######## pixel_scanner ########
pixel_scanner, cell placement:
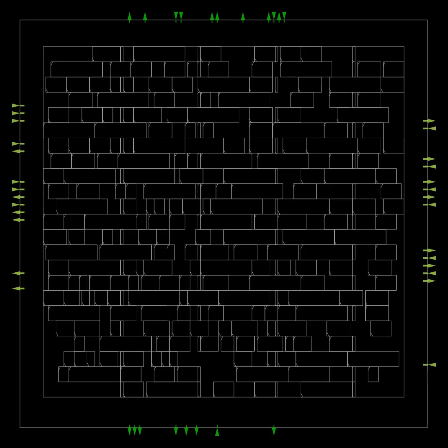

## config.mk

```make
export PLATFORM = sky130hd
export DESIGN_NAME = pixel_scanner
export DESIGN_NICKNAME = d
export VERILOG_FILES = /design/src/rtl/pixel_scanner.sv
export SDC_FILE = /design/constraint.sdc
export NUM_CORES = 1
export LEC_CHECK = 0
export CORE_MARGIN = 4
export CORE_UTILIZATION = 55
export CTS_BUF_LIST = sky130_fd_sc_hd__clkbuf_4 sky130_fd_sc_hd__clkbuf_8 sky130_fd_sc_hd__clkbuf_16
export DETAILED_ROUTE_END_ITERATION = 6
export GPL_TIMING_DRIVEN = 0
export PLACE_DENSITY = 0.86
export SLEW_MARGIN = 20
export SYNTH_ARGS = -nofsm -noshare
export SYNTH_HDL_FRONTEND = slang
export SYNTH_SLANG_ARGS = --single-unit
```

## constraint.sdc

```tcl
create_clock -name clk -period 3.5 [get_ports clk]
set_input_delay 0.7 -clock clk [delete_from_list [all_inputs] [get_ports clk]]
set_output_delay 0.7 -clock clk [all_outputs]
set_load 0.005 [all_outputs]
```

## src/rtl/pixel_scanner.sv

```systemverilog
// Per-angle frame sequencer: walks every (row, color) of one angle,
// reads the frame RAM and streams the pixels to the serializer.
module pixel_scanner #(
    parameter int NB_ROWS = 32,
    parameter int NB_ANGLES = 128,
    parameter int DATA_WIDTH = 8,
    localparam int ROW_WIDTH = $clog2(NB_ROWS),
    localparam int ANGLE_WIDTH = $clog2(NB_ANGLES)
) (
    input  logic                   clk,
    input  logic                   nrst,
    input  logic                   angle_tick,
    input  logic [ANGLE_WIDTH-1:0] new_angle,
    output logic [ROW_WIDTH-1:0]   row,
    output logic [ANGLE_WIDTH-1:0] angle,
    output logic [1:0]             color,
    output logic                   rd_en,
    input  logic [DATA_WIDTH-1:0]  r_data,
    output logic [DATA_WIDTH-1:0]  pix_data,
    output logic                   pix_valid,
    input  logic                   pix_ready,
    output logic                   pix_last,
    output logic                   busy,
    output logic                   overrun
);

    typedef enum logic [1:0] {
        IDLE  = 2'd0,
        SCAN  = 2'd1,
        DRAIN = 2'd2
    } state_t;

    localparam logic [ROW_WIDTH-1:0] ROW_MAX = ROW_WIDTH'(NB_ROWS - 1);
    localparam logic [1:0] COLOR_MAX = 2'd2;

    state_t state_q, state_d;

    logic [ROW_WIDTH-1:0]   row_q, row_d;
    logic [1:0]             color_q, color_d;
    logic [ANGLE_WIDTH-1:0] angle_q, angle_d;

    logic                   pend_q, pend_d;
    logic [ANGLE_WIDTH-1:0] pend_angle_q, pend_angle_d;
    logic                   ovr_q, ovr_d;

    logic                   infl_q;
    logic                   infl_last_q;

    logic [DATA_WIDTH-1:0]  fifo_data [2];
    logic                   fifo_last [2];
    logic                   wr_ptr_q;
    logic                   rd_ptr_q;
    logic [1:0]             cnt_q;

    logic                   issue;
    logic                   start;
    logic                   is_last;
    logic                   pop;
    logic                   push;
    logic                   done;
    logic                   can_issue;
    logic                   store;
    logic                   consume;
    logic [1:0]             occ;
    logic [ANGLE_WIDTH-1:0] start_angle;

    assign is_last   = (row_q == ROW_MAX) && (color_q == COLOR_MAX);
    assign push      = infl_q;
    assign pix_valid = (cnt_q != 2'd0);
    assign pix_data  = fifo_data[rd_ptr_q];
    assign pix_last  = pix_valid & fifo_last[rd_ptr_q];
    assign pop       = pix_valid & pix_ready;
    assign done      = pop & pix_last;

    // Words already buffered plus the one that may still be returning
    // from the RAM; the FIFO can never be asked to hold more than two.
    assign occ       = cnt_q + {1'b0, infl_q};
    assign can_issue = (occ < 2'd2) || ((occ == 2'd2) && pop);

    // Pending slot is preferred over a fresh tick: it is older.
    assign start_angle = pend_q ? pend_angle_q : new_angle;

    assign rd_en   = issue;
    assign row     = row_q;
    assign color   = color_q;
    assign angle   = angle_q;
    assign busy    = (state_q != IDLE);
    assign overrun = ovr_q;

    // Sequencer next state and issue counters.
    always_comb begin
        state_d = state_q;
        row_d   = row_q;
        color_d = color_q;
        angle_d = angle_q;
        issue   = 1'b0;
        start   = 1'b0;
        unique case (state_q)
            IDLE: begin
                if (angle_tick || pend_q) begin
                    start = 1'b1;
                end
            end
            SCAN: begin
                if (can_issue) begin
                    issue = 1'b1;
                    if (is_last) begin
                        state_d = DRAIN;
                    end else if (color_q == COLOR_MAX) begin
                        color_d = 2'd0;
                        row_d   = row_q + ROW_WIDTH'(1);
                    end else begin
                        color_d = color_q + 2'd1;
                    end
                end
            end
            DRAIN: begin
                if (done) begin
                    if (pend_q) begin
                        start = 1'b1;
                    end else begin
                        state_d = IDLE;
                    end
                end
            end
            default: begin
                state_d = IDLE;
            end
        endcase
        if (start) begin
            state_d = SCAN;
            row_d   = '0;
            color_d = 2'd0;
            angle_d = start_angle;
        end
    end

    // Pending-tick slot: a tick is parked unless it starts a scan at once.
    always_comb begin
        consume      = start & pend_q;
        store        = angle_tick & ~((state_q == IDLE) & ~pend_q);
        pend_d       = store | (pend_q & ~consume);
        pend_angle_d = store ? new_angle : pend_angle_q;
        ovr_d        = store & pend_q & ~consume;
    end

    // Sequencer, address and pending registers.
    always_ff @(posedge clk or negedge nrst) begin
        if (!nrst) begin
            state_q      <= IDLE;
            row_q        <= '0;
            color_q      <= 2'd0;
            angle_q      <= '0;
            pend_q       <= 1'b0;
            pend_angle_q <= '0;
            ovr_q        <= 1'b0;
            infl_q       <= 1'b0;
            infl_last_q  <= 1'b0;
        end else begin
            state_q      <= state_d;
            row_q        <= row_d;
            color_q      <= color_d;
            angle_q      <= angle_d;
            pend_q       <= pend_d;
            pend_angle_q <= pend_angle_d;
            ovr_q        <= ovr_d;
            infl_q       <= issue;
            infl_last_q  <= issue & is_last;
        end
    end

    // Two-entry output FIFO; captures the RAM word one cycle after rd_en.
    always_ff @(posedge clk or negedge nrst) begin
        if (!nrst) begin
            for (int i = 0; i < 2; i++) begin
                fifo_data[i] <= '0;
                fifo_last[i] <= 1'b0;
            end
            wr_ptr_q <= 1'b0;
            rd_ptr_q <= 1'b0;
            cnt_q    <= 2'd0;
        end else begin
            if (push) begin
                fifo_data[wr_ptr_q] <= r_data;
                fifo_last[wr_ptr_q] <= infl_last_q;
                wr_ptr_q            <= ~wr_ptr_q;
            end
            if (pop) begin
                rd_ptr_q <= ~rd_ptr_q;
            end
            unique case ({push, pop})
                2'b10:   cnt_q <= cnt_q + 2'd1;
                2'b01:   cnt_q <= cnt_q - 2'd1;
                default: cnt_q <= cnt_q;
            endcase
        end
    end

endmodule

```

######## screen_crossfader ########
File: config.mk
export PLATFORM = sky130hd
export DESIGN_NAME = screen_crossfader
export DESIGN_NICKNAME = d
export VERILOG_FILES = /design/src/rtl/screen_crossfader.sv
export SDC_FILE = /design/constraint.sdc
export NUM_CORES = 1
export LEC_CHECK = 0
export ABC_AREA = 1
export CORE_MARGIN = 1
export CORE_UTILIZATION = 54
export DETAILED_ROUTE_END_ITERATION = 8
export PLACE_DENSITY = 0.79
export SYNTH_ARGS = -nofsm -noshare
export SYNTH_HDL_FRONTEND = slang
export SYNTH_SLANG_ARGS = --single-unit
File: constraint.sdc
create_clock -name clk -period 5.06 [get_ports clk]
set_clock_uncertainty 0.2 [all_clocks]
set_input_delay 0.506 -clock clk [delete_from_list [all_inputs] [get_ports clk]]
set_output_delay 0.506 -clock clk [all_outputs]
set_load 0.02 [all_outputs]
File: src/rtl/screen_crossfader.sv
// Screen crossfader: picks one of NUM_SCREENS renderer channels per pixel and,
// when the requested screen changes, blends old to new over 2^FADE_SHIFT
// frames. Screen/alpha updates happen only on frame_start, so a frame never
// tears. The two-stage pixel pipeline gives a fixed 2-cycle latency.
module screen_crossfader #(
   parameter  int NUM_SCREENS = 4,
   parameter  int MAX_POS     = 109,
   parameter  int INTENSITY_W = 8,
   parameter  int FADE_SHIFT  = 4,
   localparam int SEL_W       = $clog2(NUM_SCREENS),
   localparam int LED_W       = $clog2(MAX_POS)
) (
   input  logic                               clk,
   input  logic                               reset,
   input  logic                               frame_start,
   input  logic [SEL_W-1:0]                   current_screen,
   input  logic                               valid_in,
   input  logic [LED_W-1:0]                   current_led,
   input  logic [NUM_SCREENS*INTENSITY_W-1:0] scr_green,
   input  logic [NUM_SCREENS*INTENSITY_W-1:0] scr_red,
   input  logic [NUM_SCREENS*INTENSITY_W-1:0] scr_blue,
   output logic                               o_valid,
   output logic [LED_W-1:0]                   o_led,
   output logic [INTENSITY_W-1:0]             o_green,
   output logic [INTENSITY_W-1:0]             o_red,
   output logic [INTENSITY_W-1:0]             o_blue,
   output logic [SEL_W-1:0]                   active_screen,
   output logic                               fading
);

   localparam int AW = FADE_SHIFT + 1;                 // alpha spans 0..2^FADE_SHIFT
   localparam int PW = INTENSITY_W + FADE_SHIFT + 1;   // product / sum width
   localparam logic [AW-1:0]    ALPHA_FULL = AW'(1 << FADE_SHIFT);
   localparam logic [SEL_W:0]   NUM_SEL    = (SEL_W + 1)'(NUM_SCREENS);

   typedef enum logic {STEADY, FADE} state_e;

   state_e           state_q,   state_d;
   logic [AW-1:0]    alpha_q,   alpha_d;
   logic [SEL_W-1:0] active_q,  active_d;
   logic [SEL_W-1:0] prev_q,    prev_d;
   logic [SEL_W-1:0] pending_q, pending_d;

   // Per-component channel views: index 0 = green, 1 = red, 2 = blue.
   logic [INTENSITY_W-1:0] ch [3][NUM_SCREENS];

   for (genvar k = 0; k < NUM_SCREENS; k++) begin : g_unpack
      assign ch[0][k] = scr_green[k*INTENSITY_W +: INTENSITY_W];
      assign ch[1][k] = scr_red  [k*INTENSITY_W +: INTENSITY_W];
      assign ch[2][k] = scr_blue [k*INTENSITY_W +: INTENSITY_W];
   end

   // Out-of-range screen requests are dropped; the last valid request stands.
   assign pending_d = ({1'b0, current_screen} < NUM_SEL) ? current_screen : pending_q;

   // Fade controller state: screens, alpha and the latched request.
   always_ff @(posedge clk) begin
      // NOTE: sequential state uses non-blocking assignments so every flop
      // samples the pre-edge values regardless of statement order.
      if (reset) begin
         state_q   <= STEADY;
         alpha_q   <= ALPHA_FULL;
         active_q  <= '0;
         prev_q    <= '0;
         pending_q <= '0;
      end else begin
         state_q   <= state_d;
         alpha_q   <= alpha_d;
         active_q  <= active_d;
         prev_q    <= prev_d;
         pending_q <= pending_d;
      end
   end

   // Next-state: a new request (re)starts the fade, otherwise alpha ramps up.
   always_comb begin
      // NOTE: every output of this block gets a default first, so no path
      // leaves it unassigned and no latch is inferred.
      state_d  = state_q;
      alpha_d  = alpha_q;
      active_d = active_q;
      prev_d   = prev_q;
      if (frame_start) begin
         if (pending_q != active_q) begin
            prev_d   = active_q;
            active_d = pending_q;
            if (FADE_SHIFT > 0) begin
               alpha_d = '0;
               state_d = FADE;
            end
         end else if (state_q == FADE) begin
            alpha_d = alpha_q + 1'b1;
            if (alpha_d == ALPHA_FULL) state_d = STEADY;
         end
      end
   end

   // Controller outputs.
   always_comb begin
      fading        = (state_q == FADE);
      active_screen = active_q;
   end

   // Stage 1 operands: weighted new and old channel per component.
   logic [PW-1:0] alpha_ext, inv_ext;
   logic [PW-1:0] prod_new [3];
   logic [PW-1:0] prod_old [3];

   assign alpha_ext = PW'(alpha_q);
   assign inv_ext   = PW'(ALPHA_FULL - alpha_q);

   // Products for the incoming pixel using the pre-update alpha and screens.
   always_comb begin
      for (int c = 0; c < 3; c++) begin
         prod_new[c] = PW'(ch[c][active_q]) * alpha_ext;
         prod_old[c] = PW'(ch[c][prev_q])   * inv_ext;
      end
   end

   logic          s1_valid_q;
   logic [LED_W-1:0] s1_led_q;
   logic [PW-1:0] s1_new_q [3];
   logic [PW-1:0] s1_old_q [3];

   // Stage 1 register: products, LED index and qualifier.
   always_ff @(posedge clk) begin
      if (reset) begin
         s1_valid_q <= 1'b0;
         s1_led_q   <= '0;
         // NOTE: these small arrays are plain flops, not RAM, so they take
         // a reset like any other register.
         for (int c = 0; c < 3; c++) begin
            s1_new_q[c] <= '0;
            s1_old_q[c] <= '0;
         end
      end else begin
         s1_valid_q <= valid_in;
         if (valid_in) begin
            s1_led_q <= current_led;
            for (int c = 0; c < 3; c++) begin
               s1_new_q[c] <= prod_new[c];
               s1_old_q[c] <= prod_old[c];
            end
         end
      end
   end

   logic [INTENSITY_W-1:0] mix [3];

   // Blend: the sum never exceeds (2^W-1)*2^FADE_SHIFT, so truncation is safe.
   always_comb begin
      for (int c = 0; c < 3; c++) begin
         mix[c] = INTENSITY_W'((s1_new_q[c] + s1_old_q[c]) >> FADE_SHIFT);
      end
   end

   logic                   o_valid_q;
   logic [LED_W-1:0]       o_led_q;
   logic [INTENSITY_W-1:0] o_col_q [3];

   // Stage 2 register: colours hold their last value while no pixel arrives.
   always_ff @(posedge clk) begin
      if (reset) begin
         o_valid_q <= 1'b0;
         o_led_q   <= '0;
         for (int c = 0; c < 3; c++) o_col_q[c] <= '0;
      end else begin
         o_valid_q <= s1_valid_q;
         if (s1_valid_q) begin
            o_led_q <= s1_led_q;
            for (int c = 0; c < 3; c++) o_col_q[c] <= mix[c];
         end
      end
   end

   assign o_valid = o_valid_q;
   assign o_led   = o_led_q;
   assign o_green = o_col_q[0];
   assign o_red   = o_col_q[1];
   assign o_blue  = o_col_q[2];

endmodule
######## mars_date_counter ########
==> src/rtl/mars_date_counter.sv <==
// -----------------------------------------------------------------------------
// mars_date_counter
//   Running Martian calendar date: sol (1..28), month (0..23) and year.
//   Each sol_tick advances the date by one sol. A handshaked load writes a new
//   date. Before committing it, the block works out year mod 10 one bit per
//   cycle and then checks that the date is valid.
//
//   Optional build macro: MARS_DATE_ALARM_EN adds an armable (month,sol) alarm.
//
// Ports
//   clk, rst          clock, synchronous active-high reset
//   sol_tick          advance one sol (dropped while a load is in flight)
//   load_valid/ready  load handshake; load_sol/month/year carry the date
//   sol/month/year    current date (registered)
//   leap              current year is a leap year
//   month_end         pulse: the last tick rolled the month
//   year_end          pulse: the last tick rolled the year
//   load_done         pulse: load committed
//   load_err          pulse: load rejected as an invalid date
//   tick_lost         pulse: a tick arrived while busy and was dropped
//   alarm_set/month/sol, alarm   (MARS_DATE_ALARM_EN only)
// -----------------------------------------------------------------------------
module mars_date_counter #(
   parameter int YEAR_W = 12
) (
   input  logic              clk,
   input  logic              rst,
   input  logic              sol_tick,
   input  logic              load_valid,
   output logic              load_ready,
   input  logic [4:0]        load_sol,
   input  logic [4:0]        load_month,
   input  logic [YEAR_W-1:0] load_year,
   output logic [4:0]        sol,
   output logic [4:0]        month,
   output logic [YEAR_W-1:0] year,
   output logic              leap,
   output logic              month_end,
   output logic              year_end,
   output logic              load_done,
   output logic              load_err,
`ifdef MARS_DATE_ALARM_EN
   input  logic              alarm_set,
   input  logic [4:0]        alarm_month,
   input  logic [4:0]        alarm_sol,
   output logic              alarm,
`endif
   output logic              tick_lost
);

   localparam int CNT_W = (YEAR_W > 1) ? $clog2(YEAR_W) : 1;
   localparam logic [YEAR_W-1:0] YEAR_ONE = {{(YEAR_W-1){1'b0}}, 1'b1};

   typedef enum logic [1:0] {RUN, DIV, CHK} state_t;

   state_t            state_q, state_d;
   logic [4:0]        sol_q, sol_d, month_q, month_d;
   logic [YEAR_W-1:0] year_q, year_d;
   logic [3:0]        ymod10_q, ymod10_d;
   logic              month_end_q, month_end_d, year_end_q, year_end_d;
   logic              load_done_q, load_done_d, load_err_q, load_err_d;
   logic              tick_lost_q, tick_lost_d;
   logic [4:0]        sh_sol_q, sh_sol_d, sh_month_q, sh_month_d;
   logic [YEAR_W-1:0] sh_year_q, sh_year_d;
   logic [3:0]        rem_q, rem_d;
   logic [CNT_W-1:0]  bcnt_q, bcnt_d;
`ifdef MARS_DATE_ALARM_EN
   logic              alm_arm_q, alm_arm_d, alarm_q, alarm_d;
   logic [4:0]        alm_month_q, alm_month_d, alm_sol_q, alm_sol_d;
`endif

   logic       cur_leap, sh_leap;
   logic [4:0] cur_len, sh_len;
   logic [4:0] rem_t;

   function automatic logic [4:0] month_len(input logic [4:0] m, input logic lp);
      return (!m[0] || (m == 5'd23 && lp)) ? 5'd28 : 5'd27;
   endfunction

   assign cur_leap = year_q[0] | (ymod10_q == 4'd0);
   assign cur_len  = month_len(month_q, cur_leap);
   // Leap flag and month length of the date being loaded; valid only in CHK,
   // once rem_q holds the shadow year mod 10.
   assign sh_leap  = sh_year_q[0] | (rem_q == 4'd0);
   assign sh_len   = month_len(sh_month_q, sh_leap);
   // One restoring step: shift the next year bit (MSB first) into the remainder.
   assign rem_t    = {rem_q, sh_year_q[bcnt_q]};

   always_comb begin
      state_d     = state_q;
      sol_d       = sol_q;
      month_d     = month_q;
      year_d      = year_q;
      ymod10_d    = ymod10_q;
      month_end_d = 1'b0;
      year_end_d  = 1'b0;
      load_done_d = 1'b0;
      load_err_d  = 1'b0;
      tick_lost_d = 1'b0;
      sh_sol_d    = sh_sol_q;
      sh_month_d  = sh_month_q;
      sh_year_d   = sh_year_q;
      rem_d       = rem_q;
      bcnt_d      = bcnt_q;
`ifdef MARS_DATE_ALARM_EN
      alm_arm_d   = alm_arm_q | alarm_set;
      alm_month_d = alarm_set ? alarm_month : alm_month_q;
      alm_sol_d   = alarm_set ? alarm_sol   : alm_sol_q;
      alarm_d     = 1'b0;
`endif
      case (state_q)
         RUN: begin
            if (load_valid) begin
               // A load wins over a tick that arrives in the same cycle.
               sh_sol_d    = load_sol;
               sh_month_d  = load_month;
               sh_year_d   = load_year;
               rem_d       = 4'd0;
               bcnt_d      = CNT_W'(YEAR_W - 1);
               tick_lost_d = sol_tick;
               state_d     = DIV;
            end else if (sol_tick) begin
               if (sol_q < cur_len) begin
                  sol_d = sol_q + 5'd1;
               end else begin
                  sol_d       = 5'd1;
                  month_end_d = 1'b1;
                  if (month_q == 5'd23) begin
                     month_d    = 5'd0;
                     year_end_d = 1'b1;
                     year_d     = year_q + YEAR_ONE;
                     // Wrapping the year to 0 forces ymod10 back to 0 as well.
                     if (year_q == {YEAR_W{1'b1}} || ymod10_q == 4'd9)
                        ymod10_d = 4'd0;
                     else
                        ymod10_d = ymod10_q + 4'd1;
                  end else begin
                     month_d = month_q + 5'd1;
                  end
               end
`ifdef MARS_DATE_ALARM_EN
               alarm_d = alm_arm_q && (month_d == alm_month_q) && (sol_d == alm_sol_q);
`endif
            end
         end
         DIV: begin
            tick_lost_d = sol_tick;
            rem_d       = (rem_t >= 5'd10) ? 4'(rem_t - 5'd10) : rem_t[3:0];
            bcnt_d      = bcnt_q - CNT_W'(1);
            if (bcnt_q == '0) state_d = CHK;
         end
         CHK: begin
            tick_lost_d = sol_tick;
            if (sh_sol_q != 5'd0 && sh_month_q <= 5'd23 && sh_sol_q <= sh_len) begin
               sol_d       = sh_sol_q;
               month_d     = sh_month_q;
               year_d      = sh_year_q;
               ymod10_d    = rem_q;
               load_done_d = 1'b1;
            end else begin
               load_err_d  = 1'b1;
            end
            state_d = RUN;
         end
         default: state_d = RUN;
      endcase
   end

   always_ff @(posedge clk) begin
      if (rst) begin
         state_q     <= RUN;
         sol_q       <= 5'd1;
         month_q     <= 5'd0;
         year_q      <= '0;
         ymod10_q    <= 4'd0;
         month_end_q <= 1'b0;
         year_end_q  <= 1'b0;
         load_done_q <= 1'b0;
         load_err_q  <= 1'b0;
         tick_lost_q <= 1'b0;
         sh_sol_q    <= 5'd0;
         sh_month_q  <= 5'd0;
         sh_year_q   <= '0;
         rem_q       <= 4'd0;
         bcnt_q      <= '0;
`ifdef MARS_DATE_ALARM_EN
         alm_arm_q   <= 1'b0;
         alm_month_q <= 5'd0;
         alm_sol_q   <= 5'd0;
         alarm_q     <= 1'b0;
`endif
      end else begin
         state_q     <= state_d;
         sol_q       <= sol_d;
         month_q     <= month_d;
         year_q      <= year_d;
         ymod10_q    <= ymod10_d;
         month_end_q <= month_end_d;
         year_end_q  <= year_end_d;
         load_done_q <= load_done_d;
         load_err_q  <= load_err_d;
         tick_lost_q <= tick_lost_d;
         sh_sol_q    <= sh_sol_d;
         sh_month_q  <= sh_month_d;
         sh_year_q   <= sh_year_d;
         rem_q       <= rem_d;
         bcnt_q      <= bcnt_d;
`ifdef MARS_DATE_ALARM_EN
         alm_arm_q   <= alm_arm_d;
         alm_month_q <= alm_month_d;
         alm_sol_q   <= alm_sol_d;
         alarm_q     <= alarm_d;
`endif
      end
   end

   assign load_ready = (state_q == RUN);
   assign sol        = sol_q;
   assign month      = month_q;
   assign year       = year_q;
   assign leap       = cur_leap;
   assign month_end  = month_end_q;
   assign year_end   = year_end_q;
   assign load_done  = load_done_q;
   assign load_err   = load_err_q;
   assign tick_lost  = tick_lost_q;
`ifdef MARS_DATE_ALARM_EN
   assign alarm      = alarm_q;
`endif

endmodule
==> config.mk <==
export PLATFORM = sky130hd
export DESIGN_NAME = mars_date_counter
export DESIGN_NICKNAME = d
export VERILOG_FILES = /design/src/rtl/mars_date_counter.sv
export SDC_FILE = /design/constraint.sdc
export NUM_CORES = 1
export LEC_CHECK = 0
export CAP_MARGIN = 20
export CORE_MARGIN = 4
export CORE_UTILIZATION = 54
export DETAILED_ROUTE_END_ITERATION = 8
export GPL_ROUTABILITY_DRIVEN = 1
export PLACE_DENSITY_LB_ADDON = 0.12
export SYNTH_ARGS = -nofsm -noshare
export SYNTH_HDL_FRONTEND = slang
export SYNTH_SLANG_ARGS = --single-unit
==> constraint.sdc <==
create_clock -name clk -period 3.5 [get_ports clk]
set_input_delay 1.05 -clock clk [delete_from_list [all_inputs] [get_ports clk]]
set_output_delay 1.05 -clock clk [all_outputs]
set_load 0.05 [all_outputs]
######## seq_det_sched ########
==> src/rtl/seq_det_sched.sv <==
// seq_det_sched: arbitrates NREQ requesters onto one serial 0110 detector and returns its hit count.
// Define SEQ_SCHED_FIXED_PRIO_EN for fixed lowest-index priority; round-robin otherwise.
module seq_det_sched #(
  parameter int NREQ  = 4,
  parameter int WIDTH = 8,
  parameter int CNTW  = 4
) (
  input  logic                     clk_i,
  input  logic                     reset_i,
  input  logic [NREQ-1:0]          req_i,
  input  logic [NREQ*WIDTH-1:0]    req_data_i,
  output logic [NREQ-1:0]          grant_o,
  output logic                     busy_o,
  output logic                     done_o,
  output logic [$clog2(NREQ)-1:0]  done_id_o,
  output logic [CNTW-1:0]          hit_count_o,
  output logic                     det_clr_o,
  output logic                     det_bit_o,
  input  logic                     det_hit_i
);
  localparam int IDW = $clog2(NREQ);
  localparam int IXW = (WIDTH > 1) ? $clog2(WIDTH) : 1;
  typedef enum logic [1:0] {IDLE, CLEAR, SHIFT, DONE} state_e;
  state_e           state_q;
  logic [IDW-1:0]   last_q, id_q, win_d;
  logic [WIDTH-1:0] word_q;
  logic [IXW-1:0]   idx_q;
  logic [CNTW-1:0]  cnt_q, cnt_d, hit_q;
  logic [NREQ-1:0]  grant_q;
  logic             busy_q, done_q, det_clr_q, det_bit_q;
`ifndef SEQ_SCHED_FIXED_PRIO_EN
  logic [IDW-1:0]   j;
`endif
  always_comb begin
    win_d = '0;
`ifdef SEQ_SCHED_FIXED_PRIO_EN
    for (int k = NREQ - 1; k >= 0; k--) if (req_i[k]) win_d = IDW'(k);
`else
    j = '0;
    for (int k = NREQ; k >= 1; k--) begin
      j = IDW'((int'(last_q) + k) % NREQ);
      if (req_i[j]) win_d = j;
    end
`endif
  end
  assign cnt_d = (det_hit_i && cnt_q != '1) ? cnt_q + CNTW'(1) : cnt_q;
  always_ff @(posedge clk_i or posedge reset_i) begin
    if (reset_i) begin
      state_q   <= IDLE;
      last_q    <= IDW'(NREQ - 1);
      id_q      <= '0;
      word_q    <= '0;
      idx_q     <= '0;
      cnt_q     <= '0;
      hit_q     <= '0;
      grant_q   <= '0;
      busy_q    <= 1'b0;
      done_q    <= 1'b0;
      det_clr_q <= 1'b0;
      det_bit_q <= 1'b0;
    end else begin
      case (state_q)
        IDLE: if (|req_i) begin
          state_q        <= CLEAR;
          id_q           <= win_d;
          last_q         <= win_d;
          word_q         <= req_data_i[int'(win_d)*WIDTH +: WIDTH];
          grant_q        <= '0;
          grant_q[win_d] <= 1'b1;
          busy_q         <= 1'b1;
          det_clr_q      <= 1'b1;
          det_bit_q      <= 1'b0;
        end
        CLEAR: begin
          state_q   <= SHIFT;
          idx_q     <= IXW'(WIDTH - 1);
          cnt_q     <= '0;
          det_clr_q <= 1'b0;
          det_bit_q <= word_q[WIDTH-1];
        end
        SHIFT: begin
          cnt_q <= cnt_d;
          if (idx_q == '0) begin
            state_q   <= DONE;
            done_q    <= 1'b1;
            hit_q     <= cnt_d;
            det_bit_q <= 1'b0;
          end else begin
            idx_q     <= idx_q - 1'b1;
            det_bit_q <= word_q[idx_q - 1'b1];
          end
        end
        DONE: begin
          state_q <= IDLE;
          done_q  <= 1'b0;
          grant_q <= '0;
          busy_q  <= 1'b0;
        end
        default: state_q <= IDLE;
      endcase
    end
  end
  assign grant_o     = grant_q;
  assign busy_o      = busy_q;
  assign done_o      = done_q;
  assign done_id_o   = id_q;
  assign hit_count_o = hit_q;
  assign det_clr_o   = det_clr_q;
  assign det_bit_o   = det_bit_q;
endmodule

==> config.mk <==
export PLATFORM = sky130hd
export DESIGN_NAME = seq_det_sched
export DESIGN_NICKNAME = d
export VERILOG_FILES = /design/src/rtl/seq_det_sched.sv
export SDC_FILE = /design/constraint.sdc
export NUM_CORES = 1
export LEC_CHECK = 0
export CELL_PAD_IN_SITES_DETAIL_PLACEMENT = 0
export CELL_PAD_IN_SITES_GLOBAL_PLACEMENT = 1
export CORE_ASPECT_RATIO = 0.7
export CORE_MARGIN = 3
export CORE_UTILIZATION = 40
export CTS_BUF_LIST = sky130_fd_sc_hd__clkbuf_8
export CTS_CLUSTER_DIAMETER = 30
export DETAILED_ROUTE_END_ITERATION = 8
export PLACE_DENSITY_LB_ADDON = 0.1
export REMOVE_ABC_BUFFERS = 1
export SLEW_MARGIN = 20
export SYNTH_ARGS = -nofsm -noshare
export SYNTH_HDL_FRONTEND = slang
export SYNTH_SLANG_ARGS = --single-unit
==> constraint.sdc <==
create_clock -name clk_i -period 1.9 [get_ports clk_i]
set_input_delay 0.38 -clock clk_i [delete_from_list [all_inputs] [get_ports clk_i]]
set_output_delay 0.38 -clock clk_i [all_outputs]
set_load 0.03 [all_outputs]

==> layout pictures side by side <==
Met3 routing.
image #1
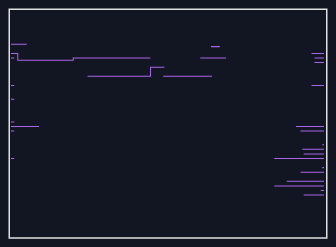
image #2
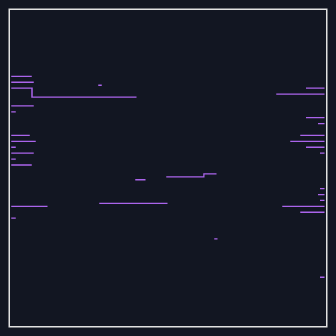
image #3
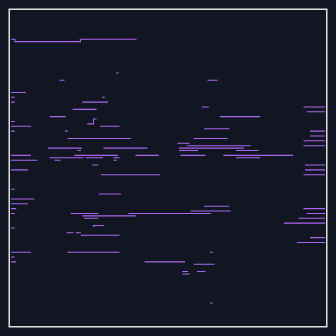
image #4
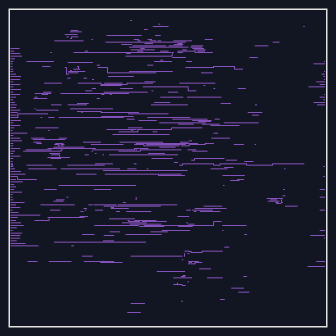
Image #4 comes from screen_crossfader.
Image #2 comes from pixel_scanner.
Image #3 comes from mars_date_counter.
Image #1 comes from seq_det_sched.

screen_crossfader, wires at chosen ports, followed through buffers:
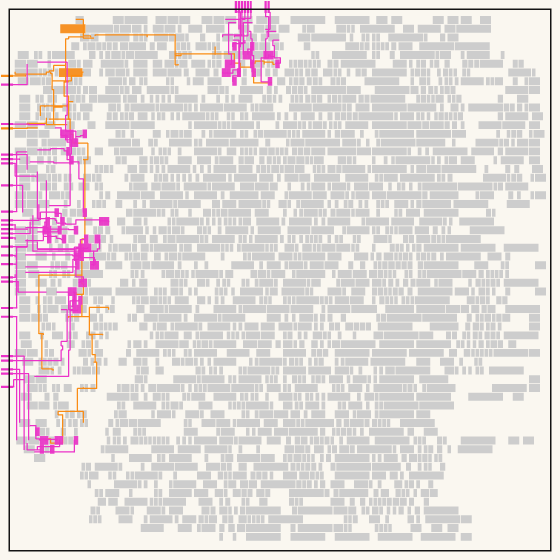
legend:
  scr_green:
    color: magenta
    direction: input
    end_cells: 62
    buffers: 32
    wire: 1040 um
  active_screen:
    color: orange
    direction: output
    end_cells: 2
    buffers: 3
    wire: 450 um
Port Buffers: 143
I/O pin count: 144

==> flow_summary.json, screen_crossfader <==
{
  "outcome": "complete, no violations",
  "fp_nets": 2368,
  "wl_met2_um": 19200,
  "cts_buffers": 17,
  "path_cells": "inv_6 > buf_12 > clkbuf_16 > nand2_2 > a32oi_2 > buf_4 > inv_2 > nor2_1 > fa_1 > inv_1 > fa_1 > inv_1 > fa_1 > inv_1 > fa_1 > inv_1 > ha_1 > nand3_2 > nand2_2 > a21oi_2 > o21a_1 > o21ai_0 > a21oi_1",
  "hold_start": "s1_led_q[3]",
  "postSynthAreaPerCell_um2": 7.52,
  "grt_pass1_vias": 13500,
  "synth_chip_area_um2": 14800,
  "synth.cellmix.xorXnorShare": 0.0155,
  "die_w_um": 168,
  "cts_sinks": 124,
  "core_um2": 27000,
  "setup_tns_ns": 0,
  "top_cell": "nand2_1",
  "edf_count": 96
}
[screen_crossfader: layout make-up]
| type | count | share of cell area |
|---|---|---|
| antenna | 1 | 0.000140 |
| clock buffer | 20 | 0.0268 |
| clock inverter | 12 | 0.00559 |
| inverter | 327 | 0.0694 |
| multi-input combinational | 1457 | 0.553 |
| sequential | 124 | 0.193 |
| tap | 341 | 0.0238 |
| timing repair buffer | 246 | 0.128 |
[screen_crossfader: power by group]
part	internal (mW)	total, mW	switching (mW)
Clock	0.696	1.20	0.508
Sequential	1.18	1.21	0.0324
Combinational	0.590	1.50	0.912
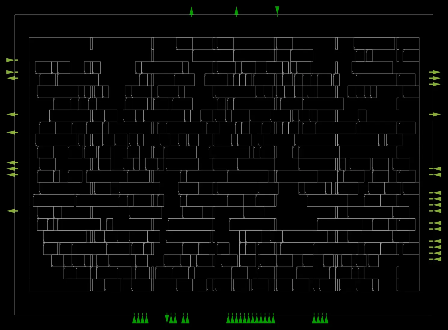
seq_det_sched: cell placement
flop share of the area: 0.272
seq_cells: 33
fill count: 415
row count: 21
Core Util, Final: 0.608

==> flow_summary.json, seq_det_sched <==
{
  "outcome": "complete, no violations",
  "leakage_nw": 1.31,
  "nonClkBufAreaFrac": 0.252,
  "crit-reg2reg-capture": "word_q[5]",
  "clk_transition_reported_paths_ns": 0.06,
  "cts_setup_buffers": 0,
  "cts_root_buffer": "clkbuf_8",
  "critical_path.startpoint": "req_i[2]",
  "syn-cell-area_um2": 2170,
  "aoi_share": 0.296,
  "path_cells": "clkdlybuf4s50_1 > nor2b_2 > o21ai_4 > and3_4 > buf_12 > a2111oi_4 > a211oi_2",
  "grt_max_degree": 34,
  "synth_top_area_share": 0.357,
  "yosys.area_share.simple": 0.132,
  "edf_count": 0,
  "synth_chip_area_um2": 2170,
  "largest_register_ffs": 8,
  "buffers": 78,
  "p_comb_mw": 2.64,
  "final-clk-cell-share": 0.0263,
  "nNetsFinal": 326,
  "min_period_ns": 1.78,
  "track_usage": 0.167,
  "nWellTaps": 69,
  "ctsHoldBuffers": 0,
  "vias": 1742,
  "powerDensity_nw_per_um2": 1410,
  "reg2reg_slack_ns": 0.16,
  "inverters": 19,
  "dieArea_um2": 6370,
  "cp_top_family": "buffers and inverters"
}
[seq_det_sched: metrics by stage]
step | setup TNS, ns | std cells | total power, mW | setup WS [ns] | cell area [um2]
final | 0 | 350 | 4.30 | 0.120 | 3050
after global routing | 0 | 350 | 4.62 | 0.0274 | 3050
after CTS | 0 | 350 | 4.34 | 0.0422 | 3040
after detailed placement | -4.47 | 342 | 3.83 | -0.317 | 2970
after global placement | -3.90 | 342 | 3.80 | -0.303 | 2970
after floorplan | -7.30 | 195 | 2.80 | -0.653 | 2100
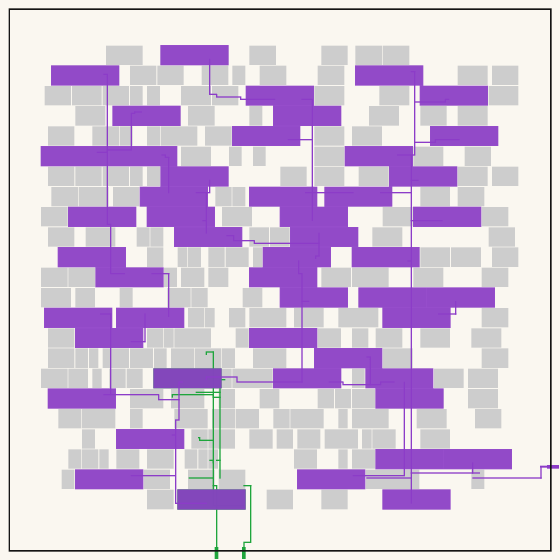
pixel_scanner: wires at chosen ports, followed through buffers
legend:
  nrst:
    color: purple
    direction: input
    end_cells: 49
    buffers: 2
    wire: 358 um
  color:
    color: green
    direction: output
    end_cells: 2
    buffers: 2
    wire: 76.1 um
Port Buffers: 45
I/O pin count: 46

## Picture notes: 'cell placement' of pixel_scanner
flop share of the area: 0.419
fill count: 287
fin cells: 284
Core Util, Final: 0.727

==> flow_summary.json, pixel_scanner <==
{
  "comb_cells": 121,
  "flops": 49,
  "crit_path_frequent_cell": "clkdlybuf4s50_1",
  "grt_max_degree": 30,
  "cts_tree": "built",
  "p_comb_mw": 1.11,
  "ctsHoldBuffers": 0,
  "reg2reg_from": "row[0]",
  "nNetsFinal": 256,
  "synth_top_area_share": 0.532,
  "yosysCellCount": 180,
  "vias_per_cell": 5.47,
  "drcViolationCount": 0,
  "maxSlewHeadroom": 0.673,
  "yosysTopAreaCell": "dfrtp_1",
  "top_cell": "dfrtp_1",
  "switching_share": 0.318,
  "setup_ws_ns": 0.546,
  "grt_pass1_wl_um": 7290,
  "ff2ff_path_depth": 7,
  "synth_seq_share": 0.532,
  "outcome": "complete, no violations",
  "track_usage": 0.178,
  "ys_sh_adder": 0.0217
}
## pixel_scanner: placed cells by master, fill, tap and decap left out, types with 4 or more instances in the layout
| cell type | n |
|---|---|
| ha_1 | 4 |
| clkdlybuf4s50_1 | 44 |
| inv_1 | 4 |
| mux2_2 | 33 |
| dfrtp_1 | 49 |
| nand2_1 | 5 |
| clkbuf_8 | 6 |
| xor2_1 | 4 |
| mux2i_1 | 7 |
| nand2b_1 | 4 |
| o21ai_0 | 22 |
mars_date_counter, cell placement:
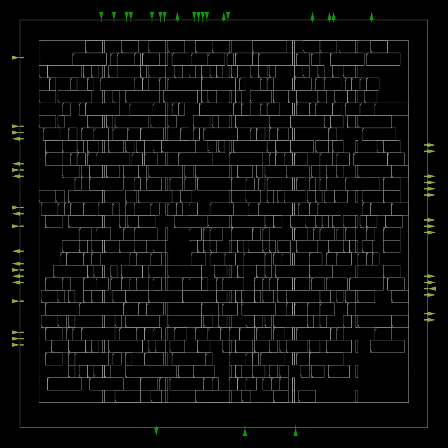
seq_cells: 63
Core Util, Final: 0.675
flop share of the area: 0.294
fin cells: 571

==> flow_summary.json, mars_date_counter <==
{
  "outcome": "complete, no violations",
  "cp-start-kind": "flop",
  "powerDensity_nw_per_um2": 513,
  "ff2ff_path_depth": 10,
  "path_buffers": 1,
  "nNetsFinal": 532,
  "busiest_layer": "met2",
  "synth_seq_share": 0.358,
  "hold_viol_final": 0,
  "gp_congestion": 0.836,
  "fp_nets": 485,
  "crit_path_frequent_cell": "ha_1",
  "ctsHoldBuffers": 0,
  "cts_root_buffer": "clkbuf_8",
  "endpoint": "year[0]"
}
mars_date_counter: cell type report:
type / count / area [um2] / share of cell area
multi-input cells: 330 / 2050 / 0.478
flip-flops and latches: 63 / 1260 / 0.294
repair buffers: 63 / 603 / 0.141
clock buffers: 9 / 124 / 0.0289
well taps: 77 / 96.3 / 0.0225
inverters: 22 / 82.6 / 0.0193
clock inverters: 7 / 72.6 / 0.0169
mars_date_counter: logic make-up after synthesis:
family | Yosys count
and+or+nand+nor | 161
AOI/OAI and AO/OA | 140
DFF | 63
buffers and inverters | 49
adders and majority gates | 17
muxes | 10
xor gates and xnor gates | 2

######## gpio_in_conditioner ########
--- src/rtl/gpio_in_conditioner.sv ---
// Switch input conditioner: per-bit 2-flop synchronizer, counter debouncer,
// sticky rise/fall event flags with write-1-to-clear, and a small read mux.
module gpio_in_conditioner #(
  parameter int unsigned WIDTH           = 8,
  parameter int unsigned DEBOUNCE_COUNTS = 500_000,
  parameter logic [31:0] STAT_ADDR       = 32'h1001_0024,
  parameter logic [31:0] EVT_ADDR        = 32'h1001_0028
) (
  input  logic             clk,
  input  logic             rst,
  input  logic [WIDTH-1:0] sw_raw,
  input  logic [31:0]      Adr_in,
  input  logic             MemWrite_in,
  input  logic [31:0]      Data_in,
  output logic [31:0]      Data_out,
  output logic [WIDTH-1:0] sw_clean,
  output logic             event_pending
);

  localparam int unsigned   CW      = (DEBOUNCE_COUNTS > 1) ? $clog2(DEBOUNCE_COUNTS) : 1;
  localparam logic [CW-1:0] CNT_MAX = CW'(DEBOUNCE_COUNTS - 1);
  localparam logic [CW-1:0] CNT_ONE = CW'(1);

  logic [WIDTH-1:0] sync1_q, sync1_d;
  logic [WIDTH-1:0] sync2_q, sync2_d;
  logic [WIDTH-1:0] deb_q, deb_d;
  logic [WIDTH-1:0] deb_dly_q, deb_dly_d;
  logic [CW-1:0]    cnt_q [WIDTH];
  logic [CW-1:0]    cnt_d [WIDTH];
  logic [WIDTH-1:0] rise_q, rise_d;
  logic [WIDTH-1:0] fall_q, fall_d;

  logic             evt_wr_s;
  logic [WIDTH-1:0] clr_rise_s;
  logic [WIDTH-1:0] clr_fall_s;
  logic             unused_data_s;

  // Synchronizer shift and per-bit debounce counters.
  always_comb begin
    sync1_d   = sw_raw;
    sync2_d   = sync1_q;
    deb_d     = deb_q;
    deb_dly_d = deb_q;
    cnt_d     = cnt_q;
    for (int i = 0; i < WIDTH; i++) begin
      if (sync2_q[i] == deb_q[i]) begin
        cnt_d[i] = {CW{1'b0}};
      end else if (cnt_q[i] == CNT_MAX) begin
        deb_d[i] = sync2_q[i];
        cnt_d[i] = {CW{1'b0}};
      end else begin
        cnt_d[i] = cnt_q[i] + CNT_ONE;
      end
    end
  end

  // Sticky edge flags; a set in the same cycle as its clear takes priority.
  always_comb begin
    evt_wr_s = MemWrite_in && (Adr_in == EVT_ADDR);
    if (evt_wr_s) begin
      clr_rise_s = Data_in[WIDTH-1:0];
      clr_fall_s = Data_in[8 +: WIDTH];
    end else begin
      clr_rise_s = {WIDTH{1'b0}};
      clr_fall_s = {WIDTH{1'b0}};
    end
    rise_d = (rise_q & ~clr_rise_s) | (deb_q & ~deb_dly_q);
    fall_d = (fall_q & ~clr_fall_s) | (~deb_q & deb_dly_q);
  end

  // State registers.
  always_ff @(posedge clk or negedge rst) begin
    if (!rst) begin
      sync1_q   <= {WIDTH{1'b0}};
      sync2_q   <= {WIDTH{1'b0}};
      deb_q     <= {WIDTH{1'b0}};
      deb_dly_q <= {WIDTH{1'b0}};
      rise_q    <= {WIDTH{1'b0}};
      fall_q    <= {WIDTH{1'b0}};
      for (int i = 0; i < WIDTH; i++) begin
        cnt_q[i] <= {CW{1'b0}};
      end
    end else begin
      sync1_q   <= sync1_d;
      sync2_q   <= sync2_d;
      deb_q     <= deb_d;
      deb_dly_q <= deb_dly_d;
      rise_q    <= rise_d;
      fall_q    <= fall_d;
      for (int i = 0; i < WIDTH; i++) begin
        cnt_q[i] <= cnt_d[i];
      end
    end
  end

  // Read mux; each field is zero-extended to a byte.
  always_comb begin
    if (Adr_in == STAT_ADDR) begin
      Data_out = {8'h00, 8'(fall_q), 8'(rise_q), 8'(deb_q)};
    end else if (Adr_in == EVT_ADDR) begin
      Data_out = {16'h0000, 8'(fall_q), 8'(rise_q)};
    end else begin
      Data_out = 32'h0000_0000;
    end
  end

  assign sw_clean      = deb_q;
  assign event_pending = |{rise_q, fall_q};
  assign unused_data_s = ^Data_in;

endmodule
--- config.mk ---
export PLATFORM = sky130hd
export DESIGN_NAME = gpio_in_conditioner
export DESIGN_NICKNAME = d
export VERILOG_FILES = /design/src/rtl/gpio_in_conditioner.sv
export SDC_FILE = /design/constraint.sdc
export NUM_CORES = 1
export LEC_CHECK = 0
export CAP_MARGIN = 20
export CORE_AREA = 8 8 142 144
export DETAILED_ROUTE_END_ITERATION = 7
export DIE_AREA = 0 0 150 152
export PLACE_DENSITY_LB_ADDON = 0.12
export SETUP_SLACK_MARGIN = 0.2
export SLEW_MARGIN = 10
export SYNTH_ARGS = -nofsm -noshare
export SYNTH_HDL_FRONTEND = slang
export SYNTH_SLANG_ARGS = --single-unit
--- constraint.sdc ---
create_clock -name clk -period 3.27 [get_ports clk]
set_input_delay 0.8175 -clock clk [delete_from_list [all_inputs] [get_ports clk]]
set_output_delay 0.8175 -clock clk [all_outputs]
set_load 0.005 [all_outputs]
######## regfile_alu_ctrl ########
$ cat src/rtl/regfile_alu_pkg.sv
// Shared types and default widths for the RegFile_Alu control sequencer.
`default_nettype none

package regfile_alu_pkg;

  localparam int OP_W   = 5;
  localparam int RA_W   = 4;
  localparam int DATA_W = 16;
  localparam int FLAG_W = 5;

  typedef enum logic [1:0] {
    IDLE  = 2'd0,
    ISSUE = 2'd1,
    CLEAR = 2'd2
  } state_t;

  // Field order matches the FIFO word layout used by the controller.
  typedef struct packed {
    logic [OP_W-1:0]   op;
    logic              imm_s;
    logic [RA_W-1:0]   rdest;
    logic [RA_W-1:0]   rsrc;
    logic [DATA_W-1:0] imm;
  } cmd_t;

endpackage

`default_nettype wire

$ cat src/rtl/regfile_alu_cmd_fifo.sv
// Synchronous command FIFO with occupancy count and registered full/empty flags.
`default_nettype none

module regfile_alu_cmd_fifo #(
  parameter int WIDTH = 30,
  parameter int DEPTH = 4
) (
  input  logic                     clk,
  input  logic                     rst,
  input  logic                     push,
  input  logic [WIDTH-1:0]         wdata,
  input  logic                     pop,
  output logic [WIDTH-1:0]         rdata,
  output logic [$clog2(DEPTH):0]   count,
  output logic                     full,
  output logic                     empty
);

  localparam int PTR_W = $clog2(DEPTH);
  localparam int CNT_W = PTR_W + 1;
  localparam logic [CNT_W-1:0] FULL_CNT = CNT_W'(DEPTH);

  logic [WIDTH-1:0] mem [DEPTH];
  logic [PTR_W-1:0] wr_ptr;
  logic [PTR_W-1:0] rd_ptr;
  logic [CNT_W-1:0] count_nxt;
  logic             do_push;
  logic             do_pop;

  assign do_push = push && !full;
  assign do_pop  = pop && !empty;
  assign rdata   = mem[rd_ptr];

  always_comb begin
    count_nxt = count;
    if (do_push && !do_pop) begin
      count_nxt = count + 1'b1;
    end else if (!do_push && do_pop) begin
      count_nxt = count - 1'b1;
    end
  end

  always_ff @(posedge clk) begin
    if (do_push) begin
      mem[wr_ptr] <= wdata;
    end
  end

  // Flags are registered from the next count so they never depend on this cycle's inputs.
  always_ff @(posedge clk) begin
    if (rst) begin
      wr_ptr <= '0;
      rd_ptr <= '0;
      count  <= '0;
      full   <= 1'b0;
      empty  <= 1'b1;
    end else begin
      if (do_push) wr_ptr <= wr_ptr + 1'b1;
      if (do_pop)  rd_ptr <= rd_ptr + 1'b1;
      count <= count_nxt;
      full  <= (count_nxt == FULL_CNT);
      empty <= (count_nxt == '0);
    end
  end

endmodule

`default_nettype wire

$ cat src/rtl/regfile_alu_ctrl.sv
// Clocked sequencer driving the RegFile_Alu control inputs: buffered command issue,
// single-cycle write enables, result capture and register-file clear sequencing.
`default_nettype none

module regfile_alu_ctrl #(
  parameter int OP_W       = regfile_alu_pkg::OP_W,
  parameter int RA_W       = regfile_alu_pkg::RA_W,
  parameter int DATA_W     = regfile_alu_pkg::DATA_W,
  parameter int FLAG_W     = regfile_alu_pkg::FLAG_W,
  parameter int DEPTH      = 4,
  parameter int CLR_CYCLES = 2
) (
  input  logic                   clk,
  input  logic                   Rst,
  input  logic                   cmd_valid,
  output logic                   cmd_ready,
  input  logic [OP_W-1:0]        cmd_op,
  input  logic                   cmd_imm_s,
  input  logic [RA_W-1:0]        cmd_rdest,
  input  logic [RA_W-1:0]        cmd_rsrc,
  input  logic [DATA_W-1:0]      cmd_imm,
  input  logic                   clr_req,
  output logic [OP_W-1:0]        dp_OpCode,
  output logic                   dp_Imm_s,
  output logic [RA_W-1:0]        dp_RdestLoc,
  output logic [RA_W-1:0]        dp_RsrcLoc,
  output logic [DATA_W-1:0]      dp_Imm,
  output logic                   dp_En,
  output logic                   dp_Rst,
  input  logic [DATA_W-1:0]      dp_AluOutput,
  input  logic [FLAG_W-1:0]      dp_Flags,
  output logic                   res_valid,
  input  logic                   res_ready,
  output logic [DATA_W-1:0]      res_data,
  output logic [FLAG_W-1:0]      res_flags,
  output logic                   busy,
  output logic [$clog2(DEPTH):0] fifo_count
);

  import regfile_alu_pkg::*;

  localparam int CMD_W = OP_W + 1 + 2 * RA_W + DATA_W;
  localparam int CLR_W = $clog2(CLR_CYCLES) + 1;
  localparam logic [CLR_W-1:0] CLR_LAST = CLR_W'(CLR_CYCLES - 1);

  state_t           state;
  state_t           state_nxt;
  logic             clr_pend;
  logic [CLR_W-1:0] clr_cnt;
  logic [CMD_W-1:0] fifo_wdata;
  logic [CMD_W-1:0] fifo_rdata;
  logic             fifo_full;
  logic             fifo_empty;
  logic             push;
  logic             pop;

  assign fifo_wdata = {cmd_op, cmd_imm_s, cmd_rdest, cmd_rsrc, cmd_imm};
  assign cmd_ready  = !fifo_full;
  assign push       = cmd_valid && cmd_ready;
  assign busy       = (state != IDLE) || !fifo_empty || clr_pend;

  regfile_alu_cmd_fifo #(
    .WIDTH (CMD_W),
    .DEPTH (DEPTH)
  ) u_fifo (
    .clk   (clk),
    .rst   (Rst),
    .push  (push),
    .wdata (fifo_wdata),
    .pop   (pop),
    .rdata (fifo_rdata),
    .count (fifo_count),
    .full  (fifo_full),
    .empty (fifo_empty)
  );

  // A result being accepted this edge counts as a free result slot, so pops chain without a bubble.
  always_comb begin
    state_nxt = state;
    pop       = 1'b0;
    case (state)
      IDLE: begin
        if (clr_pend) begin
          state_nxt = CLEAR;
        end else if (!fifo_empty && (!res_valid || res_ready)) begin
          pop       = 1'b1;
          state_nxt = ISSUE;
        end
      end
      ISSUE:   state_nxt = IDLE;
      CLEAR:   if (clr_cnt == CLR_LAST) state_nxt = IDLE;
      default: state_nxt = IDLE;
    endcase
  end

  // Rst aborts an in-flight issue at once, so the enable is masked while it is high.
  assign dp_En  = (state == ISSUE) && !Rst;
  assign dp_Rst = Rst || (state == CLEAR);

  always_ff @(posedge clk) begin
    if (Rst) begin
      state       <= IDLE;
      clr_pend    <= 1'b0;
      clr_cnt     <= '0;
      dp_OpCode   <= '0;
      dp_Imm_s    <= 1'b0;
      dp_RdestLoc <= '0;
      dp_RsrcLoc  <= '0;
      dp_Imm      <= '0;
      res_valid   <= 1'b0;
      res_data    <= '0;
      res_flags   <= '0;
    end else begin
      state <= state_nxt;

      // Requests arriving while a clear is pending or running merge into that clear.
      if (state == IDLE && clr_pend) begin
        clr_pend <= 1'b0;
      end else if (clr_req && state != CLEAR) begin
        clr_pend <= 1'b1;
      end

      if (state == CLEAR) clr_cnt <= clr_cnt + 1'b1;
      else                clr_cnt <= '0;

      if (pop) begin
        {dp_OpCode, dp_Imm_s, dp_RdestLoc, dp_RsrcLoc, dp_Imm} <= fifo_rdata;
      end

      if (state == ISSUE) begin
        res_data  <= dp_AluOutput;
        res_flags <= dp_Flags;
        res_valid <= 1'b1;
      end else if (res_valid && res_ready) begin
        res_valid <= 1'b0;
      end
    end
  end

endmodule

`default_nettype wire
$ cat config.mk
export PLATFORM = sky130hd
export DESIGN_NAME = regfile_alu_ctrl
export DESIGN_NICKNAME = d
export VERILOG_FILES = /design/src/rtl/regfile_alu_pkg.sv /design/src/rtl/regfile_alu_cmd_fifo.sv /design/src/rtl/regfile_alu_ctrl.sv
export SDC_FILE = /design/constraint.sdc
export NUM_CORES = 1
export LEC_CHECK = 0
export CAP_MARGIN = 0
export CORE_MARGIN = 2
export CORE_UTILIZATION = 28
export CTS_BUF_LIST = sky130_fd_sc_hd__clkbuf_8
export CTS_CLUSTER_DIAMETER = 120
export DETAILED_ROUTE_END_ITERATION = 10
export PLACE_DENSITY = 0.47
export SLEW_MARGIN = 25
export SYNTH_ARGS = -nofsm -noshare
export SYNTH_HDL_FRONTEND = slang
export SYNTH_SLANG_ARGS = --single-unit
$ cat constraint.sdc
create_clock -name clk -period 5.95 [get_ports clk]
set_input_delay 0.595 -clock clk [delete_from_list [all_inputs] [get_ports clk]]
set_output_delay 0.595 -clock clk [all_outputs]
set_load 0.01 [all_outputs]
######## alu_arbiter ########
$ cat src/rtl/alu_arbiter.sv
// Two-port arbiter in front of a single shared combinational ALU.
// One operation is outstanding at a time: IDLE accepts a request,
// EXEC captures the ALU result, and RESP holds it until the requester takes it.
// Define ALU_ARB_FIXED_PRIO_EN to give port 0 fixed priority instead of round-robin.
module alu_arbiter #(
  parameter int DW = 16
) (
  input  logic          clk,
  input  logic          reset,
  input  logic          req0_valid,
  output logic          req0_ready,
  input  logic [3:0]    req0_op,
  input  logic [DW-1:0] req0_a,
  input  logic [DW-1:0] req0_b,
  input  logic          req0_cin,
  input  logic          req1_valid,
  output logic          req1_ready,
  input  logic [3:0]    req1_op,
  input  logic [DW-1:0] req1_a,
  input  logic [DW-1:0] req1_b,
  input  logic          req1_cin,
  output logic          resp0_valid,
  input  logic          resp0_ready,
  output logic          resp1_valid,
  input  logic          resp1_ready,
  output logic [DW-1:0] resp_c,
  output logic          resp_cout,
  output logic [3:0]    alu_op,
  output logic [DW-1:0] alu_a,
  output logic [DW-1:0] alu_b,
  output logic          alu_cin,
  input  logic [DW-1:0] alu_c,
  input  logic          alu_cout,
  output logic          busy
);

  typedef enum logic [1:0] {
    IDLE = 2'd0,
    EXEC = 2'd1,
    RESP = 2'd2
  } state_t;

  state_t        state;
  state_t        next_state;
  logic          gnt;
  logic          grant_id;
  logic          handshake;
  logic          resp_fire;
  logic [3:0]    op_r;
  logic [DW-1:0] a_r;
  logic [DW-1:0] b_r;
  logic          cin_r;
  logic [DW-1:0] c_r;
  logic          cout_r;

`ifdef ALU_ARB_FIXED_PRIO_EN
  // Port 0 wins whenever it is valid; otherwise port 1 is the candidate.
  always_comb begin
    gnt = 1'b0;
    if (!req0_valid) gnt = 1'b1;
  end
`else
  logic last_served;

  // Round-robin: on contention serve the port that did not go last.
  always_comb begin
    gnt = req1_valid;
    if (req0_valid && req1_valid) gnt = ~last_served;
  end

  // Remember who was served once its response has been taken.
  always_ff @(posedge clk) begin
    if (reset) begin
      last_served <= 1'b1;
    end else if (resp_fire) begin
      last_served <= grant_id;
    end
  end
`endif

  assign req0_ready = (state == IDLE) && req0_valid && !gnt;
  assign req1_ready = (state == IDLE) && req1_valid && gnt;
  assign handshake  = req0_ready || req1_ready;
  assign resp_fire  = (state == RESP) && (grant_id ? resp1_ready : resp0_ready);

  // State register; reset drops any outstanding operation.
  always_ff @(posedge clk) begin
    if (reset) begin
      state <= IDLE;
    end else begin
      state <= next_state;
    end
  end

  // Next-state logic for the single-outstanding-operation sequence.
  always_comb begin
    next_state = state;
    case (state)
      IDLE:    if (handshake) next_state = EXEC;
      EXEC:    next_state = RESP;
      RESP:    if (resp_fire) next_state = IDLE;
      default: next_state = IDLE;
    endcase
  end

  // Operand capture on handshake and result capture in EXEC.
  always_ff @(posedge clk) begin
    if (reset) begin
      grant_id <= 1'b0;
      op_r     <= '0;
      a_r      <= '0;
      b_r      <= '0;
      cin_r    <= 1'b0;
      c_r      <= '0;
      cout_r   <= 1'b0;
    end else begin
      if (handshake) begin
        grant_id <= gnt;
        op_r     <= gnt ? req1_op  : req0_op;
        a_r      <= gnt ? req1_a   : req0_a;
        b_r      <= gnt ? req1_b   : req0_b;
        cin_r    <= gnt ? req1_cin : req0_cin;
      end
      if (state == EXEC) begin
        c_r    <= alu_c;
        cout_r <= alu_cout;
      end
    end
  end

  assign alu_op      = op_r;
  assign alu_a       = a_r;
  assign alu_b       = b_r;
  assign alu_cin     = cin_r;
  assign resp_c      = c_r;
  assign resp_cout   = cout_r;
  assign resp0_valid = (state == RESP) && !grant_id;
  assign resp1_valid = (state == RESP) && grant_id;
  assign busy        = (state != IDLE);

endmodule

$ cat config.mk
export PLATFORM = sky130hd
export DESIGN_NAME = alu_arbiter
export DESIGN_NICKNAME = d
export VERILOG_FILES = /design/src/rtl/alu_arbiter.sv
export SDC_FILE = /design/constraint.sdc
export NUM_CORES = 1
export LEC_CHECK = 0
export CELL_PAD_IN_SITES_DETAIL_PLACEMENT = 1
export CELL_PAD_IN_SITES_GLOBAL_PLACEMENT = 2
export CORE_MARGIN = 2
export CORE_UTILIZATION = 21
export DETAILED_ROUTE_END_ITERATION = 10
export HOLD_SLACK_MARGIN = 0.06
export PLACE_DENSITY = 0.92
export SLEW_MARGIN = 15
export SYNTH_ARGS = -nofsm -noshare
export SYNTH_HDL_FRONTEND = slang
export SYNTH_SLANG_ARGS = --single-unit
$ cat constraint.sdc
create_clock -name clk -period 1.73 [get_ports clk]
set_input_delay 0.173 -clock clk [delete_from_list [all_inputs] [get_ports clk]]
set_output_delay 0.173 -clock clk [all_outputs]
set_load 0.01 [all_outputs]
######## operand_sequencer_flat ########
### src/rtl/operand_sequencer_if.sv
// Byte-stream input, combine-unit bus and result-stream output
// bundled for the operand sequencer.
interface operand_sequencer_if;
    logic       in_valid;
    logic       in_ready;
    logic [7:0] in_data;
    logic       in_mode;
    logic       start;
    logic       mode;
    logic [7:0] a;
    logic [7:0] b;
    logic [7:0] c;
    logic [7:0] d;
    logic [7:0] result;
    logic       done;
    logic       out_valid;
    logic       out_ready;
    logic [7:0] out_data;
    logic       timeout;

    modport master (
        output in_valid, in_data, in_mode,
        input  in_ready,
        input  start, mode, a, b, c, d,
        output result, done,
        input  out_valid, out_data, timeout,
        output out_ready
    );

    modport slave (
        input  in_valid, in_data, in_mode,
        output in_ready,
        output start, mode, a, b, c, d,
        input  result, done,
        output out_valid, out_data, timeout,
        input  out_ready
    );
endinterface

### src/rtl/operand_sequencer.sv
// Collects four operand bytes, runs the combine unit with a
// watchdog, and hands the captured result to a valid/ready sink.
module operand_sequencer #(
    parameter int TIMEOUT_CYCLES = 16,
    parameter int CNT_W          = 5
) (
    input logic            clock,
    input logic            reset,
    operand_sequencer_if.slave bus
);
    typedef enum logic [1:0] {
        S_COLLECT,
        S_WAIT,
        S_OUT
    } state_t;

    localparam logic [CNT_W-1:0] LAST =
        CNT_W'(TIMEOUT_CYCLES - 1);

    state_t           state;
    state_t           state_n;
    logic [1:0]       idx;
    logic [CNT_W-1:0] cnt;
    logic [7:0]       a_q;
    logic [7:0]       b_q;
    logic [7:0]       c_q;
    logic [7:0]       d_q;
    logic             mode_q;
    logic [7:0]       out_q;
    logic             tmo_q;

    logic in_ready;
    logic start;
    logic out_valid;
    logic accept;
    logic finish;
    logic abandon;

    always_ff @(posedge clock or posedge reset) begin
        if (reset) begin
            state <= S_COLLECT;
        end else begin
            state <= state_n;
        end
    end

    always_comb begin
        state_n   = state;
        in_ready  = 1'b0;
        start     = 1'b0;
        out_valid = 1'b0;
        accept    = 1'b0;
        finish    = 1'b0;
        abandon   = 1'b0;
        unique case (state)
            S_COLLECT: begin
                in_ready = 1'b1;
                accept   = bus.in_valid;
                if (accept && idx == 2'd3) begin
                    state_n = S_WAIT;
                end
            end
            S_WAIT: begin
                start = 1'b1;
                // done on the last counted edge still wins
                if (bus.done) begin
                    finish  = 1'b1;
                    state_n = S_OUT;
                end else if (cnt == LAST) begin
                    abandon = 1'b1;
                    state_n = S_COLLECT;
                end
            end
            S_OUT: begin
                out_valid = 1'b1;
                if (bus.out_ready) begin
                    state_n = S_COLLECT;
                end
            end
            default: begin
                state_n = S_COLLECT;
            end
        endcase
    end

    always_ff @(posedge clock or posedge reset) begin
        if (reset) begin
            idx    <= '0;
            cnt    <= '0;
            a_q    <= '0;
            b_q    <= '0;
            c_q    <= '0;
            d_q    <= '0;
            mode_q <= 1'b0;
            out_q  <= '0;
            tmo_q  <= 1'b0;
        end else begin
            if (accept) begin
                // index wraps to 0 after byte d
                idx <= idx + 2'd1;
                unique case (idx)
                    2'd0: a_q <= bus.in_data;
                    2'd1: b_q <= bus.in_data;
                    2'd2: c_q <= bus.in_data;
                    2'd3: begin
                        d_q    <= bus.in_data;
                        mode_q <= bus.in_mode;
                        cnt    <= '0;
                    end
                    default: ;
                endcase
            end
            if (state == S_WAIT) begin
                cnt <= cnt + CNT_W'(1);
            end
            if (finish) begin
                out_q <= bus.result;
            end
            if (abandon) begin
                tmo_q <= 1'b1;
                idx   <= '0;
            end
        end
    end

    assign bus.in_ready  = in_ready;
    assign bus.start     = start;
    assign bus.out_valid = out_valid;
    assign bus.mode      = mode_q;
    assign bus.a         = a_q;
    assign bus.b         = b_q;
    assign bus.c         = c_q;
    assign bus.d         = d_q;
    assign bus.out_data  = out_q;
    assign bus.timeout   = tmo_q;
endmodule

### src/flat_wrapper.sv
// flat-port wrapper written by rule: the top's interface ports become plain ports
module operand_sequencer_flat 
#(
    parameter int TIMEOUT_CYCLES = 16,
    parameter int CNT_W          = 5
)
  (clock, reset, bus_in_valid, bus_in_data, bus_in_mode, bus_in_ready, bus_start, bus_mode, bus_a, bus_b, bus_c, bus_d, bus_result, bus_done, bus_out_valid, bus_out_data, bus_timeout, bus_out_ready);
  operand_sequencer_if bus_i ();
  input logic clock;
  input logic reset;
  input wire logic [$bits(bus_i.in_valid)-1:0] bus_in_valid;
  input wire logic [$bits(bus_i.in_data)-1:0] bus_in_data;
  input wire logic [$bits(bus_i.in_mode)-1:0] bus_in_mode;
  output wire logic [$bits(bus_i.in_ready)-1:0] bus_in_ready;
  output wire logic [$bits(bus_i.start)-1:0] bus_start;
  output wire logic [$bits(bus_i.mode)-1:0] bus_mode;
  output wire logic [$bits(bus_i.a)-1:0] bus_a;
  output wire logic [$bits(bus_i.b)-1:0] bus_b;
  output wire logic [$bits(bus_i.c)-1:0] bus_c;
  output wire logic [$bits(bus_i.d)-1:0] bus_d;
  input wire logic [$bits(bus_i.result)-1:0] bus_result;
  input wire logic [$bits(bus_i.done)-1:0] bus_done;
  output wire logic [$bits(bus_i.out_valid)-1:0] bus_out_valid;
  output wire logic [$bits(bus_i.out_data)-1:0] bus_out_data;
  output wire logic [$bits(bus_i.timeout)-1:0] bus_timeout;
  input wire logic [$bits(bus_i.out_ready)-1:0] bus_out_ready;
  assign bus_i.in_valid = bus_in_valid;
  assign bus_i.in_data = bus_in_data;
  assign bus_i.in_mode = bus_in_mode;
  assign bus_in_ready = bus_i.in_ready;
  assign bus_start = bus_i.start;
  assign bus_mode = bus_i.mode;
  assign bus_a = bus_i.a;
  assign bus_b = bus_i.b;
  assign bus_c = bus_i.c;
  assign bus_d = bus_i.d;
  assign bus_i.result = bus_result;
  assign bus_i.done = bus_done;
  assign bus_out_valid = bus_i.out_valid;
  assign bus_out_data = bus_i.out_data;
  assign bus_timeout = bus_i.timeout;
  assign bus_i.out_ready = bus_out_ready;
  operand_sequencer #(.TIMEOUT_CYCLES(TIMEOUT_CYCLES), .CNT_W(CNT_W)) u_core (.clock(clock), .reset(reset), .bus(bus_i));
endmodule
### config.mk
export PLATFORM = sky130hd
export DESIGN_NAME = operand_sequencer_flat
export DESIGN_NICKNAME = d
export VERILOG_FILES = /design/src/rtl/operand_sequencer_if.sv /design/src/rtl/operand_sequencer.sv /design/src/flat_wrapper.sv
export SDC_FILE = /design/constraint.sdc
export NUM_CORES = 1
export LEC_CHECK = 0
export CORE_UTILIZATION = 46
export DETAILED_ROUTE_END_ITERATION = 8
export PLACE_DENSITY = 0.79
export SLEW_MARGIN = 10
export SYNTH_ARGS = -nofsm -noshare
export SYNTH_HDL_FRONTEND = slang
export SYNTH_SLANG_ARGS = --single-unit
### constraint.sdc
create_clock -name clock -period 2.2 [get_ports clock]
set_clock_uncertainty 0.2 [all_clocks]
set_input_delay 0.44 -clock clock [delete_from_list [all_inputs] [get_ports clock]]
set_output_delay 0.44 -clock clock [all_outputs]
set_load 0.05 [all_outputs]
regfile_alu_ctrl, sequential cells grouped by signal name:
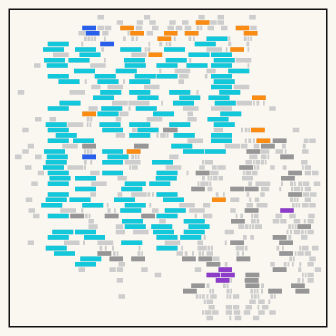
legend:
  dp_Imm:
    color: orange
    flops: 16
  res_flags:
    color: purple
    flops: 5
  u_fifo.mem:
    color: cyan
    flops: 120
  dp_RsrcLoc:
    color: blue
    flops: 4
    where: north-west
not colored: 41

regfile_alu_ctrl, wires at chosen ports, followed through buffers:
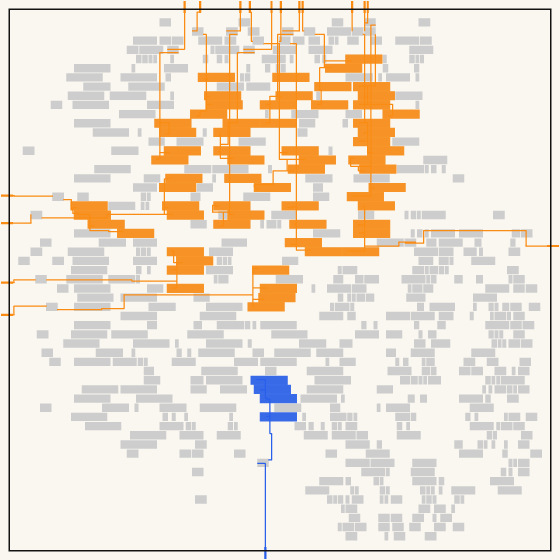
legend:
  cmd_imm_s:
    color: blue
    direction: input
    end_cells: 4
    buffers: 1
    wire: 59.7 um
  cmd_imm:
    color: orange
    direction: input
    end_cells: 64
    buffers: 16
    wire: 1040 um
I/O pin count: 115
Port Buffers: 114

==> flow_summary.json, regfile_alu_ctrl <==
{
  "critical_path_required_ns": 5.36,
  "drcViolationCount": 0,
  "grt-ovfl-total": 0,
  "nWellTaps": 324,
  "fin_worst_skew_ns": 0.0125,
  "crit-reg2reg-capture": "u_fifo.empty",
  "yosysWarnings": 0,
  "yosys.area_share.simple": 0.0868,
  "synth_chip_area_um2": 6820,
  "cts_setup_buffers": 0,
  "top_cell": "edfxtp_1",
  "ys_sh_adder": 0.0128,
  "route.met3.wl_um": 649,
  "ys_async_sr_fraction": 0,
  "ant_nets": 0,
  "grt_pass1_wl_um": 22900,
  "clk_transition_reported_paths_ns": 0.09,
  "hpwl_um": 8790,
  "nNetsFinal": 639,
  "warnings": 30,
  "instances_no_fill": 913,
  "syn-instance-count": 464,
  "fp_util": 0.283,
  "cp_slowest_stage_delay_ns": 0.56,
  "cts_tree": "built",
  "cts_buffers": 17,
  "wl_met2_um": 7300,
  "rows": 57,
  "fin_util": 0.361,
  "outcome": "complete, no violations",
  "seq_area_um2": 4930,
  "clk_path_buf_depth": 2,
  "common_cells": "120 x edfxtp_1, 105 x nand2_1, 66 x dfxtp_1",
  "htreeDepth": 4,
  "vias_per_cell": 4.36,
  "flop_cell": "edfxtp_1",
  "fillers": 2365
}
regfile_alu_ctrl: registers in the layout, summed over array words and instances (netlist names):
register       cells
dp_RdestLoc        4
dp_RsrcLoc         4
dp_Imm            16
u_fifo.full        1
res_flags          5
u_fifo.count       3
res_data          16
state              2
u_fifo.empty       1
clr_pend           1
res_valid          1
u_fifo.wr_ptr      2
dp_OpCode          5
u_fifo.mem       120
dp_Imm_s           1
u_fifo.rd_ptr      2
clr_cnt            2
gpio_in_conditioner, sequential cells grouped by signal name:
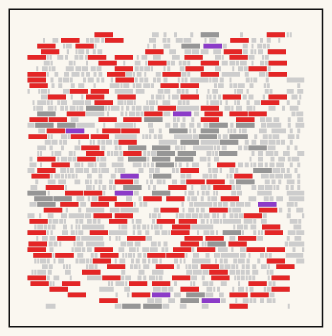
legend:
    color: purple
    flops: 8
  cnt_q:
    color: red
    flops: 152
    where: spread over the die
Core Util, Final: 0.662

==> flow_summary.json, gpio_in_conditioner <==
{
  "diodes": 1,
  "place_ws_ns": -0.503,
  "cts_root_buffer": "clkbuf_16",
  "ys_async_sr_fraction": 1.00,
  "area_leaders": "dfrtp_1 51%, xnor2_1 5.8%, nor2_1 5.6%",
  "drcViolationCount": 1,
  "flop_cell": "dfrtp_1",
  "wl_um": 21900,
  "yosys.area_share.simple": 0.253,
  "buffers": 114,
  "ant_nets": 0,
  "violations": "DRC",
  "synth_seq_share": 0.510,
  "warnings": 43,
  "nNetsFinal": 1182,
  "n_clock_buffer": 23,
  "worstPathArrival_ns": 2.22,
  "maxCapViolations": 0,
  "first_pass_iters": 8,
  "mux_share": 0.00917,
  "cts_tree": "built",
  "wl_per_cell_um": 16.4,
  "postSynthAreaPerCell_um2": 9.83,
  "sh_comb_area": 0.399,
  "vias_per_cell": 5.70,
  "critPathMaxFanout": 7,
  "outcome": "finished with violations",
  "grt_max_degree": 88
}
[gpio_in_conditioner: worst max-delay path by stage]
stage / start / endpoint
5_1_grt: Adr_in[1] / Data_out[4]
2_1_floorplan: Adr_in[26] / Data_out[10]
6_report: Adr_in[7] / Data_out[5]
3_5_place_dp: Adr_in[0] / Data_out[11]
3_3_place_gp: Adr_in[25] / Data_out[12]
4_1_cts: Adr_in[12] / Data_out[2]
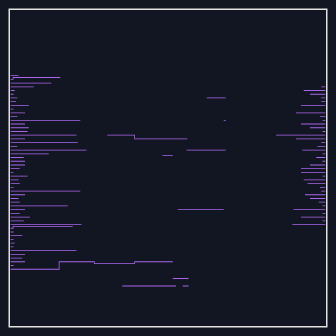
alu_arbiter: met3 routing
main direction: horizontal
nets with wire on the layer: 94
wire length on this layer: 744 um

==> flow_summary.json, alu_arbiter <==
{
  "outcome": "complete, no violations",
  "cpMaxStageDelayCell": "clkdlybuf4s50_1",
  "synth_top_area_share": 0.445,
  "sh_comb_area": 0.274,
  "ctsHoldBuffers": 0,
  "path_depth": 4,
  "comb_cells": 222,
  "yosysWarnings": 0,
  "mostFrequentLayoutCells": "149 x clkdlybuf4s50_1, 108 x nand2_1, 58 x dfxtp_1",
  "synth.cellmix.xorXnorShare": 0,
  "reg2reg_slack_ns": 0.21,
  "warnings": 26,
  "drive_above_1_share": 0.126,
  "hpwl_um": 7040,
  "synth_seq_share": 0.445,
  "flops": 58,
  "htreeDepth": 3,
  "drt_iter0_markers": 45,
  "yosysTopAreaCell": "dfxtp_1",
  "logic_area_um2": 1280,
  "ff2ff_path_depth": 4,
  "wl_um": 9550,
  "worstPathArrival_ns": 1.50,
  "grt_pass1_vias": 3084,
  "clk_transition_reported_paths_ns": 0.05,
  "cts_root_buffer": "clkbuf_16",
  "instances_no_fill": 638,
  "route.met3.wl_um": 744,
  "grt_pass1_wl_um": 15000,
  "rsz0062_at_grt": "false",
  "fillers": 1407,
  "maxSlewHeadroom": 0.636,
  "path_cells": "clkdlybuf4s50_1 > or3b_2 > nor2_1 > clkdlybuf4s15_1",
  "setup_viol": 0
}
[alu_arbiter: synth_stat cells (all sizes together)]
cell type,n
o21bai,1
a311oi,37
a22oi,1
buf,22
or3b,1
nand2b,2
nor2,6
clkbuf,8
a21boi,1
or2,1
nand2,108
inv,1
dfxtp,58
nor3b,1
and2,2
mux2i,1
a21bo,1
a31oi,1
nor2b,3
a21oi,55
operand_sequencer_flat, wires at chosen ports, followed through buffers:
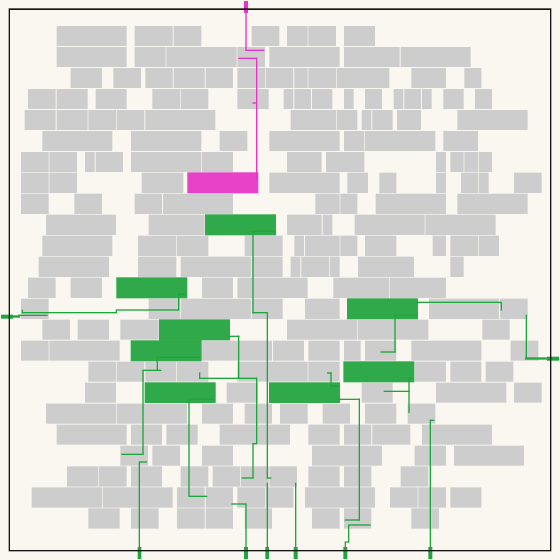
legend:
  bus_mode:
    color: magenta
    direction: output
    end_cells: 1
    buffers: 1
    wire: 25.6 um
  bus_c:
    color: green
    direction: output
    end_cells: 8
    buffers: 8
    wire: 256 um
Port Buffers: 66
I/O pin count: 67

operand_sequencer_flat, signal metal coverage by tile:
The die is cut into 14 by 14 equal tiles; black is low, pale yellow is high, scaled to the fullest tile. Values are wire area over tile area, all layers added.
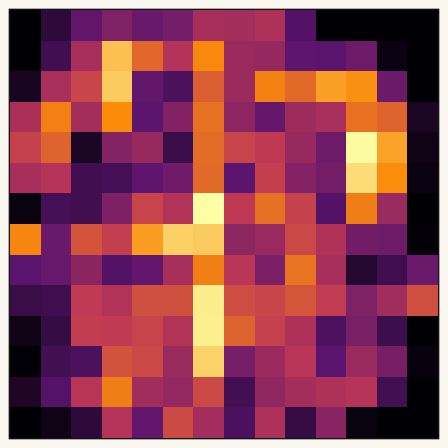
emptiest ninth of the die: south-east
fullest tile: 0.36
mean over tiles: 0.14
nearly empty tiles: 8.2%
densest ninth of the die: center

==> flow_summary.json, operand_sequencer_flat <==
{
  "syn2layout_area_growth_pct": 40.7,
  "sh_comb_area": 0.255,
  "cpMaxStageDelayCell": "clkdlybuf4s50_1",
  "cp-start-kind": "flop",
  "outcome": "complete, no violations",
  "die_h_um": 70.0,
  "first_pass_iters": 4,
  "cp_top_family": "buffers and inverters",
  "yosys.area_share.simple": 0.0688,
  "ff2ff_path_depth": 5,
  "ant_nets": 0,
  "fmax_ghz": 0.465,
  "ys_sh_adder": 0.0353,
  "htreeDepth": 2,
  "clock_latency_ns": 0.30,
  "grt-ovfl-total": 0,
  "inverters": 7,
  "area_leaders": "dfrtp_1 60%, mux2_2 21%, ha_1 3.5%"
}
-- operand_sequencer_flat: worst min path at each step --
stage                       startpoint                  to
floorplan                u_core.cnt[0]       u_core.cnt[0]
global placement    u_core.bus.timeout  u_core.bus.timeout
detailed placement  u_core.bus.timeout  u_core.bus.timeout
CTS                              reset       u_core.cnt[1]
global route                     reset       u_core.cnt[1]
finish                           reset       u_core.cnt[1]


==> layout pictures side by side <==
Wires at chosen ports, followed through buffers.
(a)
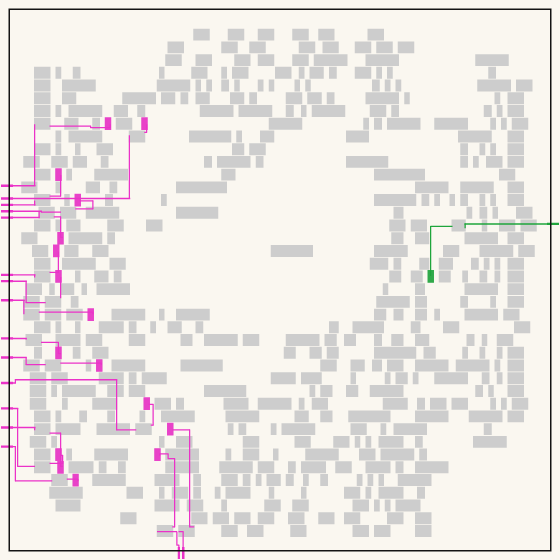
(b)
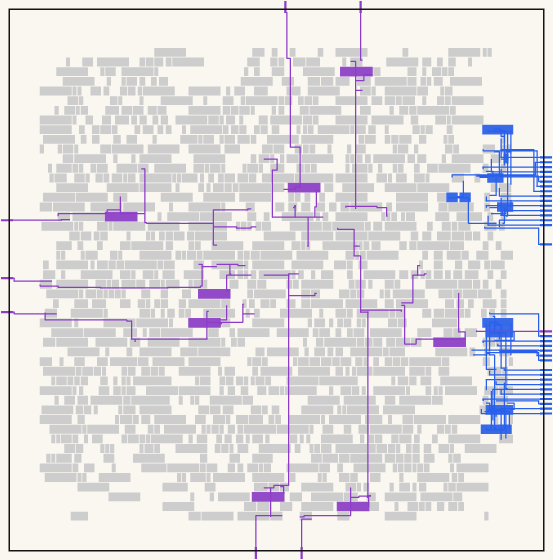
(c)
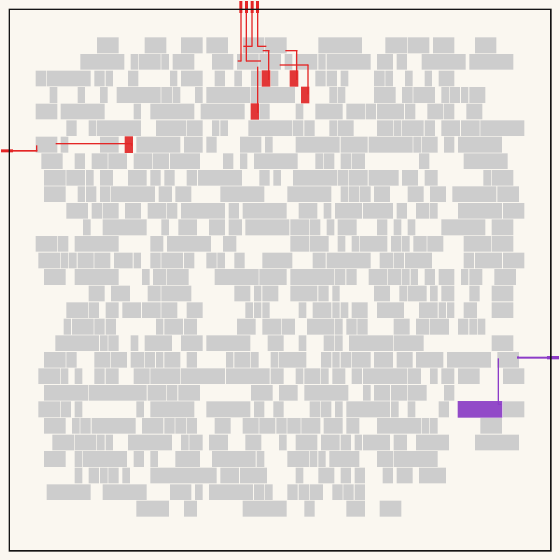
(d)
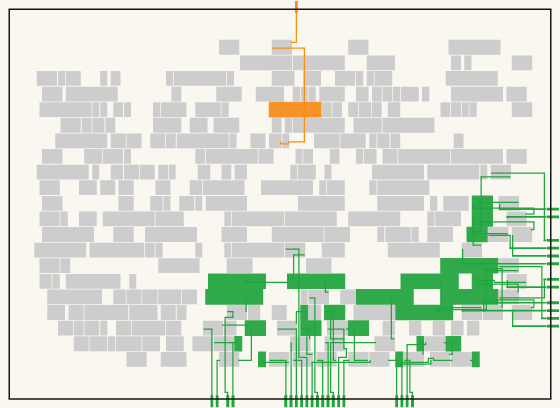
gpio_in_conditioner -> (b)
mars_date_counter -> (c)
seq_det_sched -> (d)
alu_arbiter -> (a)
- fewest cells: (d)

Key to (a):
legend:
  req0_a:
    color: magenta
    direction: input
    end_cells: 16
    buffers: 16
    wire: 346 um
  resp0_valid:
    color: green
    direction: output
    end_cells: 1
    buffers: 1
    wire: 33.7 um


## Gallery

Cell placement.
Plate I
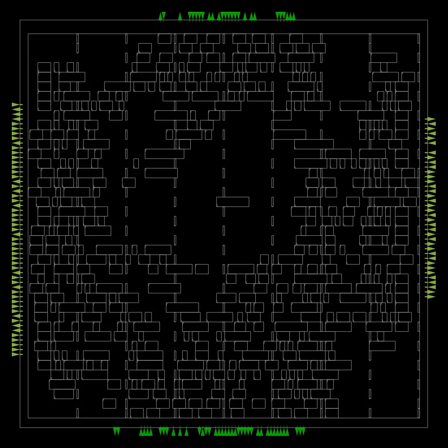
Plate II
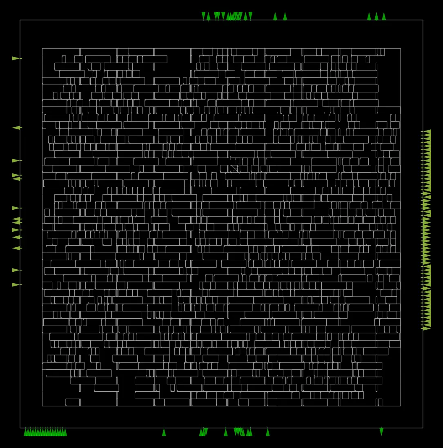
Plate III
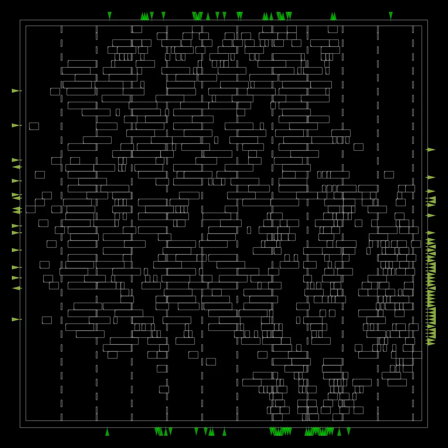
Plate IV
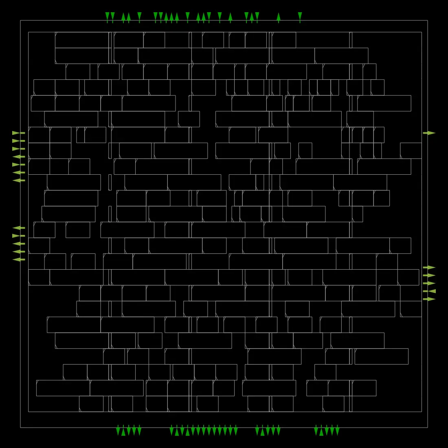
Plate V
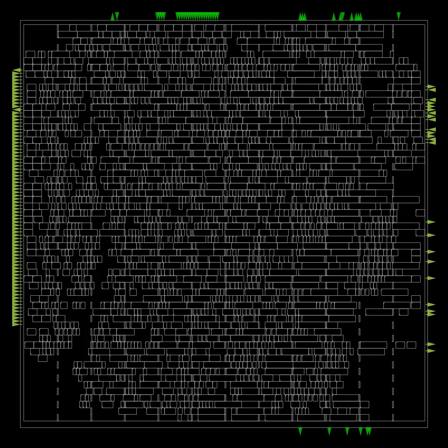
| from | picture |
|---|---|
| regfile_alu_ctrl | Plate III |
| alu_arbiter | Plate I |
| screen_crossfader | Plate V |
| operand_sequencer_flat | Plate IV |
| gpio_in_conditioner | Plate II |
Of these, fewest cells: Plate IV

Power and IR drop assume default switching activity.
